# layer3_seq

<file path="src/rtl/layer3_seq.sv">
// Layer-3 fully-connected sequencer: for every output neuron it streams
// activations and weights into the PE, waits for the PE result, writes it
// to the output buffer and clears the PE. Data passes through unmodified.
module layer3_seq #(
    parameter int IN_LEN      = 256,
    parameter int OUT_NUM     = 120,
    parameter int FIN_TIMEOUT = 8
) (
    input  logic        clk,
    input  logic        reset,
    input  logic        start,
    output logic [7:0]  act_addr,
    input  logic [17:0] act_rdata,
    output logic [14:0] w_addr,
    input  logic [15:0] w_rdata,
    output logic [6:0]  b_addr,
    input  logic [15:0] b_rdata,
    output logic [17:0] pe_din1,
    output logic [15:0] pe_din2,
    output logic [15:0] pe_bias,
    output logic        pe_ena,
    output logic        pe_clr,
    input  logic [15:0] pe_dout,
    input  logic        pe_finish,
    output logic [6:0]  out_waddr,
    output logic [15:0] out_wdata,
    output logic        out_we,
    output logic        busy,
    output logic        done,
    output logic        err
);

    localparam int              WC_W    = $clog2(FIN_TIMEOUT) + 1;
    localparam logic [7:0]      K_LAST  = 8'(IN_LEN - 1);
    localparam logic [6:0]      N_LAST  = 7'(OUT_NUM - 1);
    localparam logic [WC_W-1:0] TO_LAST = WC_W'(FIN_TIMEOUT - 1);

    typedef enum logic [2:0] {
        IDLE, LOAD_BIAS, STREAM, DRAIN, WAIT_FIN, WRITE, CLEAR, FINISH
    } state_t;

    state_t          state;
    state_t          state_nxt;
    logic [7:0]      k;
    logic [6:0]      neuron;
    logic [WC_W-1:0] wait_cnt;
    logic            issue;

    // State register; reset abandons any pass in progress.
    always_ff @(posedge clk or negedge reset) begin
        if (!reset) state <= IDLE;
        else        state <= state_nxt;
    end

    // Next-state decode; start is only honoured from IDLE.
    always_comb begin
        state_nxt = state;
        case (state)
            IDLE:      if (start) state_nxt = LOAD_BIAS;
            LOAD_BIAS: state_nxt = STREAM;
            STREAM:    if (k == K_LAST) state_nxt = DRAIN;
            DRAIN:     state_nxt = WAIT_FIN;
            WAIT_FIN: begin
                if (pe_finish)               state_nxt = WRITE;
                else if (wait_cnt == TO_LAST) state_nxt = FINISH;
            end
            WRITE:     state_nxt = CLEAR;
            CLEAR:     state_nxt = (neuron == N_LAST) ? FINISH : LOAD_BIAS;
            FINISH:    state_nxt = IDLE;
            default:   state_nxt = IDLE;
        endcase
    end

    // Moore outputs plus the combinational data pass-through to the PE.
    always_comb begin
        issue    = (state == STREAM);
        pe_clr   = (state == IDLE) || (state == CLEAR) || (state == FINISH);
        out_we   = (state == WRITE);
        busy     = (state != IDLE);
        done     = (state == FINISH);
        act_addr = k;
        b_addr   = neuron;
        pe_din1  = act_rdata;
        pe_din2  = w_rdata;
    end

    // Counters, addresses, captured bias/result and the sticky error flag.
    // pe_ena lags the issue strobe by the one-cycle memory read latency.
    always_ff @(posedge clk or negedge reset) begin
        if (!reset) begin
            k         <= '0;
            neuron    <= '0;
            w_addr    <= '0;
            wait_cnt  <= '0;
            err       <= 1'b0;
            pe_bias   <= '0;
            out_wdata <= '0;
            out_waddr <= '0;
            pe_ena    <= 1'b0;
        end else begin
            pe_ena <= issue;
            case (state)
                IDLE: begin
                    if (start) begin
                        neuron <= '0;
                        w_addr <= '0;
                        err    <= 1'b0;
                    end
                end
                LOAD_BIAS: k <= '0;
                STREAM: begin
                    k        <= k + 8'd1;
                    wait_cnt <= '0;
                    // Weight address runs contiguously across neurons and
                    // only returns to zero after the final neuron.
                    if (k == K_LAST && neuron == N_LAST) w_addr <= '0;
                    else                                 w_addr <= w_addr + 15'd1;
                    // Bias ROM data arrives in the first stream cycle.
                    if (k == 8'd0) pe_bias <= b_rdata;
                end
                WAIT_FIN: begin
                    wait_cnt <= wait_cnt + WC_W'(1);
                    if (pe_finish) begin
                        out_wdata <= pe_dout;
                        out_waddr <= neuron;
                    end else if (wait_cnt == TO_LAST) begin
                        err <= 1'b1;
                    end
                end
                CLEAR: if (neuron != N_LAST) neuron <= neuron + 7'd1;
                default: ;
            endcase
        end
    end

endmodule

</file>
<file path="config.mk">
export PLATFORM = sky130hd
export DESIGN_NAME = layer3_seq
export DESIGN_NICKNAME = d
export VERILOG_FILES = /design/src/rtl/layer3_seq.sv
export SDC_FILE = /design/constraint.sdc
export NUM_CORES = 1
export LEC_CHECK = 0
export CAP_MARGIN = 40
export CORE_MARGIN = 4
export CORE_UTILIZATION = 38
export CTS_CLUSTER_DIAMETER = 30
export CTS_CLUSTER_SIZE = 40
export DETAILED_ROUTE_END_ITERATION = 16
export GPL_TIMING_DRIVEN = 0
export PLACE_DENSITY = 0.77
export RECOVER_POWER = 50
export SLEW_MARGIN = 20
export SYNTH_ARGS = -nofsm -noshare
export SYNTH_HDL_FRONTEND = slang
export SYNTH_SLANG_ARGS = --single-unit
</file>
<file path="constraint.sdc">
create_clock -name clk -period 2.02 [get_ports clk]
set_clock_uncertainty 0.15 [all_clocks]
set_input_delay 0.303 -clock clk [delete_from_list [all_inputs] [get_ports clk]]
set_output_delay 0.303 -clock clk [all_outputs]
set_load 0.005 [all_outputs]
</file>
# spi_tx_fifo

<file path="src/rtl/spi_pkg.sv">
// Shared constants and output-stage state type for the SPI transmit path.
package spi_pkg;
  localparam int SPI_DATA_W           = 8;
  localparam int SPI_TXFIFO_DEPTH_DEF = 8;
  localparam int SPI_TXFIFO_WM_DEF    = 2;

  typedef enum logic {
    READY_WAIT = 1'b0,
    ARMED      = 1'b1
  } tx_state_e;
endpackage

</file>
<file path="src/rtl/spi_fifo_mem.sv">
// TX FIFO storage: synchronous write, asynchronous read, no reset on the array.
module spi_fifo_mem
  import spi_pkg::*;
#(
  parameter int DATA_W  = SPI_DATA_W,
  parameter int DEPTH   = SPI_TXFIFO_DEPTH_DEF,
  localparam int AW     = $clog2(DEPTH)
) (
  input  logic              clk_i,
  input  logic              we_i,
  input  logic [AW-1:0]     waddr_i,
  input  logic [DATA_W-1:0] wdata_i,
  input  logic [AW-1:0]     raddr_i,
  output logic [DATA_W-1:0] rdata_o
);
  logic [DATA_W-1:0] r_mem [DEPTH];

  always_ff @(posedge clk_i) begin
    if (we_i) r_mem[waddr_i] <= wdata_i;
  end

  assign rdata_o = r_mem[raddr_i];
endmodule

</file>
<file path="src/rtl/spi_tx_fifo.sv">
// Transmit FIFO feeding the SPI transmitter, with one-pop-per-frame output stage.
// Optional watermark interrupt enabled by defining SPI_TX_FIFO_IRQ_EN.
module spi_tx_fifo
  import spi_pkg::*;
#(
  parameter int DATA_W = SPI_DATA_W,
  parameter int DEPTH  = SPI_TXFIFO_DEPTH_DEF,
  parameter int TX_WM  = SPI_TXFIFO_WM_DEF,
  localparam int AW    = $clog2(DEPTH)
) (
  input  logic              clk_i,
  input  logic              rst_n,
  input  logic              wr_en_i,
  input  logic [DATA_W-1:0] wr_data_i,
  input  logic              flush_i,
  input  logic              ovf_clr_i,
  input  logic              en_i,
  output logic [DATA_W-1:0] data_o,
  output logic              valid_o,
  input  logic              ready_i,
  output logic              full_o,
  output logic              empty_o,
  output logic [AW:0]       level_o,
  output logic              ovf_o,
  output logic              irq_o
);
  localparam logic [AW:0]   LVL_ONE  = (AW+1)'(1);
  localparam logic [AW:0]   LVL_FULL = (AW+1)'(DEPTH);
  localparam logic [AW-1:0] PTR_ONE  = AW'(1);

  if ((DEPTH < 2) || (DEPTH > 256) || ((DEPTH & (DEPTH - 1)) != 0) || (TX_WM > DEPTH)) begin : g_bad_cfg
    $error("spi_tx_fifo: unsupported DEPTH/TX_WM");
  end

  logic [AW-1:0]     r_wr_ptr, r_rd_ptr;
  logic [AW:0]       r_level, w_level_nxt;
  logic              r_full, r_empty, r_ready_q, r_hold, r_ovf;
  logic              w_push, w_pop, w_valid;
  logic [DATA_W-1:0] w_rdata;
  tx_state_e         w_state;

  // Transmitter ready is high for two cycles around a frame boundary; only the
  // second of them is a real load, hence the registered ready plus hold slot.
  assign w_state = (r_ready_q && !r_hold) ? ARMED : READY_WAIT;
  assign w_valid = !r_empty && en_i && (w_state == ARMED);
  assign w_pop   = w_valid && ready_i;
  assign w_push  = wr_en_i && !r_full;

  always_comb begin
    w_level_nxt = r_level;
    if (flush_i)              w_level_nxt = '0;
    else if (w_push && !w_pop) w_level_nxt = r_level + LVL_ONE;
    else if (!w_push && w_pop) w_level_nxt = r_level - LVL_ONE;
  end

  always_ff @(posedge clk_i or negedge rst_n) begin
    if (!rst_n) begin
      r_wr_ptr  <= '0;
      r_rd_ptr  <= '0;
      r_level   <= '0;
      r_full    <= 1'b0;
      r_empty   <= 1'b1;
      r_ready_q <= 1'b0;
      r_hold    <= 1'b0;
      r_ovf     <= 1'b0;
    end else begin
      r_level   <= w_level_nxt;
      r_full    <= (w_level_nxt == LVL_FULL);
      r_empty   <= (w_level_nxt == '0);
      r_ready_q <= ready_i;
      if (flush_i) begin
        r_wr_ptr <= '0;
        r_rd_ptr <= '0;
        r_hold   <= 1'b0;
      end else begin
        if (w_push) r_wr_ptr <= r_wr_ptr + PTR_ONE;
        if (w_pop)  r_rd_ptr <= r_rd_ptr + PTR_ONE;
        r_hold <= w_pop;
      end
      // A write-while-full beats a simultaneous clear.
      if (wr_en_i && r_full) r_ovf <= 1'b1;
      else if (ovf_clr_i)    r_ovf <= 1'b0;
    end
  end

  spi_fifo_mem #(.DATA_W(DATA_W), .DEPTH(DEPTH)) u_mem (
    .clk_i   (clk_i),
    .we_i    (w_push && !flush_i),
    .waddr_i (r_wr_ptr),
    .wdata_i (wr_data_i),
    .raddr_i (r_rd_ptr),
    .rdata_o (w_rdata)
  );

  assign data_o  = r_empty ? '0 : w_rdata;
  assign valid_o = w_valid;
  assign full_o  = r_full;
  assign empty_o = r_empty;
  assign level_o = r_level;
  assign ovf_o   = r_ovf;

`ifdef SPI_TX_FIFO_IRQ_EN
  localparam logic [AW:0] WM_LVL = (AW+1)'(TX_WM);
  logic r_irq;

  always_ff @(posedge clk_i or negedge rst_n) begin
    if (!rst_n) r_irq <= 1'b0;
    else        r_irq <= (r_level <= WM_LVL) && en_i;
  end

  assign irq_o = r_irq;
`else
  assign irq_o = 1'b0;
`endif
endmodule

</file>
<file path="config.mk">
export PLATFORM = sky130hd
export DESIGN_NAME = spi_tx_fifo
export DESIGN_NICKNAME = d
export VERILOG_FILES = /design/src/rtl/spi_pkg.sv /design/src/rtl/spi_fifo_mem.sv /design/src/rtl/spi_tx_fifo.sv
export SDC_FILE = /design/constraint.sdc
export NUM_CORES = 1
export LEC_CHECK = 0
export ABC_CLOCK_PERIOD_IN_PS = 6700
export CORE_ASPECT_RATIO = 1.1
export CORE_MARGIN = 1.5
export CORE_UTILIZATION = 25
export CTS_CLUSTER_DIAMETER = 40
export CTS_CLUSTER_SIZE = 28
export DETAILED_ROUTE_END_ITERATION = 10
export SETUP_SLACK_MARGIN = 0.5
export SLEW_MARGIN = 30
export SYNTH_ARGS = -nofsm -noshare
export SYNTH_HDL_FRONTEND = slang
export SYNTH_SLANG_ARGS = --single-unit
</file>
<file path="constraint.sdc">
create_clock -name clk_i -period 6.7 [get_ports clk_i]
set_clock_uncertainty 0.1 [all_clocks]
set_input_delay 2.01 -clock clk_i [delete_from_list [all_inputs] [get_ports clk_i]]
set_output_delay 2.01 -clock clk_i [all_outputs]
set_load 0.01 [all_outputs]
</file>
# sdram_controller

<file path="src/rtl/sdram_pkg.sv">
`default_nettype none
// ============================================================================
//  Module   : sdram_pkg
//  Purpose  : Shared types, field widths, default timing values and address
//             helpers for the single-requester SDRAM controller.
//  Revision : 1.0 - initial release
// ============================================================================
package sdram_pkg;

   localparam int BANK_W = 2;
   localparam int COL_W  = 13;
   localparam int DATA_W = 32;
   localparam int ADDR_W = BANK_W + COL_W;

   localparam int DEF_BANK_SWITCH_DELAY = 140;
   localparam int DEF_READ_LATENCY      = 2;
   localparam int DEF_REFRESH_INTERVAL  = 7800;
   localparam int DEF_REFRESH_CYCLES    = 8;

   typedef enum logic [2:0] {
      ST_IDLE      = 3'd0,
      ST_SWITCH    = 3'd1,
      ST_ACCESS    = 3'd2,
      ST_READ_WAIT = 3'd3,
      ST_RESP      = 3'd4,
      ST_REFRESH   = 3'd5
   } state_e;

   typedef struct packed {
      logic [BANK_W-1:0] bank;
      logic [COL_W-1:0]  col;
   } addr_t;

   // Split a flat request address into its {bank, column} fields.
   function automatic addr_t split_addr(input logic [ADDR_W-1:0] addr);
      addr_t f;
      f.bank = addr[ADDR_W-1:COL_W];
      f.col  = addr[COL_W-1:0];
      return f;
   endfunction

   // Bits needed for a down-counter that is loaded with max_val-1; never 0.
   function automatic int cnt_width(input int max_val);
      return (max_val > 1) ? $clog2(max_val) : 1;
   endfunction

endpackage
`default_nettype wire

</file>
<file path="src/rtl/sdram_refresh_timer.sv">
`default_nettype none
// ============================================================================
//  Module   : sdram_refresh_timer
//  Purpose  : Free-running refresh interval counter with a sticky request
//             flag. The flag stays set until the controller finishes a
//             refresh; expiries while pending collapse into one request.
//  Revision : 1.0 - initial release
// ============================================================================
module sdram_refresh_timer
   import sdram_pkg::*;
#(
   parameter int REFRESH_INTERVAL = DEF_REFRESH_INTERVAL
) (
   input  logic clock,
   input  logic reset_n,
   input  logic clear_i,
   output logic pending_o
);

   localparam int               CNT_W  = cnt_width(REFRESH_INTERVAL);
   localparam logic [CNT_W-1:0] RELOAD = CNT_W'(REFRESH_INTERVAL - 1);

   logic [CNT_W-1:0] cnt_q;
   logic             pending_q;

   // Interval down-counter plus sticky pending flag; a fresh expiry wins over
   // a clear in the same cycle so that request is not lost.
   always_ff @(posedge clock) begin
      if (!reset_n) begin
         cnt_q     <= RELOAD;
         pending_q <= 1'b0;
      end else begin
         if (cnt_q == '0) begin
            cnt_q     <= RELOAD;
            pending_q <= 1'b1;
         end else begin
            cnt_q <= cnt_q - 1'b1;
            if (clear_i) begin
               pending_q <= 1'b0;
            end
         end
      end
   end

   assign pending_o = pending_q;

endmodule
`default_nettype wire

</file>
<file path="src/rtl/sdram_controller.sv">
`default_nettype none
// ============================================================================
//  Module   : sdram_controller
//  Purpose  : Sequences single-requester accesses to a four-bank SDRAM block.
//             Charges a stall whenever the target bank differs from the open
//             bank, applies a fixed read latency and inserts periodic refresh.
//  Revision : 1.0 - initial release
// ============================================================================
module sdram_controller
   import sdram_pkg::*;
#(
   parameter int BANK_SWITCH_DELAY = DEF_BANK_SWITCH_DELAY,
   parameter int READ_LATENCY      = DEF_READ_LATENCY,
   parameter int REFRESH_INTERVAL  = DEF_REFRESH_INTERVAL,
   parameter int REFRESH_CYCLES    = DEF_REFRESH_CYCLES
) (
   input  logic              clock,
   input  logic              reset_n,
   input  logic              req_valid,
   output logic              req_ready,
   input  logic              req_write,
   input  logic [ADDR_W-1:0] req_addr,
   input  logic [DATA_W-1:0] req_wdata,
   output logic              rsp_valid,
   output logic [DATA_W-1:0] rsp_rdata,
   output logic              mem_wr_en,
   output logic [BANK_W-1:0] mem_bank_address,
   output logic [COL_W-1:0]  mem_column_address,
   output logic [DATA_W-1:0] mem_wdata,
   output logic              mem_wdata_oe,
   input  logic [DATA_W-1:0] mem_rdata
);

   // One counter serves both the bank-switch stall and the read latency.
   localparam int DLY_MAX = (BANK_SWITCH_DELAY > READ_LATENCY) ? BANK_SWITCH_DELAY : READ_LATENCY;
   localparam int DLY_W   = cnt_width(DLY_MAX);
   localparam int RFC_W   = cnt_width(REFRESH_CYCLES);

   localparam logic [DLY_W-1:0] SWITCH_LOAD = DLY_W'(BANK_SWITCH_DELAY - 1);
   localparam logic [DLY_W-1:0] READ_LOAD   = DLY_W'(READ_LATENCY - 1);
   localparam logic [RFC_W-1:0] RFC_LOAD    = RFC_W'(REFRESH_CYCLES - 1);

   state_e            state_q,      state_d;
   logic [DLY_W-1:0]  dly_q,        dly_d;
   logic [RFC_W-1:0]  rfc_q,        rfc_d;
   logic [BANK_W-1:0] open_bank_q,  open_bank_d;
   logic              open_valid_q, open_valid_d;
   logic              write_q,      write_d;
   addr_t             addr_q,       addr_d;
   logic [DATA_W-1:0] wdata_q,      wdata_d;
   logic [DATA_W-1:0] rdata_q,      rdata_d;

   addr_t             req_fields;
   logic              refresh_pending;
   logic              refresh_clear;

   assign req_fields = split_addr(req_addr);
   assign rsp_rdata  = rdata_q;

   sdram_refresh_timer #(
      .REFRESH_INTERVAL (REFRESH_INTERVAL)
   ) u_refresh_timer (
      .clock     (clock),
      .reset_n   (reset_n),
      .clear_i   (refresh_clear),
      .pending_o (refresh_pending)
   );

   // State and datapath registers; reset drops any in-flight request.
   always_ff @(posedge clock) begin
      if (!reset_n) begin
         state_q      <= ST_IDLE;
         dly_q        <= '0;
         rfc_q        <= '0;
         open_bank_q  <= '0;
         open_valid_q <= 1'b0;
         write_q      <= 1'b0;
         addr_q       <= '0;
         wdata_q      <= '0;
         rdata_q      <= '0;
      end else begin
         state_q      <= state_d;
         dly_q        <= dly_d;
         rfc_q        <= rfc_d;
         open_bank_q  <= open_bank_d;
         open_valid_q <= open_valid_d;
         write_q      <= write_d;
         addr_q       <= addr_d;
         wdata_q      <= wdata_d;
         rdata_q      <= rdata_d;
      end
   end

   // Next-state logic and Moore outputs; pins are idle outside ACCESS/READ_WAIT.
   always_comb begin
      state_d            = state_q;
      dly_d              = dly_q;
      rfc_d              = rfc_q;
      open_bank_d        = open_bank_q;
      open_valid_d       = open_valid_q;
      write_d            = write_q;
      addr_d             = addr_q;
      wdata_d            = wdata_q;
      rdata_d            = rdata_q;
      refresh_clear      = 1'b0;
      req_ready          = 1'b0;
      rsp_valid          = 1'b0;
      mem_wr_en          = 1'b0;
      mem_wdata_oe       = 1'b0;
      mem_bank_address   = '0;
      mem_column_address = '0;
      mem_wdata          = '0;

      case (state_q)
         ST_IDLE: begin
            // Refresh wins over a simultaneous request because ready is held low.
            req_ready = !refresh_pending;
            if (refresh_pending) begin
               rfc_d   = RFC_LOAD;
               state_d = ST_REFRESH;
            end else if (req_valid) begin
               write_d = req_write;
               addr_d  = req_fields;
               wdata_d = req_wdata;
               if (open_valid_q && (req_fields.bank == open_bank_q)) begin
                  state_d = ST_ACCESS;
               end else begin
                  dly_d   = SWITCH_LOAD;
                  state_d = ST_SWITCH;
               end
            end
         end

         ST_SWITCH: begin
            if (dly_q == '0) begin
               open_bank_d  = addr_q.bank;
               open_valid_d = 1'b1;
               state_d      = ST_ACCESS;
            end else begin
               dly_d = dly_q - 1'b1;
            end
         end

         ST_ACCESS: begin
            mem_bank_address   = addr_q.bank;
            mem_column_address = addr_q.col;
            mem_wr_en          = write_q;
            mem_wdata_oe       = write_q;
            mem_wdata          = wdata_q;
            if (write_q) begin
               state_d = ST_RESP;
            end else begin
               dly_d   = READ_LOAD;
               state_d = ST_READ_WAIT;
            end
         end

         ST_READ_WAIT: begin
            mem_bank_address   = addr_q.bank;
            mem_column_address = addr_q.col;
            if (dly_q == '0) begin
               rdata_d = mem_rdata;
               state_d = ST_RESP;
            end else begin
               dly_d = dly_q - 1'b1;
            end
         end

         ST_RESP: begin
            rsp_valid = 1'b1;
            state_d   = ST_IDLE;
         end

         ST_REFRESH: begin
            // Refresh closes the open row, so the next access is a miss.
            if (rfc_q == '0) begin
               refresh_clear = 1'b1;
               open_valid_d  = 1'b0;
               state_d       = ST_IDLE;
            end else begin
               rfc_d = rfc_q - 1'b1;
            end
         end

         default: begin
            state_d = ST_IDLE;
         end
      endcase
   end

endmodule
`default_nettype wire
</file>
<file path="config.mk">
export PLATFORM = sky130hd
export DESIGN_NAME = sdram_controller
export DESIGN_NICKNAME = d
export VERILOG_FILES = /design/src/rtl/sdram_pkg.sv /design/src/rtl/sdram_refresh_timer.sv /design/src/rtl/sdram_controller.sv
export SDC_FILE = /design/constraint.sdc
export NUM_CORES = 1
export LEC_CHECK = 0
export CAP_MARGIN = 25
export CORE_MARGIN = 10
export CORE_UTILIZATION = 41
export CTS_BUF_LIST = sky130_fd_sc_hd__clkbuf_16
export CTS_CLUSTER_DIAMETER = 50
export DETAILED_ROUTE_END_ITERATION = 8
export PLACE_DENSITY = 0.81
export SETUP_SLACK_MARGIN = 0.2
export SLEW_MARGIN = 25
export SYNTH_ARGS = -nofsm -noshare
export SYNTH_HDL_FRONTEND = slang
export SYNTH_SLANG_ARGS = --single-unit
</file>
<file path="constraint.sdc">
create_clock -name clock -period 2 [get_ports clock]
set_clock_uncertainty 0.15 [all_clocks]
set_input_delay 0.6 -clock clock [delete_from_list [all_inputs] [get_ports clock]]
set_output_delay 0.6 -clock clock [all_outputs]
set_load 0.005 [all_outputs]
</file>
# tinymemif_arbiter_flat

<file path="config.mk">
export PLATFORM = sky130hd
export DESIGN_NAME = tinymemif_arbiter_flat
export DESIGN_NICKNAME = d
export VERILOG_FILES = /design/src/rtl/tinymemif_arbiter_if.sv /design/src/rtl/tinymemif_arbiter.sv /design/src/flat_wrapper.sv
export SDC_FILE = /design/constraint.sdc
export NUM_CORES = 1
export LEC_CHECK = 0
export CAP_MARGIN = 25
export CORE_MARGIN = 2
export CORE_UTILIZATION = 39
export CTS_BUF_LIST = sky130_fd_sc_hd__clkbuf_2
export DETAILED_ROUTE_END_ITERATION = 8
export HOLD_SLACK_MARGIN = 0.06
export PLACE_DENSITY = 0.87
export RECOVER_POWER = 100
export SYNTH_ARGS = -nofsm -noshare
export SYNTH_HDL_FRONTEND = slang
export SYNTH_SLANG_ARGS = --single-unit
</file>
<file path="constraint.sdc">
create_clock -name clk_i -period 3.9 [get_ports clk_i]
set_input_delay 0.39 -clock clk_i [delete_from_list [all_inputs] [get_ports clk_i]]
set_output_delay 0.39 -clock clk_i [all_outputs]
set_load 0.05 [all_outputs]
</file>
<file path="src/rtl/tinymemif_arbiter_if.sv">
// tinymemif: single-requester memory port. The master issues rd/wr requests;
// the slave answers with busy (high until completion) and rd_data.
interface tinymemif;
    localparam int ADDR_W = 32;
    localparam int DATA_W = 32;
    localparam int SIZE_W = 2;

    logic              rd_enable;
    logic              wr_enable;
    logic [ADDR_W-1:0] addr;
    logic [SIZE_W-1:0] size;
    logic [DATA_W-1:0] wr_data;
    logic              busy;
    logic [DATA_W-1:0] rd_data;

    modport master (output rd_enable, wr_enable, addr, size, wr_data,
                    input  busy, rd_data);
    modport slave  (input  rd_enable, wr_enable, addr, size, wr_data,
                    output busy, rd_data);
endinterface

</file>
<file path="src/rtl/tinymemif_arbiter.sv">
// Two-port tinymemif arbiter: fetch (port 0) and data (port 1) share one memory port.
// Define TINYMEMIF_ARB_RR_EN for round-robin tie-breaking; default is fixed priority to port 0.
module tinymemif_arbiter (
    input  logic     clk_i,
    input  logic     reset_n_i,
    tinymemif.slave  memif_if,
    tinymemif.slave  memif_dt,
    tinymemif.master memif_mem,
    output logic     owner_o,
    output logic     active_o
);
    localparam int ADDR_W = 32;
    localparam int DATA_W = 32;
    localparam int SIZE_W = 2;

    typedef enum logic [1:0] {IDLE, ISSUE, WAIT_BUSY, WAIT_DONE} state_t;

    state_t            r_state;
    state_t            w_state_nxt;
    logic [1:0]        r_pend;
    logic [1:0]        r_kind_rd;
    logic [ADDR_W-1:0] r_addr  [2];
    logic [SIZE_W-1:0] r_size  [2];
    logic [DATA_W-1:0] r_wdata [2];
    logic [DATA_W-1:0] r_rd_data_q;
    logic              r_owner;

    logic [1:0]        w_en;
    logic [1:0]        w_rd;
    logic [1:0]        w_cap;
    logic [ADDR_W-1:0] w_addr  [2];
    logic [SIZE_W-1:0] w_size  [2];
    logic [DATA_W-1:0] w_wdata [2];
    logic              w_win;
    logic              w_grant;
    logic              w_done;
    logic              w_load;
    logic              w_active;

    // Read wins when a requester raises both enables.
    assign w_en       = {memif_dt.rd_enable | memif_dt.wr_enable,
                         memif_if.rd_enable | memif_if.wr_enable};
    assign w_rd       = {memif_dt.rd_enable, memif_if.rd_enable};
    assign w_addr[0]  = memif_if.addr;
    assign w_addr[1]  = memif_dt.addr;
    assign w_size[0]  = memif_if.size;
    assign w_size[1]  = memif_dt.size;
    assign w_wdata[0] = memif_if.wr_data;
    assign w_wdata[1] = memif_dt.wr_data;

    assign w_cap    = w_en & ~r_pend;
    assign w_grant  = (r_state == IDLE) && (r_pend != 2'b00);
    assign w_done   = (r_state == WAIT_DONE) && !memif_mem.busy;
    assign w_load   = ((r_state == WAIT_BUSY) || (r_state == WAIT_DONE)) && memif_mem.busy;
    assign w_active = (r_state != IDLE);

    always_ff @(posedge clk_i or negedge reset_n_i) begin
        if (!reset_n_i) begin
            r_pend <= '0;
        end else begin
            for (int k = 0; k < 2; k++) begin
                if (w_cap[k])
                    r_pend[k] <= 1'b1;
                else if (w_done && (int'(r_owner) == k))
                    r_pend[k] <= 1'b0;
            end
        end
    end

    // Request payload only matters once pend is set, so it carries no reset.
    always_ff @(posedge clk_i) begin
        for (int k = 0; k < 2; k++) begin
            if (w_cap[k]) begin
                r_kind_rd[k] <= w_rd[k];
                r_addr[k]    <= w_addr[k];
                r_size[k]    <= w_size[k];
                r_wdata[k]   <= w_wdata[k];
            end
        end
    end

`ifdef TINYMEMIF_ARB_RR_EN
    logic r_last_grant;

    always_ff @(posedge clk_i or negedge reset_n_i) begin
        if (!reset_n_i)
            r_last_grant <= 1'b1;
        else if (w_grant)
            r_last_grant <= w_win;
    end

    assign w_win = (&r_pend) ? ~r_last_grant : r_pend[1];
`else
    assign w_win = ~r_pend[0];
`endif

    always_ff @(posedge clk_i or negedge reset_n_i) begin
        if (!reset_n_i) begin
            r_state     <= IDLE;
            r_owner     <= 1'b0;
            r_rd_data_q <= '0;
        end else begin
            r_state <= w_state_nxt;
            if (w_grant)
                r_owner <= w_win;
            if (w_load)
                r_rd_data_q <= memif_mem.rd_data;
        end
    end

    always_comb begin
        w_state_nxt = r_state;
        case (r_state)
            IDLE:      if (w_grant)         w_state_nxt = ISSUE;
            ISSUE:     if (!memif_mem.busy) w_state_nxt = WAIT_BUSY;
            WAIT_BUSY: if (memif_mem.busy)  w_state_nxt = WAIT_DONE;
            WAIT_DONE: if (!memif_mem.busy) w_state_nxt = IDLE;
            default:                        w_state_nxt = IDLE;
        endcase
    end

    assign memif_mem.rd_enable = (r_state == ISSUE) &&  r_kind_rd[r_owner];
    assign memif_mem.wr_enable = (r_state == ISSUE) && !r_kind_rd[r_owner];
    assign memif_mem.addr      = w_active ? r_addr[r_owner]  : '0;
    assign memif_mem.size      = w_active ? r_size[r_owner]  : '0;
    assign memif_mem.wr_data   = w_active ? r_wdata[r_owner] : '0;

    assign memif_if.busy    = r_pend[0];
    assign memif_dt.busy    = r_pend[1];
    assign memif_if.rd_data = r_rd_data_q;
    assign memif_dt.rd_data = r_rd_data_q;

    assign owner_o  = r_owner;
    assign active_o = w_active;
endmodule

</file>
<file path="src/flat_wrapper.sv">
// flat-port wrapper written by rule: the top's interface ports become plain ports
module tinymemif_arbiter_flat 
  (clk_i, reset_n_i, owner_o, active_o, memif_if_rd_enable, memif_if_wr_enable, memif_if_addr, memif_if_size, memif_if_wr_data, memif_if_busy, memif_if_rd_data, memif_dt_rd_enable, memif_dt_wr_enable, memif_dt_addr, memif_dt_size, memif_dt_wr_data, memif_dt_busy, memif_dt_rd_data, memif_mem_rd_enable, memif_mem_wr_enable, memif_mem_addr, memif_mem_size, memif_mem_wr_data, memif_mem_busy, memif_mem_rd_data);
  tinymemif memif_if_i ();
  tinymemif memif_dt_i ();
  tinymemif memif_mem_i ();
  input  logic clk_i;
  input  logic reset_n_i;
  output logic owner_o;
  output logic active_o;
  input wire logic [$bits(memif_if_i.rd_enable)-1:0] memif_if_rd_enable;
  input wire logic [$bits(memif_if_i.wr_enable)-1:0] memif_if_wr_enable;
  input wire logic [$bits(memif_if_i.addr)-1:0] memif_if_addr;
  input wire logic [$bits(memif_if_i.size)-1:0] memif_if_size;
  input wire logic [$bits(memif_if_i.wr_data)-1:0] memif_if_wr_data;
  output wire logic [$bits(memif_if_i.busy)-1:0] memif_if_busy;
  output wire logic [$bits(memif_if_i.rd_data)-1:0] memif_if_rd_data;
  input wire logic [$bits(memif_dt_i.rd_enable)-1:0] memif_dt_rd_enable;
  input wire logic [$bits(memif_dt_i.wr_enable)-1:0] memif_dt_wr_enable;
  input wire logic [$bits(memif_dt_i.addr)-1:0] memif_dt_addr;
  input wire logic [$bits(memif_dt_i.size)-1:0] memif_dt_size;
  input wire logic [$bits(memif_dt_i.wr_data)-1:0] memif_dt_wr_data;
  output wire logic [$bits(memif_dt_i.busy)-1:0] memif_dt_busy;
  output wire logic [$bits(memif_dt_i.rd_data)-1:0] memif_dt_rd_data;
  output wire logic [$bits(memif_mem_i.rd_enable)-1:0] memif_mem_rd_enable;
  output wire logic [$bits(memif_mem_i.wr_enable)-1:0] memif_mem_wr_enable;
  output wire logic [$bits(memif_mem_i.addr)-1:0] memif_mem_addr;
  output wire logic [$bits(memif_mem_i.size)-1:0] memif_mem_size;
  output wire logic [$bits(memif_mem_i.wr_data)-1:0] memif_mem_wr_data;
  input wire logic [$bits(memif_mem_i.busy)-1:0] memif_mem_busy;
  input wire logic [$bits(memif_mem_i.rd_data)-1:0] memif_mem_rd_data;
  assign memif_if_i.rd_enable = memif_if_rd_enable;
  assign memif_if_i.wr_enable = memif_if_wr_enable;
  assign memif_if_i.addr = memif_if_addr;
  assign memif_if_i.size = memif_if_size;
  assign memif_if_i.wr_data = memif_if_wr_data;
  assign memif_if_busy = memif_if_i.busy;
  assign memif_if_rd_data = memif_if_i.rd_data;
  assign memif_dt_i.rd_enable = memif_dt_rd_enable;
  assign memif_dt_i.wr_enable = memif_dt_wr_enable;
  assign memif_dt_i.addr = memif_dt_addr;
  assign memif_dt_i.size = memif_dt_size;
  assign memif_dt_i.wr_data = memif_dt_wr_data;
  assign memif_dt_busy = memif_dt_i.busy;
  assign memif_dt_rd_data = memif_dt_i.rd_data;
  assign memif_mem_rd_enable = memif_mem_i.rd_enable;
  assign memif_mem_wr_enable = memif_mem_i.wr_enable;
  assign memif_mem_addr = memif_mem_i.addr;
  assign memif_mem_size = memif_mem_i.size;
  assign memif_mem_wr_data = memif_mem_i.wr_data;
  assign memif_mem_i.busy = memif_mem_busy;
  assign memif_mem_i.rd_data = memif_mem_rd_data;
  tinymemif_arbiter u_core (.clk_i(clk_i), .reset_n_i(reset_n_i), .memif_if(memif_if_i), .memif_dt(memif_dt_i), .memif_mem(memif_mem_i), .owner_o(owner_o), .active_o(active_o));
endmodule
</file>
Figure 1. Sizing map (layer3_seq).
The bar under the picture is 20 um long.
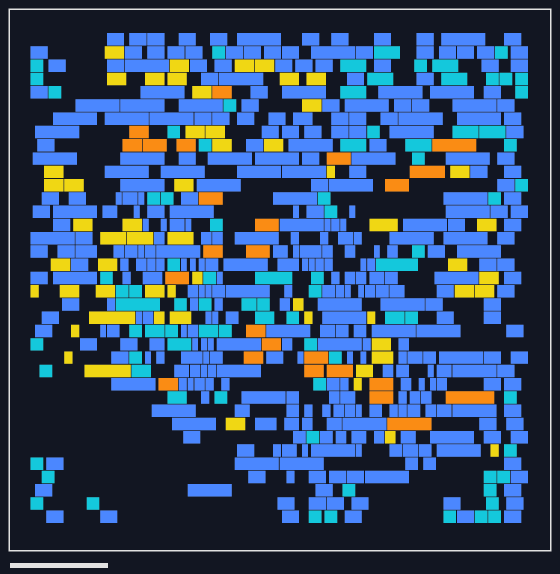
- cyan: drive 3 to 4 (cells 84; share 15%)
- yellow: drive 2 (cells 56; share 10%)
- orange: drive 6 and up (cells 25; share 4.6%)
- blue: drive 1 or less (cells 379; share 70%)

==> results_tabular.tex, layer3_seq <==
% Synthesis and place-and-route results
\begin{tabular}{lr}
\hline
Metric & Value \\
\hline
\multicolumn{2}{l}{\textbf{Status}} \\
Outcome & finished, violations left \\
Violations in the final reports & negative setup slack \\
\multicolumn{2}{l}{\textbf{Cells and area}} \\
Top cell class by occupied area & buffers \\
Number of nets in the layout & 615 \\
Post-route cell area & 6215 um\^{}2 \\
Sequential Area & 1954 um\^{}2 \\
Fraction of area in registers & 31.45\% \\
\multicolumn{2}{l}{\textbf{CTS}} \\
Clock Latency Late Sink & 340 ps \\
CTS root buffer & clkbuf\_8 \\
Clock tree from TritonCTS & yes \\
Clock transition at path regs & 80 ps \\
\multicolumn{2}{l}{\textbf{Synth}} \\
Number of flops mapped to enable cells by yosys & 0 \\
Synth cell count leaders & dfrtp\_1, buf\_4, mux2\_2 \\
Flip-flop cell with the highest count after synthesis & dfrtp\_1 \\
Async set-reset flop share out of synthesis & 100.0\% \\
\multicolumn{2}{l}{\textbf{Setup path}} \\
Required time of the critical path & 1570 ps \\
Signal arrival time at the worst endpoint & 1570 ps \\
Reg-to-Reg End & w\_addr[0] \\
\multicolumn{2}{l}{\textbf{STA}} \\
Number of hold-slack violations in the final timing report & 0 \\
Final setup TNS & -2.891 ps \\
Number of endpoints failing setup at the final stage & 1 \\
Worst Slack Setup Final & -2.891 ps \\
\multicolumn{2}{l}{\textbf{Global route}} \\
Most crowded layer after global routing & met2 \\
Gr ovfl total & 0 \\
\multicolumn{2}{l}{\textbf{Floorplan}} \\
Area of the placeable core & 10280 um\^{}2 \\
\multicolumn{2}{l}{\textbf{Hold path}} \\
Destination of the worst hold path & wait\_cnt[3] \\
\multicolumn{2}{l}{\textbf{Placement}} \\
Placed instance count & 636 \\
Final weighted congestion in routability-driven placement & 0.8113 \\
\multicolumn{2}{l}{\textbf{Flow run}} \\
Count of warning messages emitted by the tools & 29 \\
\hline
\end{tabular}
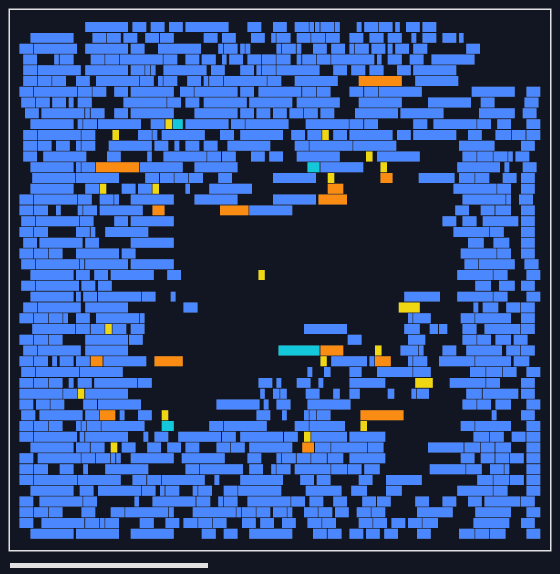
Figure 2: tinymemif_arbiter_flat, sizing map.
The bar under the picture is 50 um long.
- blue: drive 1 or less (cells 676; share 95%)
- yellow: drive 2 (cells 19; share 2.7%)
- cyan: drive 3 to 4 (cells 4; share 0.56%)
- orange: drive 6 and up (cells 14; share 2.0%)

Figure 3. Signal wires on met4 (tinymemif_arbiter_flat).
The bar under the picture is 50 um long.
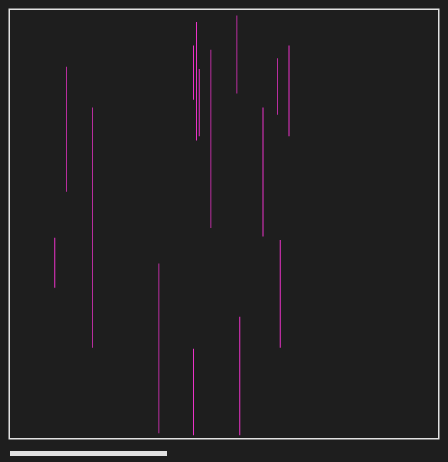
- share of all routed wire: 3.2%
- wire length on this layer: 527 um
- nets with wire on the layer: 13

==> results_tabular.tex, tinymemif_arbiter_flat <==
% Synthesis and place-and-route results
\begin{tabular}{lr}
\hline
Metric & Value \\
\hline
\multicolumn{2}{l}{\textbf{STA}} \\
Transition time of the tightest slew-check pin & 2876 ps \\
Worst relative slew slack & -92.46\% \\
Slew Limit Fails & 168 \\
\multicolumn{2}{l}{\textbf{CTS}} \\
Max Buffers Root-to-Sink & 2 \\
Quantity of hold-fixing buffers added after cts & 1 \\
\multicolumn{2}{l}{\textbf{Global route}} \\
Global routing usage summed across all routing layers & 17.86\% \\
\multicolumn{2}{l}{\textbf{Setup path}} \\
Required time of the critical path & 3510 ps \\
Sort of element at the end of the critical path & output port \\
Critical Path Slowest Stage Cell & dlygate4sd3\_1 \\
\multicolumn{2}{l}{\textbf{Synth}} \\
Sequential cell area fraction in the yosys report & 72.59\% \\
Compound-cell area share of the yosys netlist & 0.7156\% \\
Total of warnings raised by yosys & 0 \\
Flip-flop cell with the highest count after synthesis & edfxtp\_1 \\
\multicolumn{2}{l}{\textbf{Placement}} \\
Final weighted congestion in routability-driven placement & 0.7651 \\
\multicolumn{2}{l}{\textbf{Floorplan}} \\
Taps Inserted & 225 \\
\multicolumn{2}{l}{\textbf{Status}} \\
Violations in the final reports & max-capacitance violations, max-slew violations \\
Outcome & finished, violations left \\
\multicolumn{2}{l}{\textbf{Pwr}} \\
Maximum resistive drop on vdd & 0.0006048 V \\
Areal power density over the cells & 864.2 nW/um\^{}2 \\
\multicolumn{2}{l}{\textbf{Cells and area}} \\
Layout inverter count without the clock tree & 4 \\
Clock-cell share of area & 2.837\% \\
Diodes inserted & 5 \\
Non-filler cells, final & 943 \\
Tally of clock buffers in the finished layout & 17 \\
Most frequent logic cell in the layout & dlygate4sd3\_1 \\
Count of plain and timing-repair buffers & 316 \\
\multicolumn{2}{l}{\textbf{Flow run}} \\
Max\_cap viols & 5 \\
\hline
\end{tabular}
Figure 4. Clock distribution (sdram_controller).
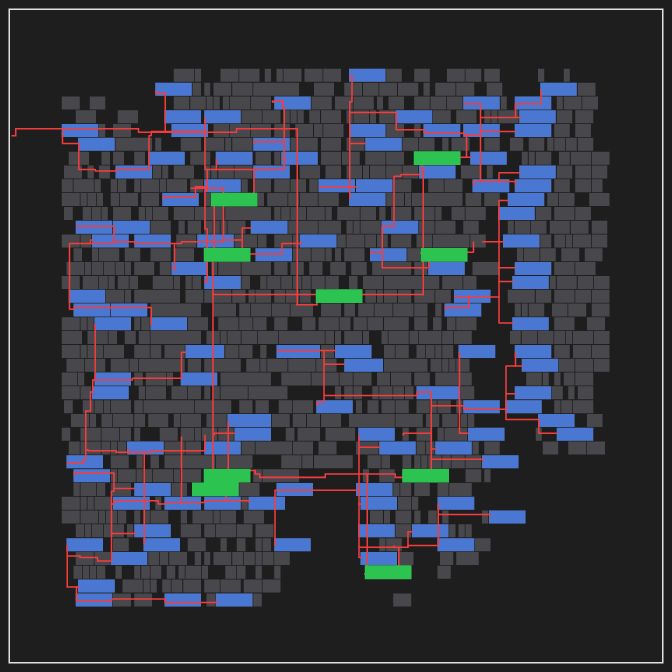
- red: clock wires (length 1300 um)
- green: cells driving clock nets (count 9)
- blue: flip-flops (count 111)
- routed clock nets: 10

Figure 5. Clock routing (sdram_controller).
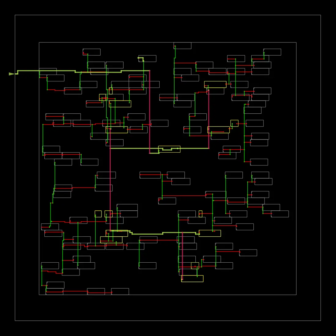
Seq cells: 111
clk sink count: 111
Clock Latency Late Sink: 350 ps
power dissipated in the clock network: 1.69 mW
tally of clock buffers in the finished layout: 9

==> results_tabular.tex, sdram_controller <==
% Synthesis and place-and-route results
\begin{tabular}{lr}
\hline
Metric & Value \\
\hline
\multicolumn{2}{l}{\textbf{Global route}} \\
Most crowded layer after global routing & met2 \\
M2 GR Usage & 35.51\% \\
\multicolumn{2}{l}{\textbf{STA}} \\
Number of endpoints failing setup at the final stage & 76 \\
Worst Slack Setup Final & -234.9 ps \\
\multicolumn{2}{l}{\textbf{Cells and area}} \\
Non-filler cells, final & 978 \\
Top cell class by occupied area & combinational gates \\
\multicolumn{2}{l}{\textbf{Synth}} \\
Share of the synthesized netlist area taken by xor and xnor gates & 1.997\% \\
Mux cell area share & 0.4149\% \\
Compound-cell area share of the yosys netlist & 14.76\% \\
Cell count listed in synth\_stat.txt & 605 \\
\multicolumn{2}{l}{\textbf{Placement}} \\
Detailed placement HPWL & 11110 um \\
Placed instance count & 908 \\
Number of buffers inserted by port buffering & 165 \\
\multicolumn{2}{l}{\textbf{Setup path}} \\
Signal arrival time at the worst endpoint & 1480 ps \\
Crit Reg-Reg Startpoint & state\_q[1] \\
Crit-path max cell delay & 340 ps \\
\multicolumn{2}{l}{\textbf{Pwr}} \\
Reg power frac & 38.3\% \\
\multicolumn{2}{l}{\textbf{CTS}} \\
CTS root buffer & clkbuf\_16 \\
\multicolumn{2}{l}{\textbf{Status}} \\
Outcome & finished, violations left \\
Violations in the final reports & negative setup slack \\
\multicolumn{2}{l}{\textbf{Floorplan}} \\
Full die area & 16510 um\^{}2 \\
\hline
\end{tabular}
Figure 6. Clock routing (spi_tx_fifo).
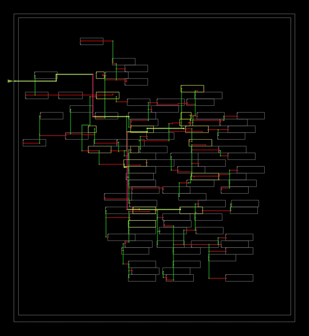
Clock Latency Late Sink: 330 ps
clk sink count: 79
TritonCTS buffer count: 9
power dissipated in the clock network: 0.540 mW

Figure 7. Placed cells, one color a class (spi_tx_fifo).
The bar under the picture is 20 um long.
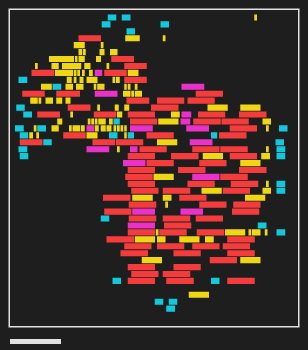
- red: flip-flops (cells 79; share of their area 59%)
- cyan: other buffers and delay cells (cells 33; share of their area 8.2%)
- magenta: clock drivers and dummy loads (cells 16; share of their area 8.5%)
- yellow: all other logic (cells 105; share of their area 25%)

==> results_tabular.tex, spi_tx_fifo <==
% Synthesis and place-and-route results
\begin{tabular}{lr}
\hline
Metric & Value \\
\hline
\multicolumn{2}{l}{\textbf{Status}} \\
Outcome & completed \\
\multicolumn{2}{l}{\textbf{Pwr}} \\
Power consumed by sequential cells & 0.555 mW \\
Switching share of power & 21.91\% \\
Areal power density over the cells & 286.0 nW/um\^{}2 \\
\multicolumn{2}{l}{\textbf{Setup path}} \\
Required time of the critical path & 4590 ps \\
Cells traversed along the worst timing path & clkdlybuf4s50\_1 > and4bb\_4 > clkdlybuf4s50\_1 \\
Crit Reg-Reg Startpoint & full\_o \\
Reg-to-Reg End & u\_mem.r\_mem[5][7] \\
Crit path max fanout & 5 \\
Flop-to-flop setup slack & 4220 ps \\
\multicolumn{2}{l}{\textbf{Synth}} \\
Total of warnings raised by yosys & 0 \\
\multicolumn{2}{l}{\textbf{Placement}} \\
Placement Setup Slack & 1312 ps \\
Final weighted congestion in routability-driven placement & 0.7520 \\
\multicolumn{2}{l}{\textbf{Route}} \\
Uppermost layer routed & met4 \\
DRC violation count after routing & 0 \\
Met3 Wirelength & 252 um \\
\multicolumn{2}{l}{\textbf{CTS}} \\
Max Buffers Root-to-Sink & 2 \\
Post-cts resize count & 0 \\
\multicolumn{2}{l}{\textbf{Cells and area}} \\
Register containing the most flip-flops in the final layout & u\_mem.r\_mem \\
Area growth, synth to finish & 23.89\% \\
\multicolumn{2}{l}{\textbf{STA}} \\
Number of endpoints failing setup at the final stage & 0 \\
Worst relative slew slack & 35.79\% \\
Period Utilization, post-route & 80.36\% \\
Period minus WS final & 5384 ps \\
\multicolumn{2}{l}{\textbf{Global route}} \\
First-pass GRT wire length & 10150 um \\
Global routing usage summed across all routing layers & 9.853\% \\
\multicolumn{2}{l}{\textbf{Floorplan}} \\
Number of placement rows & 44 \\
Height of the die & 124.0 um \\
\multicolumn{2}{l}{\textbf{Hold path}} \\
Path class of the lowest-slack min-delay path & reg -> reg \\
Min-delay src & ovf\_o \\
\hline
\end{tabular}

## Gallery

Pin placement.
Pins as bars across the die edge, other pins in gray.
image #1
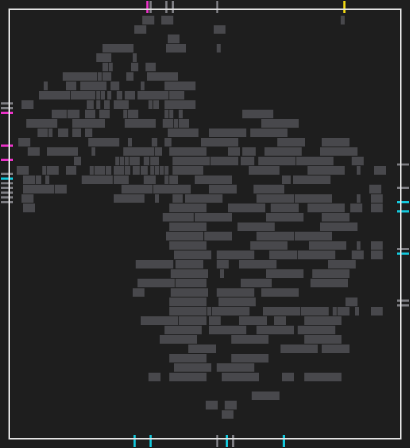
image #2
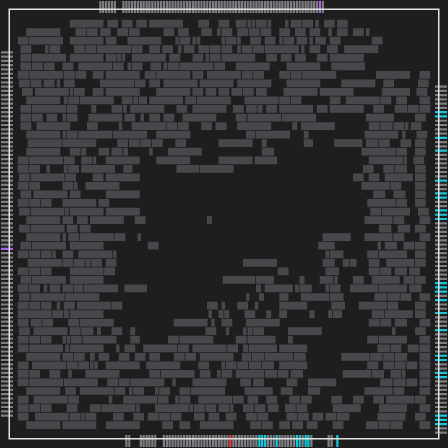
image #3
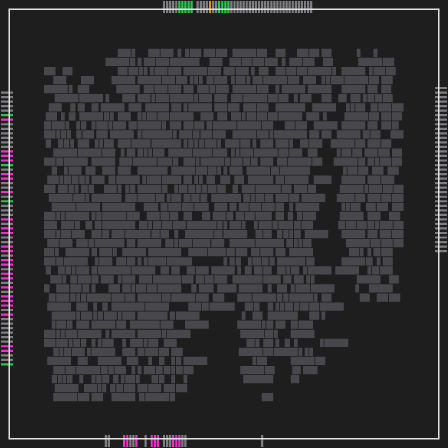
image #4
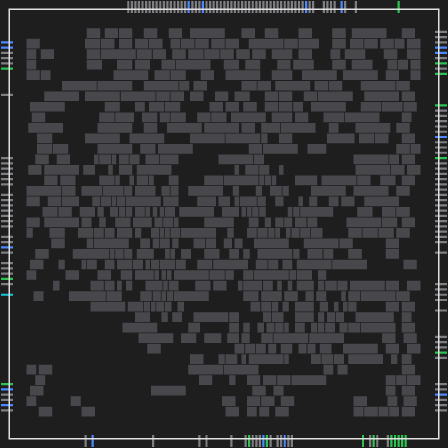
image #1: spi_tx_fifo
image #3: sdram_controller
image #2: tinymemif_arbiter_flat
image #4: layer3_seq
- most pins: image #2


# afifo_rd_ctrl

$ cat config.mk
export PLATFORM = sky130hd
export DESIGN_NAME = afifo_rd_ctrl
export DESIGN_NICKNAME = d
export VERILOG_FILES = /design/src/rtl/afifo_pkg.sv /design/src/rtl/afifo_sync_w2r.sv /design/src/rtl/afifo_rd_ctrl.sv
export SDC_FILE = /design/constraint.sdc
export NUM_CORES = 1
export LEC_CHECK = 0
export CAP_MARGIN = 20
export CORE_UTILIZATION = 45
export DETAILED_ROUTE_END_ITERATION = 8
export PLACE_DENSITY = 0.83
export REMOVE_ABC_BUFFERS = 1
export SLEW_MARGIN = 30
export SYNTH_ARGS = -nofsm -noshare
export SYNTH_HDL_FRONTEND = slang
export SYNTH_SLANG_ARGS = --single-unit
$ cat constraint.sdc
create_clock -name rclk -period 4.09 [get_ports rclk]
set_input_delay 0.818 -clock rclk [delete_from_list [all_inputs] [get_ports rclk]]
set_output_delay 0.818 -clock rclk [all_outputs]
set_load 0.05 [all_outputs]
$ cat src/rtl/afifo_pkg.sv
// -----------------------------------------------------------------------------
// afifo_pkg
// Shared definitions for the asynchronous FIFO read and write controllers.
//   DATASIZE_DEF / ADDRSIZE_DEF : default word width and RAM address width
//   DEPTH                       : number of RAM words for the default size
//   ptr_t / data_t              : pointer (ADDRSIZE+1 bits) and word types
//   bin2gray / gray2bin         : code conversions on a 32-bit container.
//                                 Narrower pointers are zero-extended on the
//                                 way in and truncated on the way out. This is
//                                 exact because the unused upper bits stay zero
//                                 in both codes.
// -----------------------------------------------------------------------------
package afifo_pkg;

    localparam int DATASIZE_DEF = 8;
    localparam int ADDRSIZE_DEF = 4;
    localparam int DEPTH        = 1 << ADDRSIZE_DEF;

    typedef logic [ADDRSIZE_DEF:0]   ptr_t;
    typedef logic [DATASIZE_DEF-1:0] data_t;

    function automatic logic [31:0] bin2gray(input logic [31:0] bin);
        return bin ^ (bin >> 1);
    endfunction

    // Each binary bit is the XOR of all Gray bits at and above it.
    function automatic logic [31:0] gray2bin(input logic [31:0] gray);
        logic [31:0] bin;
        bin[31] = gray[31];
        for (int i = 30; i >= 0; i--) begin
            bin[i] = bin[i+1] ^ gray[i];
        end
        return bin;
    endfunction

endpackage

$ cat src/rtl/afifo_sync_w2r.sv
// -----------------------------------------------------------------------------
// afifo_sync_w2r
// Generic two-flop synchroniser for a Gray-coded pointer crossing into the
// local clock domain. The write side reuses it in the opposite direction.
//   clk    : destination-domain clock
//   rst    : asynchronous, active-high reset; both stages clear to 0
//   d_i    : pointer from the foreign clock domain
//   q_o    : pointer after two destination-domain flops
// -----------------------------------------------------------------------------
module afifo_sync_w2r #(
    parameter int WIDTH = 5
) (
    input  logic             clk,
    input  logic             rst,
    input  logic [WIDTH-1:0] d_i,
    output logic [WIDTH-1:0] q_o
);

    logic [WIDTH-1:0] meta_q;
    logic [WIDTH-1:0] sync_q;

    // No logic is placed between the two stages. The first stage may go
    // metastable, so it gets a full cycle to resolve.
    always_ff @(posedge clk or posedge rst) begin
        if (rst) begin
            meta_q <= '0;
            sync_q <= '0;
        end else begin
            // NOTE: non-blocking assignments make both stages sample pre-edge
            // values. Blocking here would collapse the chain into one flop.
            meta_q <= d_i;
            sync_q <= meta_q;
        end
    end

    assign q_o = sync_q;

endmodule

$ cat src/rtl/afifo_rd_ctrl.sv
// -----------------------------------------------------------------------------
// afifo_rd_ctrl
// Read-domain half of the asynchronous FIFO. It owns the binary and Gray read
// pointers, synchronises the write Gray pointer into rclk, and produces the
// empty flag and a pessimistic fill count. It addresses the dual-port RAM and
// returns registered read data with a valid strobe.
//   rclk, rrst   : read clock; asynchronous active-high reset
//   rden         : read request from the consumer
//   wptr_gray    : write pointer (Gray), asynchronous to rclk
//   rdata_mem    : RAM read data, combinational from raddr
//   raddr        : RAM read address, taken straight from the pointer register
//   rptr_gray    : registered Gray read pointer, sent to the write domain
//   odata        : read data, updated one cycle after an accepted rden
//   rd_valid     : odata was updated on this edge
//   rd_empty     : registered empty flag
//   rd_count     : occupancy as seen from the read domain (never overstated)
//   rd_underflow : sticky; set by rden while empty, cleared only by reset
// -----------------------------------------------------------------------------
module afifo_rd_ctrl
    import afifo_pkg::*;
#(
    parameter int DATASIZE = DATASIZE_DEF,
    parameter int ADDRSIZE = ADDRSIZE_DEF
) (
    input  logic                rclk,
    input  logic                rrst,
    input  logic                rden,
    input  logic [ADDRSIZE:0]   wptr_gray,
    input  logic [DATASIZE-1:0] rdata_mem,
    output logic [ADDRSIZE-1:0] raddr,
    output logic [ADDRSIZE:0]   rptr_gray,
    output logic [DATASIZE-1:0] odata,
    output logic                rd_valid,
    output logic                rd_empty,
    output logic [ADDRSIZE:0]   rd_count,
    output logic                rd_underflow
);

    localparam int PTRW = ADDRSIZE + 1;

    logic [PTRW-1:0]     rptr_bin_q, rptr_bin_d;
    logic [PTRW-1:0]     rptr_gray_q, rptr_gray_d;
    logic                rd_empty_q, rd_empty_d;
    logic [PTRW-1:0]     rd_count_q, rd_count_d;
    logic [DATASIZE-1:0] odata_q, odata_d;
    logic                rd_valid_q, rd_valid_d;
    logic                rd_underflow_q, rd_underflow_d;

    logic [PTRW-1:0]     wq2_gray;
    logic [PTRW-1:0]     wq2_bin;
    logic                rd_fire;

    afifo_sync_w2r #(
        .WIDTH (PTRW)
    ) u_sync_w2r (
        .clk (rclk),
        .rst (rrst),
        .d_i (wptr_gray),
        .q_o (wq2_gray)
    );

    // Every next-state value uses the pre-edge synchronised write pointer.
    // A write that lands on the same edge becomes visible one cycle later,
    // so empty is conservative and is never deasserted falsely.
    always_comb begin
        rd_fire        = rden & ~rd_empty_q;
        rptr_bin_d     = rptr_bin_q + PTRW'(rd_fire);
        rptr_gray_d    = PTRW'(bin2gray(32'(rptr_bin_d)));
        wq2_bin        = PTRW'(gray2bin(32'(wq2_gray)));
        // Comparing the full Gray pointers, extra wrap bit included, tells
        // empty apart from full.
        rd_empty_d     = (rptr_gray_d == wq2_gray);
        // Modulo subtraction stays correct across pointer wrap. The result
        // reaches 2**ADDRSIZE when the FIFO is full.
        rd_count_d     = wq2_bin - rptr_bin_d;
        rd_underflow_d = rd_underflow_q | (rden & rd_empty_q);
        odata_d        = rd_fire ? rdata_mem : odata_q;
        rd_valid_d     = rd_fire;
    end

    always_ff @(posedge rclk or posedge rrst) begin
        if (rrst) begin
            rptr_bin_q     <= '0;
            rptr_gray_q    <= '0;
            rd_empty_q     <= 1'b1;
            rd_count_q     <= '0;
            odata_q        <= '0;
            rd_valid_q     <= 1'b0;
            rd_underflow_q <= 1'b0;
        end else begin
            rptr_bin_q     <= rptr_bin_d;
            rptr_gray_q    <= rptr_gray_d;
            rd_empty_q     <= rd_empty_d;
            rd_count_q     <= rd_count_d;
            odata_q        <= odata_d;
            rd_valid_q     <= rd_valid_d;
            rd_underflow_q <= rd_underflow_d;
        end
    end

    // NOTE: raddr comes straight from the pointer register, with no
    // rd_fire-dependent mux. RAM data for the word at the head is therefore
    // already valid when rden arrives, and a read can complete every cycle.
    assign raddr        = rptr_bin_q[ADDRSIZE-1:0];
    assign rptr_gray    = rptr_gray_q;
    assign rd_empty     = rd_empty_q;
    assign rd_count     = rd_count_q;
    assign odata        = odata_q;
    assign rd_valid     = rd_valid_q;
    assign rd_underflow = rd_underflow_q;

endmodule

# ifm_addr_reader

`config.mk`:
```
export PLATFORM = sky130hd
export DESIGN_NAME = ifm_addr_reader
export DESIGN_NICKNAME = d
export VERILOG_FILES = /design/src/rtl/ifm_rd_pkg.sv /design/src/rtl/ifm_tile_cursor.sv /design/src/rtl/ifm_addr_reader.sv
export SDC_FILE = /design/constraint.sdc
export NUM_CORES = 1
export LEC_CHECK = 0
export ABC_AREA = 1
export ABC_CLOCK_PERIOD_IN_PS = 13030
export CAP_MARGIN = 20
export CELL_PAD_IN_SITES_DETAIL_PLACEMENT = 0
export CELL_PAD_IN_SITES_GLOBAL_PLACEMENT = 1
export CORE_ASPECT_RATIO = 2
export CORE_UTILIZATION = 48
export CTS_CLUSTER_DIAMETER = 120
export DETAILED_ROUTE_END_ITERATION = 8
export PLACE_DENSITY = 0.94
export SKIP_CTS_REPAIR_TIMING = 1
export SLEW_MARGIN = 20
export SYNTH_ARGS = -nofsm -noshare
export SYNTH_HDL_FRONTEND = slang
export SYNTH_SLANG_ARGS = --single-unit
```
`constraint.sdc`:
```
create_clock -name clk -period 13.03 [get_ports clk]
set_clock_uncertainty 0.15 [all_clocks]
set_input_delay 1.303 -clock clk [delete_from_list [all_inputs] [get_ports clk]]
set_output_delay 1.303 -clock clk [all_outputs]
set_load 0.02 [all_outputs]
```
`src/rtl/ifm_rd_pkg.sv`:
```
// Shared constants and helpers for the IFM read address reader.
package ifm_rd_pkg;

    localparam int LEN_W  = 6;
    localparam int TILE_W = 5;

    localparam logic [1:0] ST_IDLE    = 2'd0;
    localparam logic [1:0] ST_ISSUE   = 2'd1;
    localparam logic [1:0] ST_ADVANCE = 2'd2;

    function automatic int ofm_size(input int ifm_size, input int kernel_size);
        return ifm_size - kernel_size + 1;
    endfunction

    function automatic int plane(input int ifm_size);
        return ifm_size * ifm_size;
    endfunction

    function automatic int min_int(input int a, input int b);
        return (a < b) ? a : b;
    endfunction

endpackage

```
`src/rtl/ifm_tile_cursor.sv`:
```
// Tracks the current window position (row, strip column) and the width of the
// current column strip; steps once per advance pulse.
module ifm_tile_cursor
    import ifm_rd_pkg::*;
#(
    parameter int SYSTOLIC_SIZE = 16,
    parameter int IFM_SIZE      = 34,
    parameter int KERNEL_SIZE   = 3,
    parameter int ADDR_WIDTH    = 16
) (
    input  logic                  clk,
    input  logic                  rst_n,
    input  logic                  advance,
    output logic [ADDR_WIDTH-1:0] row,
    output logic [ADDR_WIDTH-1:0] strip_col,
    output logic [TILE_W-1:0]     tile_w,
    output logic [LEN_W-1:0]      rd_len,
    output logic                  frame_last
);

    localparam int OFM      = ofm_size(IFM_SIZE, KERNEL_SIZE);
    localparam int TILE_RST = min_int(SYSTOLIC_SIZE, OFM);
    localparam logic [ADDR_WIDTH-1:0] OFM_A  = ADDR_WIDTH'(OFM);
    localparam logic [ADDR_WIDTH-1:0] SS_A   = ADDR_WIDTH'(SYSTOLIC_SIZE);
    localparam logic [ADDR_WIDTH-1:0] HALO_A = ADDR_WIDTH'(KERNEL_SIZE - 1);

    logic [ADDR_WIDTH-1:0] strip_end;
    logic [ADDR_WIDTH-1:0] strip_n;
    logic [ADDR_WIDTH-1:0] rem_n;
    logic [ADDR_WIDTH-1:0] tile_n;
    logic                  row_last;

    always_comb begin
        strip_end  = strip_col + ADDR_WIDTH'(tile_w);
        row_last   = (row == OFM_A - 1'b1);
        frame_last = row_last && (strip_end >= OFM_A);
        strip_n    = strip_col;
        if (row_last) begin
            strip_n = (strip_end >= OFM_A) ? '0 : strip_end;
        end
        // last strip may be narrower than the array
        rem_n  = OFM_A - strip_n;
        tile_n = (rem_n < SS_A) ? rem_n : SS_A;
    end

    always_ff @(posedge clk or negedge rst_n) begin
        if (!rst_n) begin
            row       <= '0;
            strip_col <= '0;
            tile_w    <= TILE_W'(TILE_RST);
            rd_len    <= LEN_W'(TILE_RST + KERNEL_SIZE - 1);
        end else if (advance) begin
            row       <= row_last ? '0 : row + 1'b1;
            strip_col <= strip_n;
            tile_w    <= TILE_W'(tile_n);
            rd_len    <= LEN_W'(tile_n + HALO_A);
        end
    end

endmodule

```
`src/rtl/ifm_addr_reader.sv`:
```
// Issues KERNEL_SIZE row-segment reads per channel for each output window,
// walking the IFM in the same strip/row order as the OFM writer.
//   state   | meaning
//   IDLE    | waiting for start
//   ISSUE   | presenting read requests, advancing c/kr on handshake
//   ADVANCE | window finished, cursor steps to the next window
module ifm_addr_reader
    import ifm_rd_pkg::*;
#(
    parameter int SYSTOLIC_SIZE = 16,
    parameter int IFM_SIZE      = 34,
    parameter int KERNEL_SIZE   = 3,
    parameter int ADDR_WIDTH    = 16,
    parameter int MAX_CHANNEL   = 32
) (
    input  logic                  clk,
    input  logic                  rst_n,
    input  logic                  start,
    input  logic [5:0]            num_channel,
    input  logic                  rd_ready,
    output logic                  rd_valid,
    output logic [ADDR_WIDTH-1:0] rd_addr,
    output logic [LEN_W-1:0]      rd_len,
    output logic [TILE_W-1:0]     tile_w,
    output logic                  busy,
    output logic                  window_done,
    output logic                  frame_done
);

    localparam logic [ADDR_WIDTH-1:0] IFM_A   = ADDR_WIDTH'(IFM_SIZE);
    localparam logic [ADDR_WIDTH-1:0] PLANE_A = ADDR_WIDTH'(plane(IFM_SIZE));
    localparam logic [1:0]            KR_LAST = 2'(KERNEL_SIZE - 1);
    localparam logic [5:0]            NCH_MAX = 6'(MAX_CHANNEL);

    logic [1:0]            state;
    logic [5:0]            nch;
    logic [5:0]            c;
    logic [1:0]            kr;
    logic [5:0]            c_n;
    logic [1:0]            kr_n;
    logic                  last_req;
    logic [ADDR_WIDTH-1:0] row;
    logic [ADDR_WIDTH-1:0] strip_col;
    logic [ADDR_WIDTH-1:0] base;
    logic [ADDR_WIDTH-1:0] addr_n;
    logic                  frame_last;

    ifm_tile_cursor #(
        .SYSTOLIC_SIZE (SYSTOLIC_SIZE),
        .IFM_SIZE      (IFM_SIZE),
        .KERNEL_SIZE   (KERNEL_SIZE),
        .ADDR_WIDTH    (ADDR_WIDTH)
    ) u_cursor (
        .clk        (clk),
        .rst_n      (rst_n),
        .advance    (state == ST_ADVANCE),
        .row        (row),
        .strip_col  (strip_col),
        .tile_w     (tile_w),
        .rd_len     (rd_len),
        .frame_last (frame_last)
    );

    always_comb begin
        last_req = (kr == KR_LAST) && (c == nch - 6'd1);
        if (kr == KR_LAST) begin
            kr_n = '0;
            c_n  = c + 6'd1;
        end else begin
            kr_n = kr + 2'd1;
            c_n  = c;
        end
        base   = row * IFM_A + strip_col;
        addr_n = base + ADDR_WIDTH'(c_n) * PLANE_A + ADDR_WIDTH'(kr_n) * IFM_A;
    end

    always_ff @(posedge clk or negedge rst_n) begin
        if (!rst_n) begin
            state       <= ST_IDLE;
            nch         <= 6'd1;
            c           <= '0;
            kr          <= '0;
            rd_valid    <= 1'b0;
            rd_addr     <= '0;
            busy        <= 1'b0;
            window_done <= 1'b0;
            frame_done  <= 1'b0;
        end else begin
            case (state)
                ST_IDLE: begin
                    if (start) begin
                        state    <= ST_ISSUE;
                        busy     <= 1'b1;
                        rd_valid <= 1'b1;
                        rd_addr  <= base;
                        c        <= '0;
                        kr       <= '0;
                        if (num_channel == 6'd0)
                            nch <= 6'd1;
                        else if (num_channel > NCH_MAX)
                            nch <= NCH_MAX;
                        else
                            nch <= num_channel;
                    end
                end
                ST_ISSUE: begin
                    if (rd_ready) begin
                        if (last_req) begin
                            state       <= ST_ADVANCE;
                            rd_valid    <= 1'b0;
                            window_done <= 1'b1;
                            frame_done  <= frame_last;
                        end else begin
                            c       <= c_n;
                            kr      <= kr_n;
                            rd_addr <= addr_n;
                        end
                    end
                end
                ST_ADVANCE: begin
                    state       <= ST_IDLE;
                    busy        <= 1'b0;
                    window_done <= 1'b0;
                    frame_done  <= 1'b0;
                end
                default: begin
                    state    <= ST_IDLE;
                    busy     <= 1'b0;
                    rd_valid <= 1'b0;
                end
            endcase
        end
    end

endmodule

```
# alu_exec_unit

File: config.mk
export PLATFORM = sky130hd
export DESIGN_NAME = alu_exec_unit
export DESIGN_NICKNAME = d
export VERILOG_FILES = /design/src/rtl/alu_exec_unit.sv
export SDC_FILE = /design/constraint.sdc
export NUM_CORES = 1
export LEC_CHECK = 0
export CAP_MARGIN = 20
export CORE_MARGIN = 2
export CORE_UTILIZATION = 55
export DETAILED_ROUTE_END_ITERATION = 10
export PLACE_DENSITY_LB_ADDON = 0.1
export SLEW_MARGIN = 40
export SYNTH_ARGS = -nofsm -noshare
export SYNTH_HDL_FRONTEND = slang
export SYNTH_SLANG_ARGS = --single-unit
File: constraint.sdc
create_clock -name i_clock -period 5.5 [get_ports i_clock]
set_clock_uncertainty 0.15 [all_clocks]
set_input_delay 1.1 -clock i_clock [delete_from_list [all_inputs] [get_ports i_clock]]
set_output_delay 1.1 -clock i_clock [all_outputs]
set_load 0.005 [all_outputs]
File: src/rtl/alu_exec_unit.sv
// Execute-stage ALU with valid/ready handshakes on both sides.
// Logic/arith ops finish in one cycle; shifts iterate one bit per cycle.
`timescale 1ns/1ps

module alu_exec_unit #(
    parameter int unsigned NB_DATA        = 32,
    parameter int unsigned NB_ALU_CONTROL = 4,
    parameter int unsigned NB_SHAMT       = 5
) (
    input  logic                      i_clock,
    input  logic                      i_reset,
    input  logic                      i_valid,
    output logic                      o_ready,
    input  logic [NB_ALU_CONTROL-1:0] i_alu_code,
    input  logic [NB_DATA-1:0]        i_dato_a,
    input  logic [NB_DATA-1:0]        i_dato_b,
    input  logic [NB_SHAMT-1:0]       i_shamt,
    output logic                      o_valid,
    input  logic                      i_ready,
    output logic [NB_DATA-1:0]        o_result,
    output logic                      o_zero,
    output logic                      o_overflow
);

    localparam int unsigned HALF = NB_DATA / 2;

    localparam logic [NB_ALU_CONTROL-1:0] ALU_SLL  = NB_ALU_CONTROL'(4'b0000);
    localparam logic [NB_ALU_CONTROL-1:0] ALU_SRL  = NB_ALU_CONTROL'(4'b0001);
    localparam logic [NB_ALU_CONTROL-1:0] ALU_SRA  = NB_ALU_CONTROL'(4'b0010);
    localparam logic [NB_ALU_CONTROL-1:0] ALU_LUI  = NB_ALU_CONTROL'(4'b0011);
    localparam logic [NB_ALU_CONTROL-1:0] ALU_ADD  = NB_ALU_CONTROL'(4'b0100);
    localparam logic [NB_ALU_CONTROL-1:0] ALU_ADDU = NB_ALU_CONTROL'(4'b0110);
    localparam logic [NB_ALU_CONTROL-1:0] ALU_SUBU = NB_ALU_CONTROL'(4'b0111);
    localparam logic [NB_ALU_CONTROL-1:0] ALU_AND  = NB_ALU_CONTROL'(4'b1000);
    localparam logic [NB_ALU_CONTROL-1:0] ALU_OR   = NB_ALU_CONTROL'(4'b1001);
    localparam logic [NB_ALU_CONTROL-1:0] ALU_XOR  = NB_ALU_CONTROL'(4'b1010);
    localparam logic [NB_ALU_CONTROL-1:0] ALU_NOR  = NB_ALU_CONTROL'(4'b1011);
    localparam logic [NB_ALU_CONTROL-1:0] ALU_SLT  = NB_ALU_CONTROL'(4'b1100);

    typedef enum logic [1:0] {
        ST_IDLE,
        ST_SHIFT,
        ST_DONE
    } state_t;

    state_t                    state_q, state_d;
    logic [NB_SHAMT-1:0]       cnt_q, cnt_d;
    logic [NB_DATA-1:0]        acc_q, acc_d;
    logic [NB_ALU_CONTROL-1:0] code_q, code_d;
    logic [NB_DATA-1:0]        result_q, result_d;
    logic                      zero_q, zero_d;
    logic                      ovf_q, ovf_d;
    logic                      valid_q, valid_d;
    logic                      ready_q, ready_d;

    logic [NB_DATA-1:0]        sum_c;
    logic [NB_DATA-1:0]        alu_res_c;
    logic                      alu_ovf_c;
    logic                      is_shift_c;
    logic [NB_DATA-1:0]        acc_step_c;

    // Single-cycle datapath evaluated on the incoming operands
    always_comb begin
        sum_c      = i_dato_a + i_dato_b;
        alu_res_c  = '0;
        alu_ovf_c  = 1'b0;
        is_shift_c = (i_alu_code == ALU_SLL) || (i_alu_code == ALU_SRL) ||
                     (i_alu_code == ALU_SRA);
        case (i_alu_code)
            ALU_LUI:  alu_res_c = {i_dato_b[HALF-1:0], {HALF{1'b0}}};
            ALU_ADD: begin
                alu_res_c = sum_c;
                alu_ovf_c = (i_dato_a[NB_DATA-1] == i_dato_b[NB_DATA-1]) &&
                            (sum_c[NB_DATA-1] != i_dato_a[NB_DATA-1]);
            end
            ALU_ADDU: alu_res_c = sum_c;
            ALU_SUBU: alu_res_c = i_dato_a - i_dato_b;
            ALU_AND:  alu_res_c = i_dato_a & i_dato_b;
            ALU_OR:   alu_res_c = i_dato_a | i_dato_b;
            ALU_XOR:  alu_res_c = i_dato_a ^ i_dato_b;
            ALU_NOR:  alu_res_c = ~(i_dato_a | i_dato_b);
            ALU_SLT:  alu_res_c = NB_DATA'($signed(i_dato_a) < $signed(i_dato_b));
            default:  alu_res_c = '0;
        endcase
    end

    // One-bit shift step of the iterative shifter
    always_comb begin
        case (code_q)
            ALU_SRL: acc_step_c = {1'b0, acc_q[NB_DATA-1:1]};
            ALU_SRA: acc_step_c = {acc_q[NB_DATA-1], acc_q[NB_DATA-1:1]};
            default: acc_step_c = {acc_q[NB_DATA-2:0], 1'b0};
        endcase
    end

    // Next-state and output-register logic
    always_comb begin
        state_d  = state_q;
        cnt_d    = cnt_q;
        acc_d    = acc_q;
        code_d   = code_q;
        result_d = result_q;
        zero_d   = zero_q;
        ovf_d    = ovf_q;
        case (state_q)
            ST_IDLE: begin
                if (i_valid) begin
                    code_d = i_alu_code;
                    if (is_shift_c) begin
                        cnt_d   = i_shamt;
                        acc_d   = i_dato_b;
                        state_d = ST_SHIFT;
                    end else begin
                        result_d = alu_res_c;
                        zero_d   = (alu_res_c == '0);
                        ovf_d    = alu_ovf_c;
                        state_d  = ST_DONE;
                    end
                end
            end
            ST_SHIFT: begin
                if (cnt_q != '0) begin
                    acc_d = acc_step_c;
                    cnt_d = cnt_q - NB_SHAMT'(1);
                end else begin
                    result_d = acc_q;
                    zero_d   = (acc_q == '0);
                    ovf_d    = 1'b0;
                    state_d  = ST_DONE;
                end
            end
            ST_DONE: begin
                if (i_ready) begin
                    state_d = ST_IDLE;
                end
            end
            default: state_d = ST_IDLE;
        endcase
        valid_d = (state_d == ST_DONE);
        ready_d = (state_d == ST_IDLE);
    end

    always_ff @(posedge i_clock) begin
        if (i_reset) begin
            state_q  <= ST_IDLE;
            cnt_q    <= '0;
            acc_q    <= '0;
            code_q   <= '0;
            result_q <= '0;
            zero_q   <= 1'b0;
            ovf_q    <= 1'b0;
            valid_q  <= 1'b0;
            ready_q  <= 1'b1;
        end else begin
            state_q  <= state_d;
            cnt_q    <= cnt_d;
            acc_q    <= acc_d;
            code_q   <= code_d;
            result_q <= result_d;
            zero_q   <= zero_d;
            ovf_q    <= ovf_d;
            valid_q  <= valid_d;
            ready_q  <= ready_d;
        end
    end

    assign o_ready    = ready_q;
    assign o_valid    = valid_q;
    assign o_result   = result_q;
    assign o_zero     = zero_q;
    assign o_overflow = ovf_q;

endmodule

Figure 8. Pin placement (afifo_rd_ctrl).
Pins as bars across the die edge, other pins in gray.
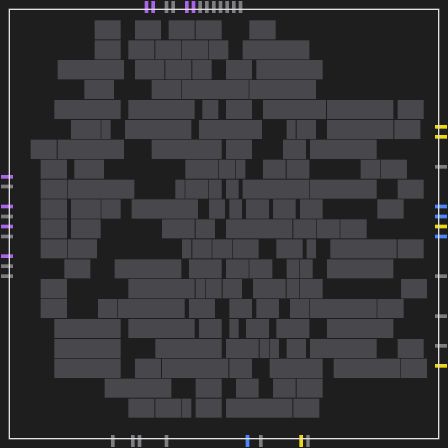
- blue: raddr (pins 4; direction output; edge 3 right, 1 bottom)
- yellow: rptr_gray (pins 5; direction output; edge 4 right, 1 bottom)
- purple: rdata_mem (pins 8; direction input; edge 4 top, 4 left)

==> results_tabular.tex, afifo_rd_ctrl <==
% Synthesis and place-and-route results
\begin{tabular}{lr}
\hline
Metric & Value \\
\hline
\multicolumn{2}{l}{\textbf{STA}} \\
Period Utilization, post-route & 79.26\% \\
RSZ-0062 raised after global routing & false \\
Final setup TNS & 0 ps \\
\multicolumn{2}{l}{\textbf{Synth}} \\
And+or+nand+nor area frac & 3.487\% \\
Post-Syn Area per Cell & 14.50 um\^{}2 \\
Cell area after technology mapping & 1435 um\^{}2 \\
Async set-reset flop share out of synthesis & 100.0\% \\
\multicolumn{2}{l}{\textbf{Cells and area}} \\
Diodes inserted & 0 \\
Non-filler cells, final & 191 \\
Fraction of area in registers & 45.02\% \\
Multi-input logic cell count & 56 \\
Top cell class by occupied area & sequential cells \\
\multicolumn{2}{l}{\textbf{Status}} \\
Outcome & completed \\
\multicolumn{2}{l}{\textbf{Route}} \\
DRT Pass-1 Iters & 4 \\
Final ANT Viol Nets & 0 \\
Met3 Wirelength & 93 um \\
\multicolumn{2}{l}{\textbf{Hold path}} \\
Min-delay src & u\_sync\_w2r.meta\_q[1] \\
\multicolumn{2}{l}{\textbf{CTS}} \\
TritonCTS buffer count & 5 \\
Number of H-tree branching levels & 2 \\
\multicolumn{2}{l}{\textbf{Placement}} \\
Final weighted congestion in routability-driven placement & 0.7683 \\
Cell Area, Placed & 1898 um\^{}2 \\
\multicolumn{2}{l}{\textbf{Global route}} \\
Largest net degree at the start of global routing & 30 \\
M2 GR Usage & 28.41\% \\
\multicolumn{2}{l}{\textbf{Floorplan}} \\
Full die area & 3419 um\^{}2 \\
Die W & 58.47 um \\
\multicolumn{2}{l}{\textbf{Setup path}} \\
Crit-path max cell delay & 490 ps \\
\hline
\end{tabular}
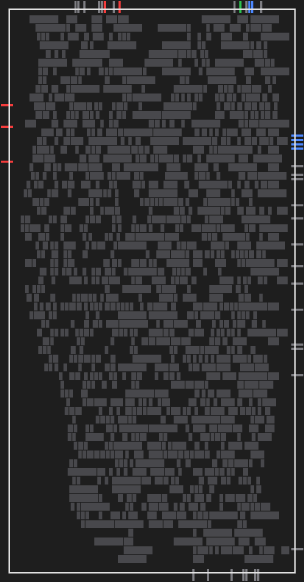
Figure 9: ifm_addr_reader, pin placement.
Pins as bars across the die edge, other pins in gray.
- red: tile_w (pins 5; direction output; edge 3 left, 2 top)
- green: start (pins 1; direction input; edge top)
- blue: num_channel (pins 6; direction input; edge 4 right, 2 top)
- all pins by edge: 17 right, 14 top, 7 bottom, 3 left

Figure 10. Signal wires on met4 (ifm_addr_reader).
The bar under the picture is 20 um long.
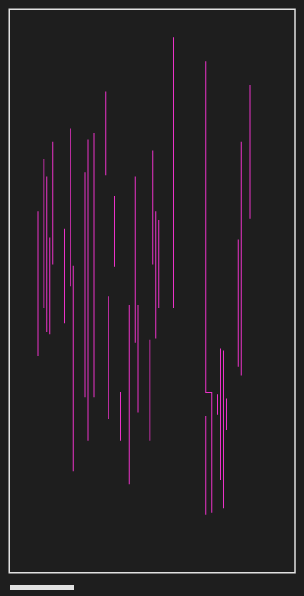
- wire length on this layer: 1490 um
- main direction: vertical
- nets with wire on the layer: 31
- longest straight run: 103 um
- share of all routed wire: 7.7%

==> results_tabular.tex, ifm_addr_reader <==
% Synthesis and place-and-route results
\begin{tabular}{lr}
\hline
Metric & Value \\
\hline
\multicolumn{2}{l}{\textbf{Cells and area}} \\
Layout inverter count without the clock tree & 165 \\
Share of layout cells above drive strength 1 & 7.216\% \\
End-of-flow core utilization & 55.34\% \\
Gate Area & 4594 um\^{}2 \\
Combinational share of cell area & 56.32\% \\
Tally of clock buffers in the finished layout & 9 \\
Most frequent logic cell in the layout & nand2\_1 \\
Fraction of area in non-clock buffers & 5.061\% \\
Number of nets in the layout & 1159 \\
\multicolumn{2}{l}{\textbf{STA}} \\
Number of hold-slack violations in the final timing report & 0 \\
Hold\_ws & 328.9 ps \\
\multicolumn{2}{l}{\textbf{Floorplan}} \\
Ports & 41 \\
Starting Density & 49.06\% \\
Taps Inserted & 195 \\
\multicolumn{2}{l}{\textbf{Setup path}} \\
Crit Reg-Reg Startpoint & u\_cursor.row[1] \\
Critical path startpoint & u\_cursor.row[1] \\
Critical Path Slowest Stage Cell & fa\_1 \\
Signal arrival time at the worst endpoint & 5260 ps \\
Kind of start point of the critical path & register \\
Flop-to-flop setup slack & 7880 ps \\
\multicolumn{2}{l}{\textbf{Synth}} \\
Number of flops mapped to enable cells by yosys & 0 \\
Total of warnings raised by yosys & 0 \\
Post-Syn Area per Cell & 7.069 um\^{}2 \\
Synthesized Nets & 1120 \\
Library cell with the highest instance count after synthesis & nand2\_1 \\
\multicolumn{2}{l}{\textbf{Status}} \\
Outcome & completed \\
\multicolumn{2}{l}{\textbf{Route}} \\
Wl on met1 & 6546 um \\
Starting DRC count in detailed routing & 271 \\
Final ANT Viol Nets & 0 \\
Met3 Wirelength & 401 um \\
Wire length on met2 & 10940 um \\
Final routed wire length divided by cell count & 15.35 um \\
\multicolumn{2}{l}{\textbf{Global route}} \\
Most crowded layer after global routing & met2 \\
Gr ovfl total & 0 \\
\multicolumn{2}{l}{\textbf{Hold path}} \\
Destination of the worst hold path & u\_cursor.rd\_len[4] \\
\multicolumn{2}{l}{\textbf{Placement}} \\
Detailed placement HPWL & 16050 um \\
\hline
\end{tabular}
Figure 11. Clock routing (alu_exec_unit).
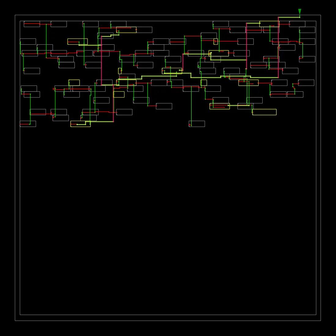
Clock Latency Late Sink: 340 ps
tally of clock buffers in the finished layout: 12
TritonCTS buffer count: 9

==> results_tabular.tex, alu_exec_unit <==
% Synthesis and place-and-route results
\begin{tabular}{lr}
\hline
Metric & Value \\
\hline
\multicolumn{2}{l}{\textbf{Floorplan}} \\
Number of placement rows & 50 \\
Starting Density & 55.79\% \\
Die W & 141.5 um \\
\multicolumn{2}{l}{\textbf{Cells and area}} \\
Area growth, synth to finish & 18.53\% \\
\multicolumn{2}{l}{\textbf{Setup path}} \\
Signal arrival time at the worst endpoint & 5330 ps \\
Flop-to-flop setup slack & 1770 ps \\
Kind of start point of the critical path & input port \\
\multicolumn{2}{l}{\textbf{STA}} \\
Final setup TNS & 0 ps \\
\multicolumn{2}{l}{\textbf{CTS}} \\
Buffers inserted by post-CTS timing repair & 0 \\
Max Buffers Root-to-Sink & 2 \\
\multicolumn{2}{l}{\textbf{Placement}} \\
Cell Area, Placed & 12030 um\^{}2 \\
Placement Setup Slack & 12.34 ps \\
\multicolumn{2}{l}{\textbf{Synth}} \\
Cells after Synth & 1470 \\
Synth cell count leaders & nor2\_1, nand2\_1, a21oi\_1 \\
Unique masters post-synth & 86 \\
Synthesized Nets & 1663 \\
Chip area line of the yosys report & 10400 um\^{}2 \\
\multicolumn{2}{l}{\textbf{Global route}} \\
Vias in the first global route & 11210 \\
\multicolumn{2}{l}{\textbf{Status}} \\
Outcome & completed \\
\hline
\end{tabular}

# video_timing_gen

Figure 12. Clock distribution (video_timing_gen).
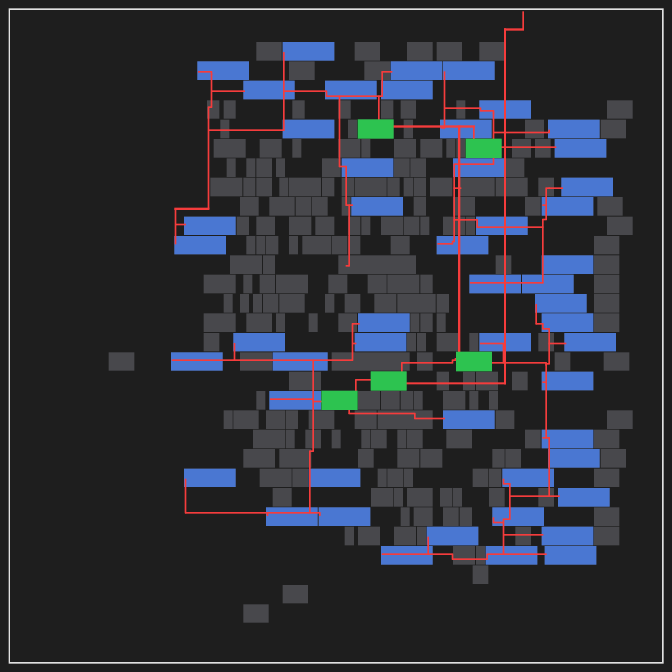

$ cat src/rtl/vtg_pkg.sv
// ---------------------------------------------------------------------------
// vtg_pkg
//   Shared definitions for the video timing generator:
//     - vtg_phase_t : phase of one raster axis (active, front porch, sync,
//                     back porch)
//     - DEF_*       : VESA 800x600@60 timing (40.000 MHz pixel clock)
//     - POS_W       : width of the hPos / vPos coordinate outputs
//     - FC_W        : width of the optional frame counter
//     - axis_total  : clocks (or lines) in one full period of an axis
//     - axis_legal  : elaboration-time legality test for one axis
// ---------------------------------------------------------------------------
package vtg_pkg;

    localparam int POS_W      = 10;
    localparam int FC_W       = 8;
    localparam int MAX_ACTIVE = 1024;

    // VESA 800x600@60, 40.000 MHz pixel clock
    localparam int DEF_H_ACTIVE = 800;
    localparam int DEF_H_FRONT  = 40;
    localparam int DEF_H_SYNC   = 128;
    localparam int DEF_H_BACK   = 88;
    localparam int DEF_V_ACTIVE = 600;
    localparam int DEF_V_FRONT  = 1;
    localparam int DEF_V_SYNC   = 4;
    localparam int DEF_V_BACK   = 23;

    typedef enum logic [1:0] {
        PH_ACT = 2'd0,
        PH_FP  = 2'd1,
        PH_SYN = 2'd2,
        PH_BP  = 2'd3
    } vtg_phase_t;

    function automatic int axis_total(input int active, input int front,
                                      input int sync, input int back);
        return active + front + sync + back;
    endfunction

    function automatic bit axis_legal(input int active, input int front,
                                      input int sync, input int back);
        return (active >= 1) && (active <= MAX_ACTIVE) &&
               (front >= 1) && (sync >= 1) && (back >= 1);
    endfunction

endpackage

$ cat src/rtl/vtg_axis_counter.sv
// ---------------------------------------------------------------------------
// vtg_axis_counter
//   One raster axis: a position counter 0..TOTAL-1 plus a phase FSM
//   (ACT -> FP -> SYN -> BP -> ACT) that tracks which region the counter is
//   in. Both only move when i_adv is high. The horizontal axis advances every
//   clock; the vertical axis advances on the horizontal wrap flag, so its
//   count and phase only change on line boundaries.
//
// Ports
//   i_clk    in   1        clock
//   i_reset  in   1        synchronous active-high reset (count 0, phase ACT)
//   i_adv    in   1        advance enable
//   o_count  out  CNT_W    current position
//   o_phase  out  phase    current phase (FSM state, also useful as debug)
//   o_wrap   out  1        high when this clock moves the count TOTAL-1 -> 0
// ---------------------------------------------------------------------------
module vtg_axis_counter
    import vtg_pkg::*;
#(
    parameter int  ACTIVE = DEF_H_ACTIVE,
    parameter int  FRONT  = DEF_H_FRONT,
    parameter int  SYNC   = DEF_H_SYNC,
    parameter int  BACK   = DEF_H_BACK,
    localparam int TOTAL  = axis_total(ACTIVE, FRONT, SYNC, BACK),
    localparam int CNT_W  = $clog2(TOTAL)
) (
    input  logic             i_clk,
    input  logic             i_reset,
    input  logic             i_adv,
    output logic [CNT_W-1:0] o_count,
    output vtg_phase_t       o_phase,
    output logic             o_wrap
);

    // Last position of each phase; the phase steps on the advance that
    // leaves that position.
    localparam logic [CNT_W-1:0] LAST_ACT = CNT_W'(ACTIVE - 1);
    localparam logic [CNT_W-1:0] LAST_FP  = CNT_W'(ACTIVE + FRONT - 1);
    localparam logic [CNT_W-1:0] LAST_SYN = CNT_W'(ACTIVE + FRONT + SYNC - 1);
    localparam logic [CNT_W-1:0] LAST_CNT = CNT_W'(TOTAL - 1);

    logic [CNT_W-1:0] r_count;
    vtg_phase_t       r_phase;
    vtg_phase_t       w_phase_next;
    logic             w_wrap;

    assign w_wrap = i_adv && (r_count == LAST_CNT);

    // Phase FSM: next-state logic
    always_comb begin
        w_phase_next = r_phase;
        if (i_adv) begin
            case (r_phase)
                PH_ACT:  if (r_count == LAST_ACT) w_phase_next = PH_FP;
                PH_FP:   if (r_count == LAST_FP)  w_phase_next = PH_SYN;
                PH_SYN:  if (r_count == LAST_SYN) w_phase_next = PH_BP;
                PH_BP:   if (r_count == LAST_CNT) w_phase_next = PH_ACT;
                default: w_phase_next = PH_ACT;
            endcase
        end
    end

    // Phase FSM state register and position counter
    always_ff @(posedge i_clk) begin
        if (i_reset) begin
            r_phase <= PH_ACT;
            r_count <= '0;
        end else begin
            r_phase <= w_phase_next;
            if (i_adv) begin
                r_count <= w_wrap ? '0 : r_count + CNT_W'(1);
            end
        end
    end

    assign o_count = r_count;
    assign o_phase = r_phase;
    assign o_wrap  = w_wrap;

endmodule

$ cat src/rtl/video_timing_gen.sv
// ---------------------------------------------------------------------------
// video_timing_gen
//   Raster timing source for the 40 MHz video path. Two vtg_axis_counter
//   instances (horizontal, vertical) hold the raster position; every output
//   is a registered decode of that position, so all outputs share one clock
//   of latency and stay mutually aligned.
//
// Ports
//   clk40        in   1      pixel clock, the only clock
//   reset        in   1      synchronous active-high reset
//   hsync        out  1      horizontal sync, asserted level = H_SYNC_POL
//   vsync        out  1      vertical sync, asserted level = V_SYNC_POL
//   videoActive  out  1      both axes in their active phase
//   hPos         out  10     pixel column while videoActive, else 0
//   vPos         out  10     pixel row while videoActive, else 0
//   lineStart    out  1      pulse on the first clock of every line
//   frameStart   out  1      pulse on the first clock of every frame
//   frameCount   out  8      frames completed (only with VTG_FRAME_CNT_EN)
//
// Configuration
//   VTG_FRAME_CNT_EN  when defined, adds the frameCount port and counter.
//                     It does not count the first frame after reset and
//                     wraps 255 -> 0.
// ---------------------------------------------------------------------------
module video_timing_gen
    import vtg_pkg::*;
#(
    parameter int H_ACTIVE   = DEF_H_ACTIVE,
    parameter int H_FRONT    = DEF_H_FRONT,
    parameter int H_SYNC     = DEF_H_SYNC,
    parameter int H_BACK     = DEF_H_BACK,
    parameter int V_ACTIVE   = DEF_V_ACTIVE,
    parameter int V_FRONT    = DEF_V_FRONT,
    parameter int V_SYNC     = DEF_V_SYNC,
    parameter int V_BACK     = DEF_V_BACK,
    parameter bit H_SYNC_POL = 1'b1,
    parameter bit V_SYNC_POL = 1'b1
) (
    input  logic             clk40,
    input  logic             reset,
    output logic             hsync,
    output logic             vsync,
    output logic             videoActive,
    output logic [POS_W-1:0] hPos,
    output logic [POS_W-1:0] vPos,
    output logic             lineStart,
`ifdef VTG_FRAME_CNT_EN
    output logic             frameStart,
    output logic [FC_W-1:0]  frameCount
`else
    output logic             frameStart
`endif
);

    localparam int H_TOTAL = axis_total(H_ACTIVE, H_FRONT, H_SYNC, H_BACK);
    localparam int V_TOTAL = axis_total(V_ACTIVE, V_FRONT, V_SYNC, V_BACK);
    localparam int H_CW    = $clog2(H_TOTAL);
    localparam int V_CW    = $clog2(V_TOTAL);

    // Refuse to build with zero-length porch/sync or an active region that
    // does not fit the 10-bit coordinate outputs.
    if (!axis_legal(H_ACTIVE, H_FRONT, H_SYNC, H_BACK)) begin : g_bad_h
        $error("video_timing_gen: illegal horizontal timing parameters");
    end
    if (!axis_legal(V_ACTIVE, V_FRONT, V_SYNC, V_BACK)) begin : g_bad_v
        $error("video_timing_gen: illegal vertical timing parameters");
    end

    logic [H_CW-1:0]  w_hcount;
    logic [V_CW-1:0]  w_vcount;
    vtg_phase_t       w_hphase;
    vtg_phase_t       w_vphase;
    logic             w_h_wrap;
    logic             w_v_wrap;

    vtg_axis_counter #(
        .ACTIVE (H_ACTIVE),
        .FRONT  (H_FRONT),
        .SYNC   (H_SYNC),
        .BACK   (H_BACK)
    ) u_h_axis (
        .i_clk   (clk40),
        .i_reset (reset),
        .i_adv   (1'b1),
        .o_count (w_hcount),
        .o_phase (w_hphase),
        .o_wrap  (w_h_wrap)
    );

    // Stepping only on the horizontal wrap keeps vertical phase changes on
    // line boundaries.
    vtg_axis_counter #(
        .ACTIVE (V_ACTIVE),
        .FRONT  (V_FRONT),
        .SYNC   (V_SYNC),
        .BACK   (V_BACK)
    ) u_v_axis (
        .i_clk   (clk40),
        .i_reset (reset),
        .i_adv   (w_h_wrap),
        .o_count (w_vcount),
        .o_phase (w_vphase),
        .o_wrap  (w_v_wrap)
    );

    // Decode of the current raster position; registered below.
    logic             w_active;
    logic             w_line_start;
    logic             w_frame_start;
    logic             w_hsync;
    logic             w_vsync;
    logic [POS_W-1:0] w_hpos;
    logic [POS_W-1:0] w_vpos;

    assign w_active      = (w_hphase == PH_ACT) && (w_vphase == PH_ACT);
    assign w_line_start  = (w_hcount == '0);
    assign w_frame_start = w_line_start && (w_vcount == '0);
    assign w_hsync       = (w_hphase == PH_SYN) ? H_SYNC_POL : ~H_SYNC_POL;
    assign w_vsync       = (w_vphase == PH_SYN) ? V_SYNC_POL : ~V_SYNC_POL;
    // While active the counts are below 1024, so the resize never drops bits.
    assign w_hpos        = w_active ? POS_W'(w_hcount) : '0;
    assign w_vpos        = w_active ? POS_W'(w_vcount) : '0;

    logic             r_hsync;
    logic             r_vsync;
    logic             r_active;
    logic [POS_W-1:0] r_hpos;
    logic [POS_W-1:0] r_vpos;
    logic             r_line_start;
    logic             r_frame_start;

    always_ff @(posedge clk40) begin
        if (reset) begin
            r_hsync       <= ~H_SYNC_POL;
            r_vsync       <= ~V_SYNC_POL;
            r_active      <= 1'b0;
            r_hpos        <= '0;
            r_vpos        <= '0;
            r_line_start  <= 1'b0;
            r_frame_start <= 1'b0;
        end else begin
            r_hsync       <= w_hsync;
            r_vsync       <= w_vsync;
            r_active      <= w_active;
            r_hpos        <= w_hpos;
            r_vpos        <= w_vpos;
            r_line_start  <= w_line_start;
            r_frame_start <= w_frame_start;
        end
    end

    assign hsync       = r_hsync;
    assign vsync       = r_vsync;
    assign videoActive = r_active;
    assign hPos        = r_hpos;
    assign vPos        = r_vpos;
    assign lineStart   = r_line_start;
    assign frameStart  = r_frame_start;

`ifdef VTG_FRAME_CNT_EN
    // The count updates on the same clock edge that raises frameStart, so it
    // is aligned with the other outputs. r_frame_seen skips the first frame
    // after reset, which is a start rather than a completed frame.
    logic [FC_W-1:0] r_frame_count;
    logic            r_frame_seen;
    logic            w_frame_wrap_unused;

    assign w_frame_wrap_unused = w_v_wrap;

    always_ff @(posedge clk40) begin
        if (reset) begin
            r_frame_count <= '0;
            r_frame_seen  <= 1'b0;
        end else if (w_frame_start) begin
            r_frame_seen <= 1'b1;
            if (r_frame_seen) begin
                r_frame_count <= r_frame_count + FC_W'(1);
            end
        end
    end

    assign frameCount = r_frame_count;
`else
    // The vertical wrap flag has no consumer without the frame counter.
    logic w_frame_wrap_unused;
    assign w_frame_wrap_unused = w_v_wrap;
`endif

endmodule

$ cat config.mk
export PLATFORM = sky130hd
export DESIGN_NAME = video_timing_gen
export DESIGN_NICKNAME = d
export VERILOG_FILES = /design/src/rtl/vtg_pkg.sv /design/src/rtl/vtg_axis_counter.sv /design/src/rtl/video_timing_gen.sv
export SDC_FILE = /design/constraint.sdc
export NUM_CORES = 1
export LEC_CHECK = 0
export CAP_MARGIN = 20
export CORE_MARGIN = 4
export CORE_UTILIZATION = 30
export DETAILED_ROUTE_END_ITERATION = 12
export SYNTH_ARGS = -nofsm -noshare
export SYNTH_HDL_FRONTEND = slang
export SYNTH_SLANG_ARGS = --single-unit
$ cat constraint.sdc
create_clock -name clk40 -period 1.99 [get_ports clk40]
set_input_delay 0.199 -clock clk40 [delete_from_list [all_inputs] [get_ports clk40]]
set_output_delay 0.199 -clock clk40 [all_outputs]
set_load 0.05 [all_outputs]
# alu_div_iter

## config.mk

```make
export PLATFORM = sky130hd
export DESIGN_NAME = alu_div_iter
export DESIGN_NICKNAME = d
export VERILOG_FILES = /design/src/rtl/alu_div_iter.sv
export SDC_FILE = /design/constraint.sdc
export NUM_CORES = 1
export LEC_CHECK = 0
export CAP_MARGIN = 25
export CORE_MARGIN = 1.5
export CORE_UTILIZATION = 40
export DETAILED_ROUTE_END_ITERATION = 7
export PLACE_DENSITY = 0.68
export SLEW_MARGIN = 20
export SYNTH_ARGS = -nofsm -noshare
export SYNTH_HDL_FRONTEND = slang
export SYNTH_SLANG_ARGS = --single-unit
```

## constraint.sdc

```tcl
create_clock -name Clk -period 4.6 [get_ports Clk]
set_clock_uncertainty 0.15 [all_clocks]
set_input_delay 0.92 -clock Clk [delete_from_list [all_inputs] [get_ports Clk]]
set_output_delay 0.92 -clock Clk [all_outputs]
set_load 0.01 [all_outputs]
```

## src/rtl/alu_div_iter.sv

```systemverilog
// Iterative restoring divider (DIV/DIVU): one quotient bit per cycle, fixed WIDTH+2 latency.
// Results and DivByZero are registered and only update when an operation completes.
module alu_div_iter #(
    parameter int WIDTH = 32
) (
    input  logic             Clk,
    input  logic             Rst,
    input  logic             Start,
    input  logic             Signed,
    input  logic [WIDTH-1:0] A,
    input  logic [WIDTH-1:0] B,
    output logic             Busy,
    output logic             Done,
    output logic [WIDTH-1:0] Quotient,
    output logic [WIDTH-1:0] Remainder,
    output logic             DivByZero
);

    localparam int CNT_W = (WIDTH > 1) ? $clog2(WIDTH) : 1;

    typedef enum logic [1:0] {
        S_IDLE = 2'd0,
        S_CALC = 2'd1,
        S_FIX  = 2'd2
    } state_t;

    state_t           state_q;
    logic [CNT_W-1:0] cnt_q;
    logic [WIDTH-1:0] rem_q;
    logic [WIDTH-1:0] quo_q;
    logic [WIDTH-1:0] div_q;
    logic [WIDTH-1:0] a_q;
    logic             q_neg_q;
    logic             r_neg_q;
    logic             bzero_q;
    logic             fix_ph_q;
    logic             busy_q;
    logic             done_q;
    logic [WIDTH-1:0] quotient_q;
    logic [WIDTH-1:0] remainder_q;
    logic             dbz_q;

    logic [WIDTH:0]   shifted_d;
    logic [WIDTH+1:0] trial_d;
    logic [WIDTH-1:0] rem_d;
    logic [WIDTH-1:0] quo_d;
    logic [WIDTH-1:0] a_mag_d;
    logic [WIDTH-1:0] b_mag_d;

    // One restoring step and operand magnitudes; the most-negative value maps to itself unsigned.
    always_comb begin
        shifted_d = {rem_q, quo_q[WIDTH-1]};
        trial_d   = {1'b0, shifted_d} - {2'b00, div_q};
        if (!trial_d[WIDTH+1]) begin
            rem_d = trial_d[WIDTH-1:0];
            quo_d = {quo_q[WIDTH-2:0], 1'b1};
        end else begin
            rem_d = shifted_d[WIDTH-1:0];
            quo_d = {quo_q[WIDTH-2:0], 1'b0};
        end
        if (Signed && A[WIDTH-1]) begin
            a_mag_d = -A;
        end else begin
            a_mag_d = A;
        end
        if (Signed && B[WIDTH-1]) begin
            b_mag_d = -B;
        end else begin
            b_mag_d = B;
        end
    end

    // Control FSM and all registered state; FIX takes two cycles (sign fix, then publish).
    always_ff @(posedge Clk) begin
        if (!Rst) begin
            state_q     <= S_IDLE;
            cnt_q       <= {CNT_W{1'b0}};
            rem_q       <= {WIDTH{1'b0}};
            quo_q       <= {WIDTH{1'b0}};
            div_q       <= {WIDTH{1'b0}};
            a_q         <= {WIDTH{1'b0}};
            q_neg_q     <= 1'b0;
            r_neg_q     <= 1'b0;
            bzero_q     <= 1'b0;
            fix_ph_q    <= 1'b0;
            busy_q      <= 1'b0;
            done_q      <= 1'b0;
            quotient_q  <= {WIDTH{1'b0}};
            remainder_q <= {WIDTH{1'b0}};
            dbz_q       <= 1'b0;
        end else begin
            done_q <= 1'b0;
            case (state_q)
                S_IDLE: begin
                    if (Start) begin
                        a_q      <= A;
                        quo_q    <= a_mag_d;
                        div_q    <= b_mag_d;
                        rem_q    <= {WIDTH{1'b0}};
                        cnt_q    <= {CNT_W{1'b0}};
                        q_neg_q  <= Signed & (A[WIDTH-1] ^ B[WIDTH-1]);
                        r_neg_q  <= Signed & A[WIDTH-1];
                        bzero_q  <= (B == {WIDTH{1'b0}});
                        fix_ph_q <= 1'b0;
                        busy_q   <= 1'b1;
                        state_q  <= S_CALC;
                    end else begin
                        busy_q <= 1'b0;
                    end
                end
                S_CALC: begin
                    rem_q <= rem_d;
                    quo_q <= quo_d;
                    cnt_q <= cnt_q + {{(CNT_W-1){1'b0}}, 1'b1};
                    if (cnt_q == CNT_W'(WIDTH - 1)) begin
                        state_q <= S_FIX;
                    end else begin
                        state_q <= S_CALC;
                    end
                end
                S_FIX: begin
                    if (!fix_ph_q) begin
                        if (q_neg_q) begin
                            quo_q <= -quo_q;
                        end else begin
                            quo_q <= quo_q;
                        end
                        if (r_neg_q) begin
                            rem_q <= -rem_q;
                        end else begin
                            rem_q <= rem_q;
                        end
                        fix_ph_q <= 1'b1;
                    end else begin
                        // Divide by zero reports all-ones and the raw dividend regardless of sign.
                        if (bzero_q) begin
                            quotient_q  <= {WIDTH{1'b1}};
                            remainder_q <= a_q;
                        end else begin
                            quotient_q  <= quo_q;
                            remainder_q <= rem_q;
                        end
                        dbz_q    <= bzero_q;
                        done_q   <= 1'b1;
                        fix_ph_q <= 1'b0;
                        state_q  <= S_IDLE;
                    end
                end
                default: begin
                    state_q <= S_IDLE;
                    busy_q  <= 1'b0;
                end
            endcase
        end
    end

    assign Busy      = busy_q;
    assign Done      = done_q;
    assign Quotient  = quotient_q;
    assign Remainder = remainder_q;
    assign DivByZero = dbz_q;

endmodule
```

# uart_loader

$ cat src/rtl/uart_loader.sv
// uart_loader: parses a framed program image from the UART receive stream
// (HDR, LEN_L, LEN_H, LEN x {lo, hi}, CSUM) and writes it word by word into
// instruction memory. The CPU is held in reset for the whole load.
module uart_loader #(
    parameter int          ADDR_W  = 10,
    parameter int          TIMEOUT = 27_000_000,
    parameter logic [7:0]  HDR     = 8'hA5
) (
    input  logic              sys_clk,
    input  logic              rst_n,
    input  logic [7:0]        rx_byte,
    input  logic              rx_valid,
    output logic              mem_we,
    output logic [ADDR_W-1:0] mem_addr,
    output logic [15:0]       mem_wdata,
    output logic              cpu_rst_n,
    output logic              loading,
    output logic              done,
    output logic              err
);

    localparam int              TO_W    = $clog2(TIMEOUT + 1);
    localparam logic [TO_W-1:0] TO_LAST = TO_W'(TIMEOUT - 1);
    // 17 bits so that a full 2**16-word image still compares correctly
    localparam logic [16:0]     MAX_LEN = 17'(2 ** ADDR_W);

    typedef enum logic [2:0] {
        S_IDLE, S_LEN_L, S_LEN_H, S_DATA_L, S_DATA_H, S_CSUM
    } state_t;

    state_t          state;
    logic [7:0]      len_lo;
    logic [15:0]     len;
    logic [7:0]      lo_byte;
    logic [7:0]      acc;
    logic [15:0]     word_cnt;
    logic [TO_W-1:0] to_cnt;
    logic [15:0]     len_w;
    logic [7:0]      csum_w;

    assign len_w  = {rx_byte, len_lo};
    assign csum_w = acc + rx_byte;

    // Frame parser, write port, timeout and status flags
    always_ff @(posedge sys_clk or negedge rst_n) begin
        if (!rst_n) begin
            state     <= S_IDLE;
            len_lo    <= '0;
            len       <= '0;
            lo_byte   <= '0;
            acc       <= '0;
            word_cnt  <= '0;
            to_cnt    <= '0;
            mem_we    <= 1'b0;
            mem_addr  <= '0;
            mem_wdata <= '0;
            cpu_rst_n <= 1'b1;
            loading   <= 1'b0;
            done      <= 1'b0;
            err       <= 1'b0;
        end else begin
            mem_we <= 1'b0;
            // address advances once the write pulse has been presented
            if (mem_we)
                mem_addr <= mem_addr + ADDR_W'(1);

            if (state == S_IDLE || rx_valid)
                to_cnt <= '0;
            else
                to_cnt <= to_cnt + TO_W'(1);

            if (rx_valid) begin
                case (state)
                    S_IDLE: begin
                        if (rx_byte == HDR) begin
                            state     <= S_LEN_L;
                            done      <= 1'b0;
                            err       <= 1'b0;
                            acc       <= '0;
                            word_cnt  <= '0;
                            mem_addr  <= '0;
                            cpu_rst_n <= 1'b0;
                            loading   <= 1'b1;
                        end
                    end
                    S_LEN_L: begin
                        len_lo <= rx_byte;
                        state  <= S_LEN_H;
                    end
                    S_LEN_H: begin
                        len <= len_w;
                        if ({1'b0, len_w} > MAX_LEN) begin
                            err       <= 1'b1;
                            state     <= S_IDLE;
                            cpu_rst_n <= 1'b1;
                            loading   <= 1'b0;
                        end else if (len_w == 16'd0) begin
                            state <= S_CSUM;
                        end else begin
                            state <= S_DATA_L;
                        end
                    end
                    S_DATA_L: begin
                        lo_byte <= rx_byte;
                        acc     <= acc + rx_byte;
                        state   <= S_DATA_H;
                    end
                    S_DATA_H: begin
                        mem_we    <= 1'b1;
                        mem_wdata <= {rx_byte, lo_byte};
                        acc       <= acc + rx_byte;
                        word_cnt  <= word_cnt + 16'd1;
                        state     <= (word_cnt == len - 16'd1) ? S_CSUM : S_DATA_L;
                    end
                    S_CSUM: begin
                        if (csum_w == 8'h00) done <= 1'b1;
                        else                 err  <= 1'b1;
                        state     <= S_IDLE;
                        cpu_rst_n <= 1'b1;
                        loading   <= 1'b0;
                    end
                    default: state <= S_IDLE;
                endcase
            end else if (state != S_IDLE && to_cnt == TO_LAST) begin
                // a byte arriving on this cycle would have won above
                err       <= 1'b1;
                state     <= S_IDLE;
                cpu_rst_n <= 1'b1;
                loading   <= 1'b0;
            end
        end
    end

endmodule

$ cat config.mk
export PLATFORM = sky130hd
export DESIGN_NAME = uart_loader
export DESIGN_NICKNAME = d
export VERILOG_FILES = /design/src/rtl/uart_loader.sv
export SDC_FILE = /design/constraint.sdc
export NUM_CORES = 1
export LEC_CHECK = 0
export ABC_CLOCK_PERIOD_IN_PS = 3800
export CORE_MARGIN = 4
export CORE_UTILIZATION = 43
export CTS_CLUSTER_SIZE = 16
export DETAILED_ROUTE_END_ITERATION = 7
export GPL_TIMING_DRIVEN = 0
export HOLD_SLACK_MARGIN = 0.02
export PLACE_DENSITY = 0.65
export SLEW_MARGIN = 15
export SYNTH_ARGS = -nofsm -noshare
export SYNTH_HDL_FRONTEND = slang
export SYNTH_SLANG_ARGS = --single-unit
$ cat constraint.sdc
create_clock -name sys_clk -period 3.8 [get_ports sys_clk]
set_input_delay 0.95 -clock sys_clk [delete_from_list [all_inputs] [get_ports sys_clk]]
set_output_delay 0.95 -clock sys_clk [all_outputs]
set_load 0.005 [all_outputs]
# alu_sequencer

--- src/rtl/alu_sequencer.sv ---
// Command-level sequencer for the shared n-bit ALU: single-cycle ops pass straight through,
// MUL is run as n shift-add iterations on the ALU adder.
module alu_sequencer #(
  parameter int unsigned n = 4
) (
  input  logic         clock,
  input  logic         resetn,
  input  logic         start,
  input  logic [2:0]   op,
  input  logic [n-1:0] dataa,
  input  logic [n-1:0] datab,
  output logic         busy,
  output logic         done,
  output logic         err,
  output logic [n-1:0] result,
  output logic [n-1:0] alua,
  output logic [n-1:0] alub,
  output logic [1:0]   aluopout,
  input  logic [n-1:0] alug
);

  localparam int unsigned CntW = $clog2(n + 1);
  localparam logic [CntW-1:0] CntInit = CntW'(n);
  localparam logic [CntW-1:0] CntLast = CntW'(1);

  typedef enum logic [1:0] {StIdle, StExec, StMul, StDone} state_e;

  state_e          state_q, state_d;
  logic [1:0]      opr_q;
  logic [n-1:0]    ar_q, br_q;
  logic [n-1:0]    acc_q, m_q, q_q;
  logic [CntW-1:0] cnt_q;
  logic [n-1:0]    result_q;
  logic            err_q;

  logic accepting, accept, op_single, op_mul, mul_last;

  assign accepting = (state_q == StIdle) || (state_q == StDone);
  assign accept    = accepting && start;
  assign op_single = (op <= 3'd3);
  assign op_mul    = (op == 3'd4);
  assign mul_last  = (state_q == StMul) && (cnt_q == CntLast);

  always_ff @(posedge clock or negedge resetn) begin
    if (!resetn) begin
      state_q <= StIdle;
    end else begin
      state_q <= state_d;
    end
  end

  always_comb begin
    state_d = state_q;
    unique case (state_q)
      StIdle, StDone: begin
        if (start) begin
          if (op_single)   state_d = StExec;
          else if (op_mul) state_d = StMul;
          else             state_d = StDone;
        end else begin
          state_d = StIdle;
        end
      end
      StExec: state_d = StDone;
      StMul:  state_d = (cnt_q == CntLast) ? StDone : StMul;
      default: state_d = StIdle;
    endcase
  end

  always_comb begin
    busy     = 1'b0;
    done     = 1'b0;
    alua     = '0;
    alub     = '0;
    aluopout = 2'd0;
    unique case (state_q)
      StExec: begin
        busy     = 1'b1;
        alua     = ar_q;
        alub     = br_q;
        aluopout = opr_q;
      end
      StMul: begin
        busy = 1'b1;
        alua = acc_q;
        alub = q_q[0] ? m_q : '0;
      end
      StDone: done = 1'b1;
      default: ;
    endcase
  end

  // Operand latches and multiply iteration registers.
  always_ff @(posedge clock or negedge resetn) begin
    if (!resetn) begin
      opr_q <= 2'd0;
      ar_q  <= '0;
      br_q  <= '0;
      acc_q <= '0;
      m_q   <= '0;
      q_q   <= '0;
      cnt_q <= '0;
    end else if (accept) begin
      opr_q <= op[1:0];
      ar_q  <= dataa;
      br_q  <= datab;
      if (op_mul) begin
        acc_q <= '0;
        m_q   <= dataa;
        q_q   <= datab;
        cnt_q <= CntInit;
      end
    end else if (state_q == StMul) begin
      acc_q <= alug;
      m_q   <= m_q << 1;
      q_q   <= q_q >> 1;
      cnt_q <= cnt_q - CntLast;
    end
  end

  // Result/err only move on the edge that enters DONE.
  always_ff @(posedge clock or negedge resetn) begin
    if (!resetn) begin
      result_q <= '0;
      err_q    <= 1'b0;
    end else if (accept && !op_single && !op_mul) begin
      result_q <= '0;
      err_q    <= 1'b1;
    end else if ((state_q == StExec) || mul_last) begin
      result_q <= alug;
      err_q    <= 1'b0;
    end
  end

  assign result = result_q;
  assign err    = err_q;

endmodule

--- config.mk ---
export PLATFORM = sky130hd
export DESIGN_NAME = alu_sequencer
export DESIGN_NICKNAME = d
export VERILOG_FILES = /design/src/rtl/alu_sequencer.sv
export SDC_FILE = /design/constraint.sdc
export NUM_CORES = 1
export LEC_CHECK = 0
export CAP_MARGIN = 20
export CELL_PAD_IN_SITES_DETAIL_PLACEMENT = 0
export CELL_PAD_IN_SITES_GLOBAL_PLACEMENT = 1
export CORE_MARGIN = 5
export CORE_UTILIZATION = 39
export DETAILED_ROUTE_END_ITERATION = 8
export PLACE_DENSITY_LB_ADDON = 0.15
export SLEW_MARGIN = 5
export SYNTH_ARGS = -nofsm -noshare
export SYNTH_HDL_FRONTEND = slang
export SYNTH_SLANG_ARGS = --single-unit
--- constraint.sdc ---
create_clock -name clock -period 1.9 [get_ports clock]
set_input_delay 0.38 -clock clock [delete_from_list [all_inputs] [get_ports clock]]
set_output_delay 0.38 -clock clock [all_outputs]
set_load 0.05 [all_outputs]
Figure 13. Sizing map (video_timing_gen).
The bar under the picture is 20 um long.
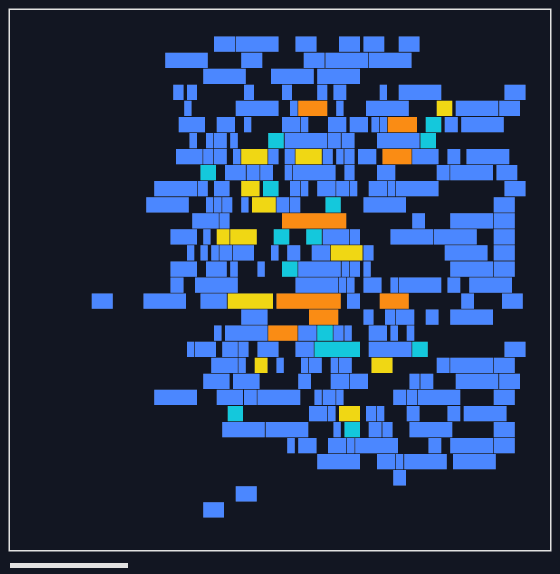
- yellow: drive 2 (cells 12; share 4.7%)
- blue: drive 1 or less (cells 224; share 87%)
- cyan: drive 3 to 4 (cells 14; share 5.4%)
- orange: drive 6 and up (cells 8; share 3.1%)

## Picture notes: Figure 12
- red: clock wires (length 569 um)
- blue: flip-flops (count 50)
- green: cells driving clock nets (count 5)
- routed clock nets: 6

==> results_tabular.tex, video_timing_gen <==
% Synthesis and place-and-route results
\begin{tabular}{lr}
\hline
Metric & Value \\
\hline
\multicolumn{2}{l}{\textbf{CTS}} \\
Quantity of hold-fixing buffers added after cts & 0 \\
Clock Latency Late Sink & 290 ps \\
\multicolumn{2}{l}{\textbf{Pwr}} \\
Maximum resistive drop on vdd & 0.0003795 V \\
Leak & 1.015 nW \\
\multicolumn{2}{l}{\textbf{STA}} \\
Max frequency & 0.5426 GHz \\
\multicolumn{2}{l}{\textbf{Placement}} \\
Placement Setup Slack & 107.6 ps \\
\multicolumn{2}{l}{\textbf{Floorplan}} \\
Height of the die & 91.48 um \\
\multicolumn{2}{l}{\textbf{Synth}} \\
Total of warnings raised by yosys & 0 \\
Synthesized flop and latch total & 50 \\
Post-Syn Area per Cell & 9.503 um\^{}2 \\
Chip area line of the yosys report & 2091 um\^{}2 \\
\multicolumn{2}{l}{\textbf{Setup path}} \\
Crit Reg-Reg Startpoint & u\_v\_axis.o\_phase[1] \\
Cells traversed along the worst timing path & inv\_1 > ha\_1 > nor3\_1 > a31oi\_1 > a221o\_1 > or3\_1 > o211a\_1 \\
Kind of start point of the critical path & register \\
Critical Path Slowest Stage Cell & dfxtp\_1 \\
\multicolumn{2}{l}{\textbf{Cells and area}} \\
Top cell class by occupied area & combinational gates \\
Fraction of area in registers & 37.33\% \\
\multicolumn{2}{l}{\textbf{Status}} \\
Outcome & completed \\
\multicolumn{2}{l}{\textbf{Route}} \\
DRC violation count after routing & 0 \\
\hline
\end{tabular}
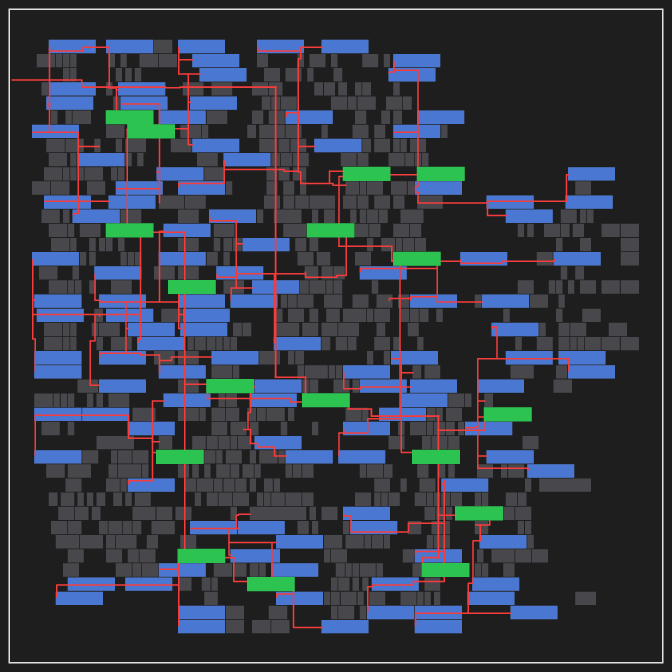
Figure 14: uart_loader, clock distribution.
- red: clock wires (length 1540 um)
- blue: flip-flops (count 115)
- green: cells driving clock nets (count 17)
- routed clock nets: 18
- flops lie: all over the die

==> results_tabular.tex, uart_loader <==
% Synthesis and place-and-route results
\begin{tabular}{lr}
\hline
Metric & Value \\
\hline
\multicolumn{2}{l}{\textbf{Setup path}} \\
Kind of start point of the critical path & input port \\
Signal arrival time at the worst endpoint & 3680 ps \\
Required time of the critical path & 4070 ps \\
Critical path startpoint & rx\_byte[0] \\
Worst r2r path cells & 8 \\
\multicolumn{2}{l}{\textbf{Synth}} \\
Unique masters post-synth & 59 \\
Mux cell area share & 5.665\% \\
Compound-cell area share of the yosys netlist & 7.863\% \\
And+or+nand+nor area frac & 22.09\% \\
Cells after Synth & 600 \\
Flip-flop cell with the highest count after synthesis & dfrtp\_1 \\
\multicolumn{2}{l}{\textbf{CTS}} \\
Clk sink count & 115 \\
Number of H-tree branching levels & 4 \\
Buffers inserted by post-CTS timing repair & 0 \\
\multicolumn{2}{l}{\textbf{Global route}} \\
Most crowded layer after global routing & met2 \\
Gr ovfl total & 0 \\
Antenna violations before repair & 0 \\
\multicolumn{2}{l}{\textbf{Cells and area}} \\
Combinational share of cell area & 40.30\% \\
Fraction of area in registers & 40.30\% \\
Share of layout cells above drive strength 1 & 10.53\% \\
End-of-flow core utilization & 53.52\% \\
Sequential Area & 2879 um\^{}2 \\
\multicolumn{2}{l}{\textbf{Pwr}} \\
Leak & 3.051 nW \\
Switching share of power & 33.56\% \\
Combinational power & 1.69 mW \\
Power dissipated in the clock network & 1.49 mW \\
\multicolumn{2}{l}{\textbf{Status}} \\
Outcome & completed \\
\multicolumn{2}{l}{\textbf{STA}} \\
Period Utilization, post-route & 89.69\% \\
RSZ-0062 raised after global routing & false \\
\multicolumn{2}{l}{\textbf{Placement}} \\
Number of buffers inserted by port buffering & 41 \\
Detailed placement HPWL & 9171 um \\
\multicolumn{2}{l}{\textbf{Flow run}} \\
Count of warning messages emitted by the tools & 26 \\
\multicolumn{2}{l}{\textbf{Floorplan}} \\
Starting Density & 44.35\% \\
\hline
\end{tabular}
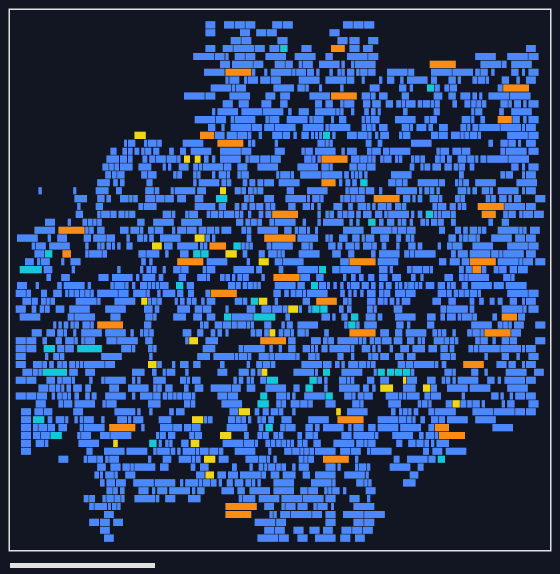
Figure 15: alu_div_iter, sizing map.
The bar under the picture is 50 um long.
- yellow: drive 2 (cells 27; share 1.5%)
- orange: drive 6 and up (cells 38; share 2.1%)
- cyan: drive 3 to 4 (cells 41; share 2.2%)
- blue: drive 1 or less (cells 1721; share 94%)

==> results_tabular.tex, alu_div_iter <==
% Synthesis and place-and-route results
\begin{tabular}{lr}
\hline
Metric & Value \\
\hline
\multicolumn{2}{l}{\textbf{Cells and area}} \\
Share of layout cells above drive strength 1 & 5.802\% \\
Most frequent logic cell in the layout & nand2\_1 \\
Seq cells & 206 \\
\multicolumn{2}{l}{\textbf{Setup path}} \\
Crit path max fanout & 21 \\
\multicolumn{2}{l}{\textbf{CTS}} \\
Clock Latency Late Sink & 530 ps \\
\multicolumn{2}{l}{\textbf{STA}} \\
Number of hold-slack violations in the final timing report & 0 \\
Final setup TNS & 0 ps \\
\multicolumn{2}{l}{\textbf{Floorplan}} \\
Ports & 135 \\
Area of the placeable core & 32780 um\^{}2 \\
\multicolumn{2}{l}{\textbf{Synth}} \\
And+or+nand+nor area frac & 24.68\% \\
Cell area after technology mapping & 13400 um\^{}2 \\
Async set-reset flop share out of synthesis & 0\% \\
Synthesized Nets & 1856 \\
\multicolumn{2}{l}{\textbf{Global route}} \\
First-pass GRT wire length & 64340 um \\
\multicolumn{2}{l}{\textbf{Status}} \\
Outcome & completed \\
\hline
\end{tabular}
Figure 16. Clock distribution (alu_sequencer).
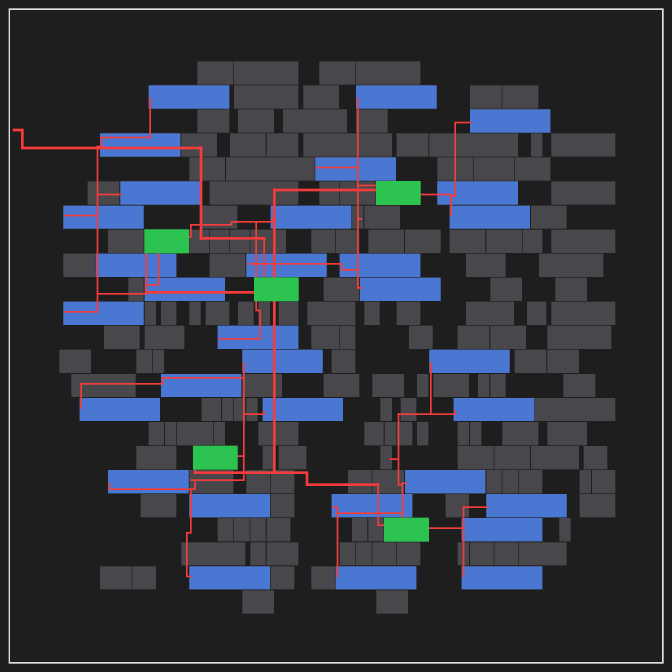
- green: cells driving clock nets (count 5)
- blue: flip-flops (count 32)
- red: clock wires (length 418 um)
- routed clock nets: 6

Figure 17. Placed cells, one color a class (alu_sequencer).
The bar under the picture is 20 um long.
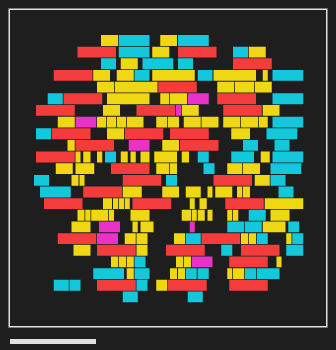
- yellow: all other logic (cells 105; share of their area 38%)
- magenta: clock drivers and dummy loads (cells 8; share of their area 3.8%)
- cyan: other buffers and delay cells (cells 49; share of their area 25%)
- red: flip-flops (cells 32; share of their area 33%)

==> results_tabular.tex, alu_sequencer <==
% Synthesis and place-and-route results
\begin{tabular}{lr}
\hline
Metric & Value \\
\hline
\multicolumn{2}{l}{\textbf{Status}} \\
Outcome & completed \\
\multicolumn{2}{l}{\textbf{Global route}} \\
Gr ovfl total & 0 \\
\multicolumn{2}{l}{\textbf{Synth}} \\
Compound-cell area share of the yosys netlist & 18.15\% \\
Share of the synthesized netlist area taken by xor and xnor gates & 0\% \\
Total of warnings raised by yosys & 0 \\
Unique masters post-synth & 34 \\
\multicolumn{2}{l}{\textbf{Pwr}} \\
Int Power & 2.860 mW \\
Maximum resistive drop on vdd & 0.0007523 V \\
\multicolumn{2}{l}{\textbf{Route}} \\
Starting DRC count in detailed routing & 43 \\
\multicolumn{2}{l}{\textbf{Floorplan}} \\
Area of the placeable core & 3971 um\^{}2 \\
Starting Density & 39.92\% \\
\multicolumn{2}{l}{\textbf{CTS}} \\
TritonCTS buffer count & 5 \\
Post-cts resize count & 30 \\
Clock Latency Late Sink & 280 ps \\
\multicolumn{2}{l}{\textbf{STA}} \\
Max frequency & 0.5275 GHz \\
\multicolumn{2}{l}{\textbf{Cells and area}} \\
Tally of filler cells in the layout & 312 \\
Diodes inserted & 0 \\
\multicolumn{2}{l}{\textbf{Setup path}} \\
Crit path buffers/inverters & 3 \\
End of the critical path & alub[3] \\
\multicolumn{2}{l}{\textbf{Placement}} \\
Placed instance count & 232 \\
\multicolumn{2}{l}{\textbf{Hold path}} \\
Min-delay src & err \\
\hline
\end{tabular}


## Gallery

Clock distribution.
picture 1
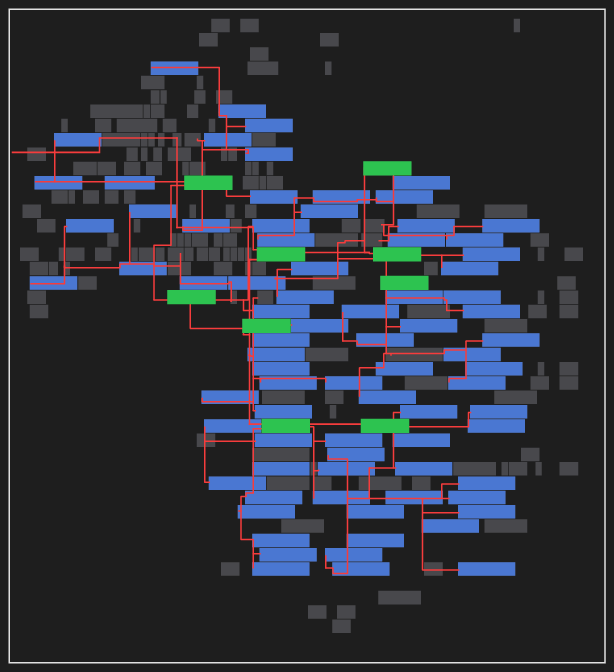
picture 2
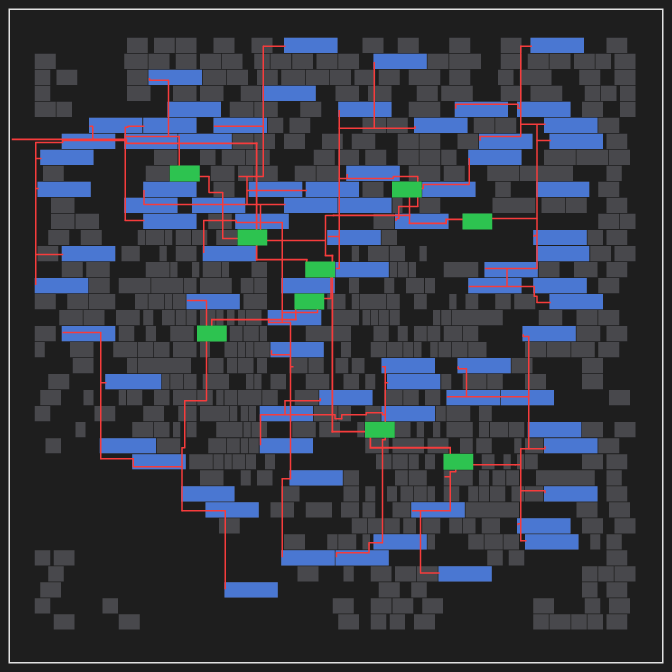
picture 3
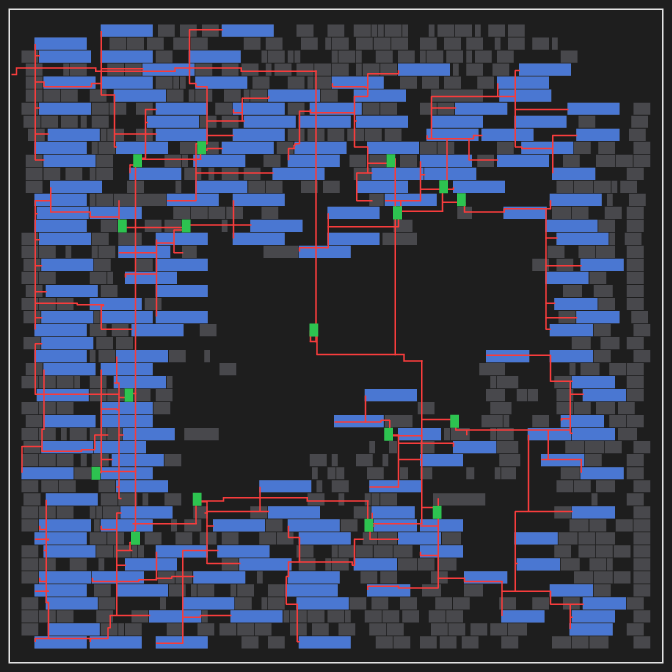
picture 4
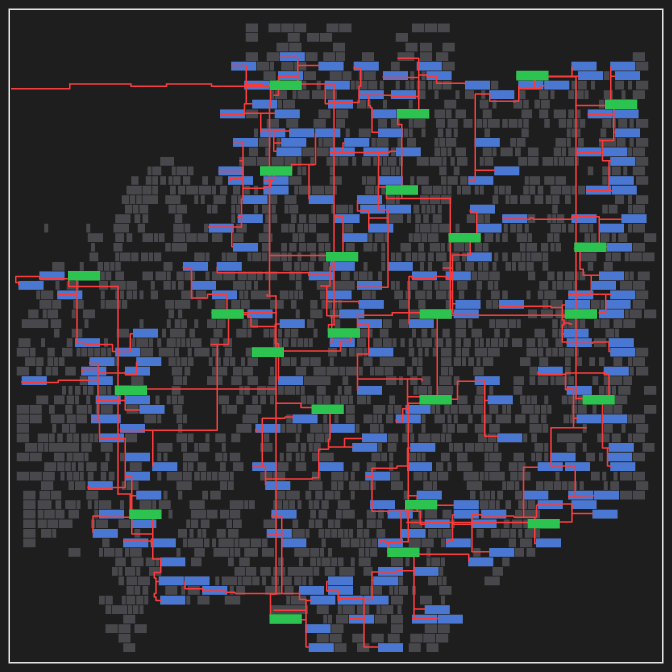
picture 5
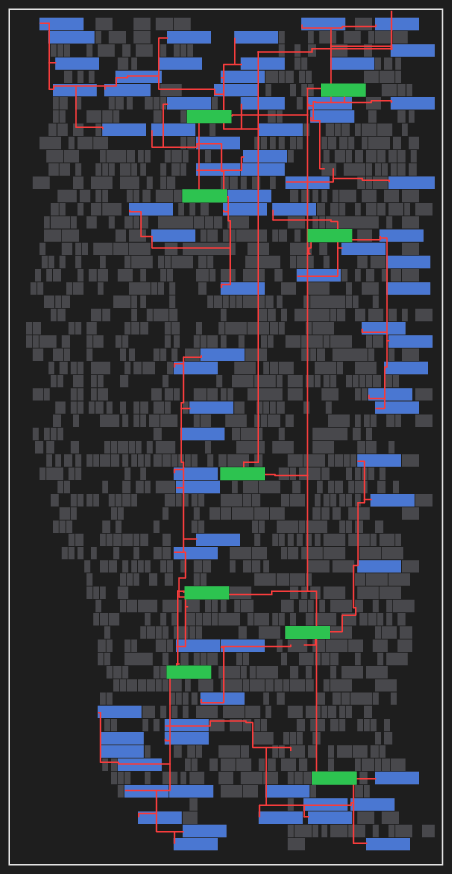
picture 6
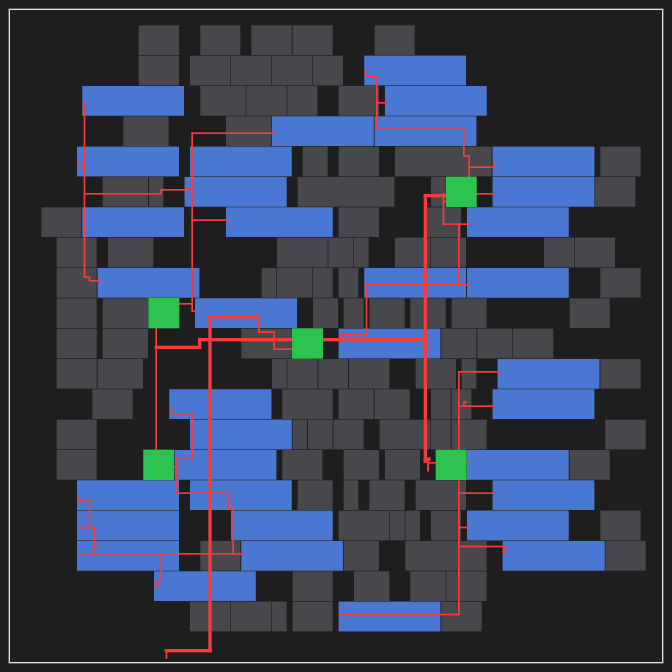
| from | picture |
|---|---|
| tinymemif_arbiter_flat | picture 3 |
| alu_div_iter | picture 4 |
| layer3_seq | picture 2 |
| spi_tx_fifo | picture 1 |
| ifm_addr_reader | picture 5 |
| afifo_rd_ctrl | picture 6 |

Key to picture 4:
- green: cells driving clock nets (count 24)
- red: clock wires (length 2910 um)
- blue: flip-flops (count 206)
- flops lie: all over the die


==> notes/layouts.md <==
Pictures saved along the way, in no particular order.

Sizing map.
Plate I
The bar under the picture is 50 um long.
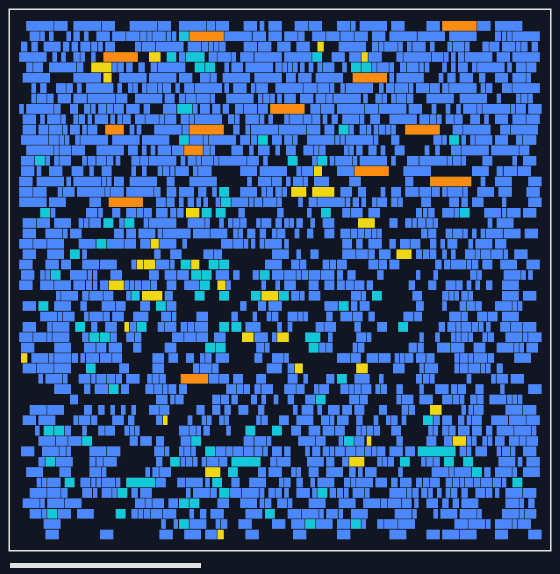
Plate II
The bar under the picture is 50 um long.
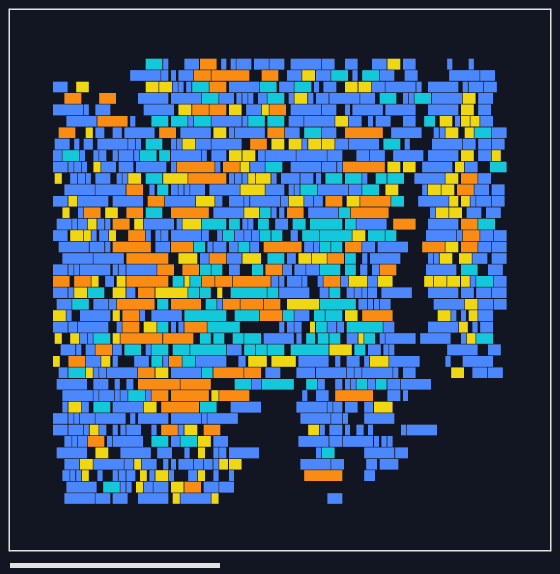
Plate III
The bar under the picture is 20 um long.
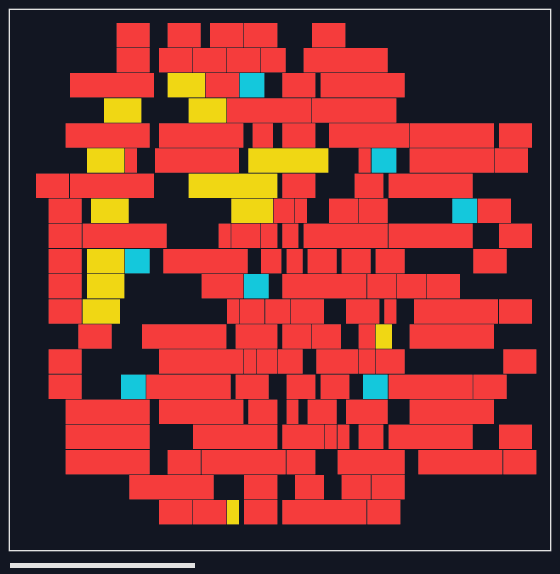
Plate IV
The bar under the picture is 20 um long.
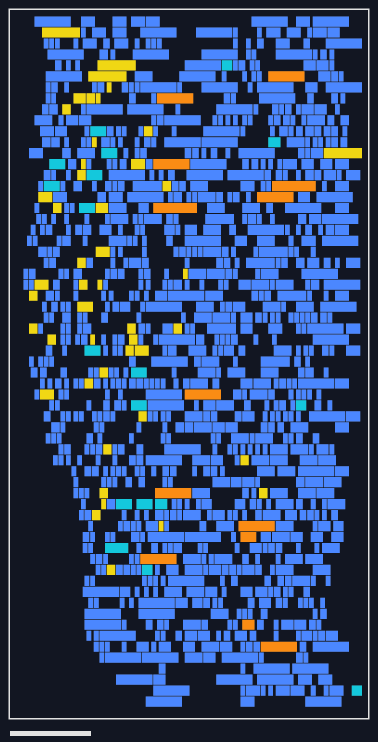
Plate V
The bar under the picture is 20 um long.
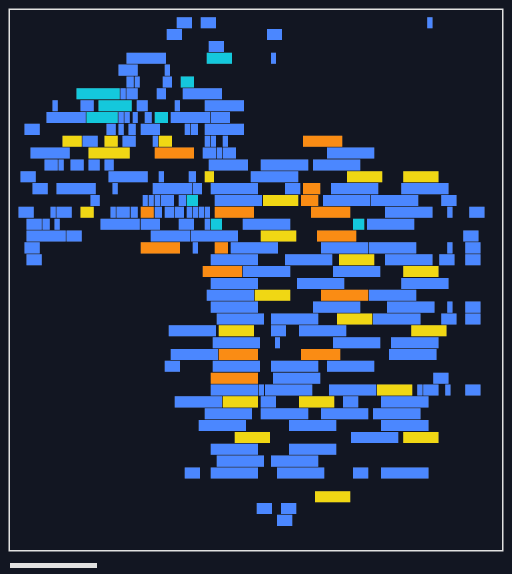
Plate VI
The bar under the picture is 50 um long.
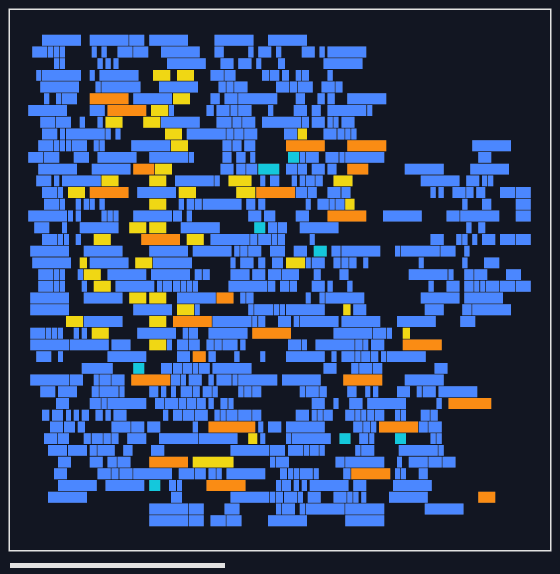
For ifm_addr_reader, see Plate IV.
For spi_tx_fifo, see Plate V.
For uart_loader, see Plate VI.
For alu_exec_unit, see Plate I.
For sdram_controller, see Plate II.
For afifo_rd_ctrl, see Plate III.

Key to Plate III:
- yellow: drive 2 (cells 13; share 8.8%)
- red: drive 1 or less (cells 127; share 86%)
- cyan: drive 3 to 4 (cells 7; share 4.8%)

Power figures rest on the tool's default switching activity, not on a simulated workload.
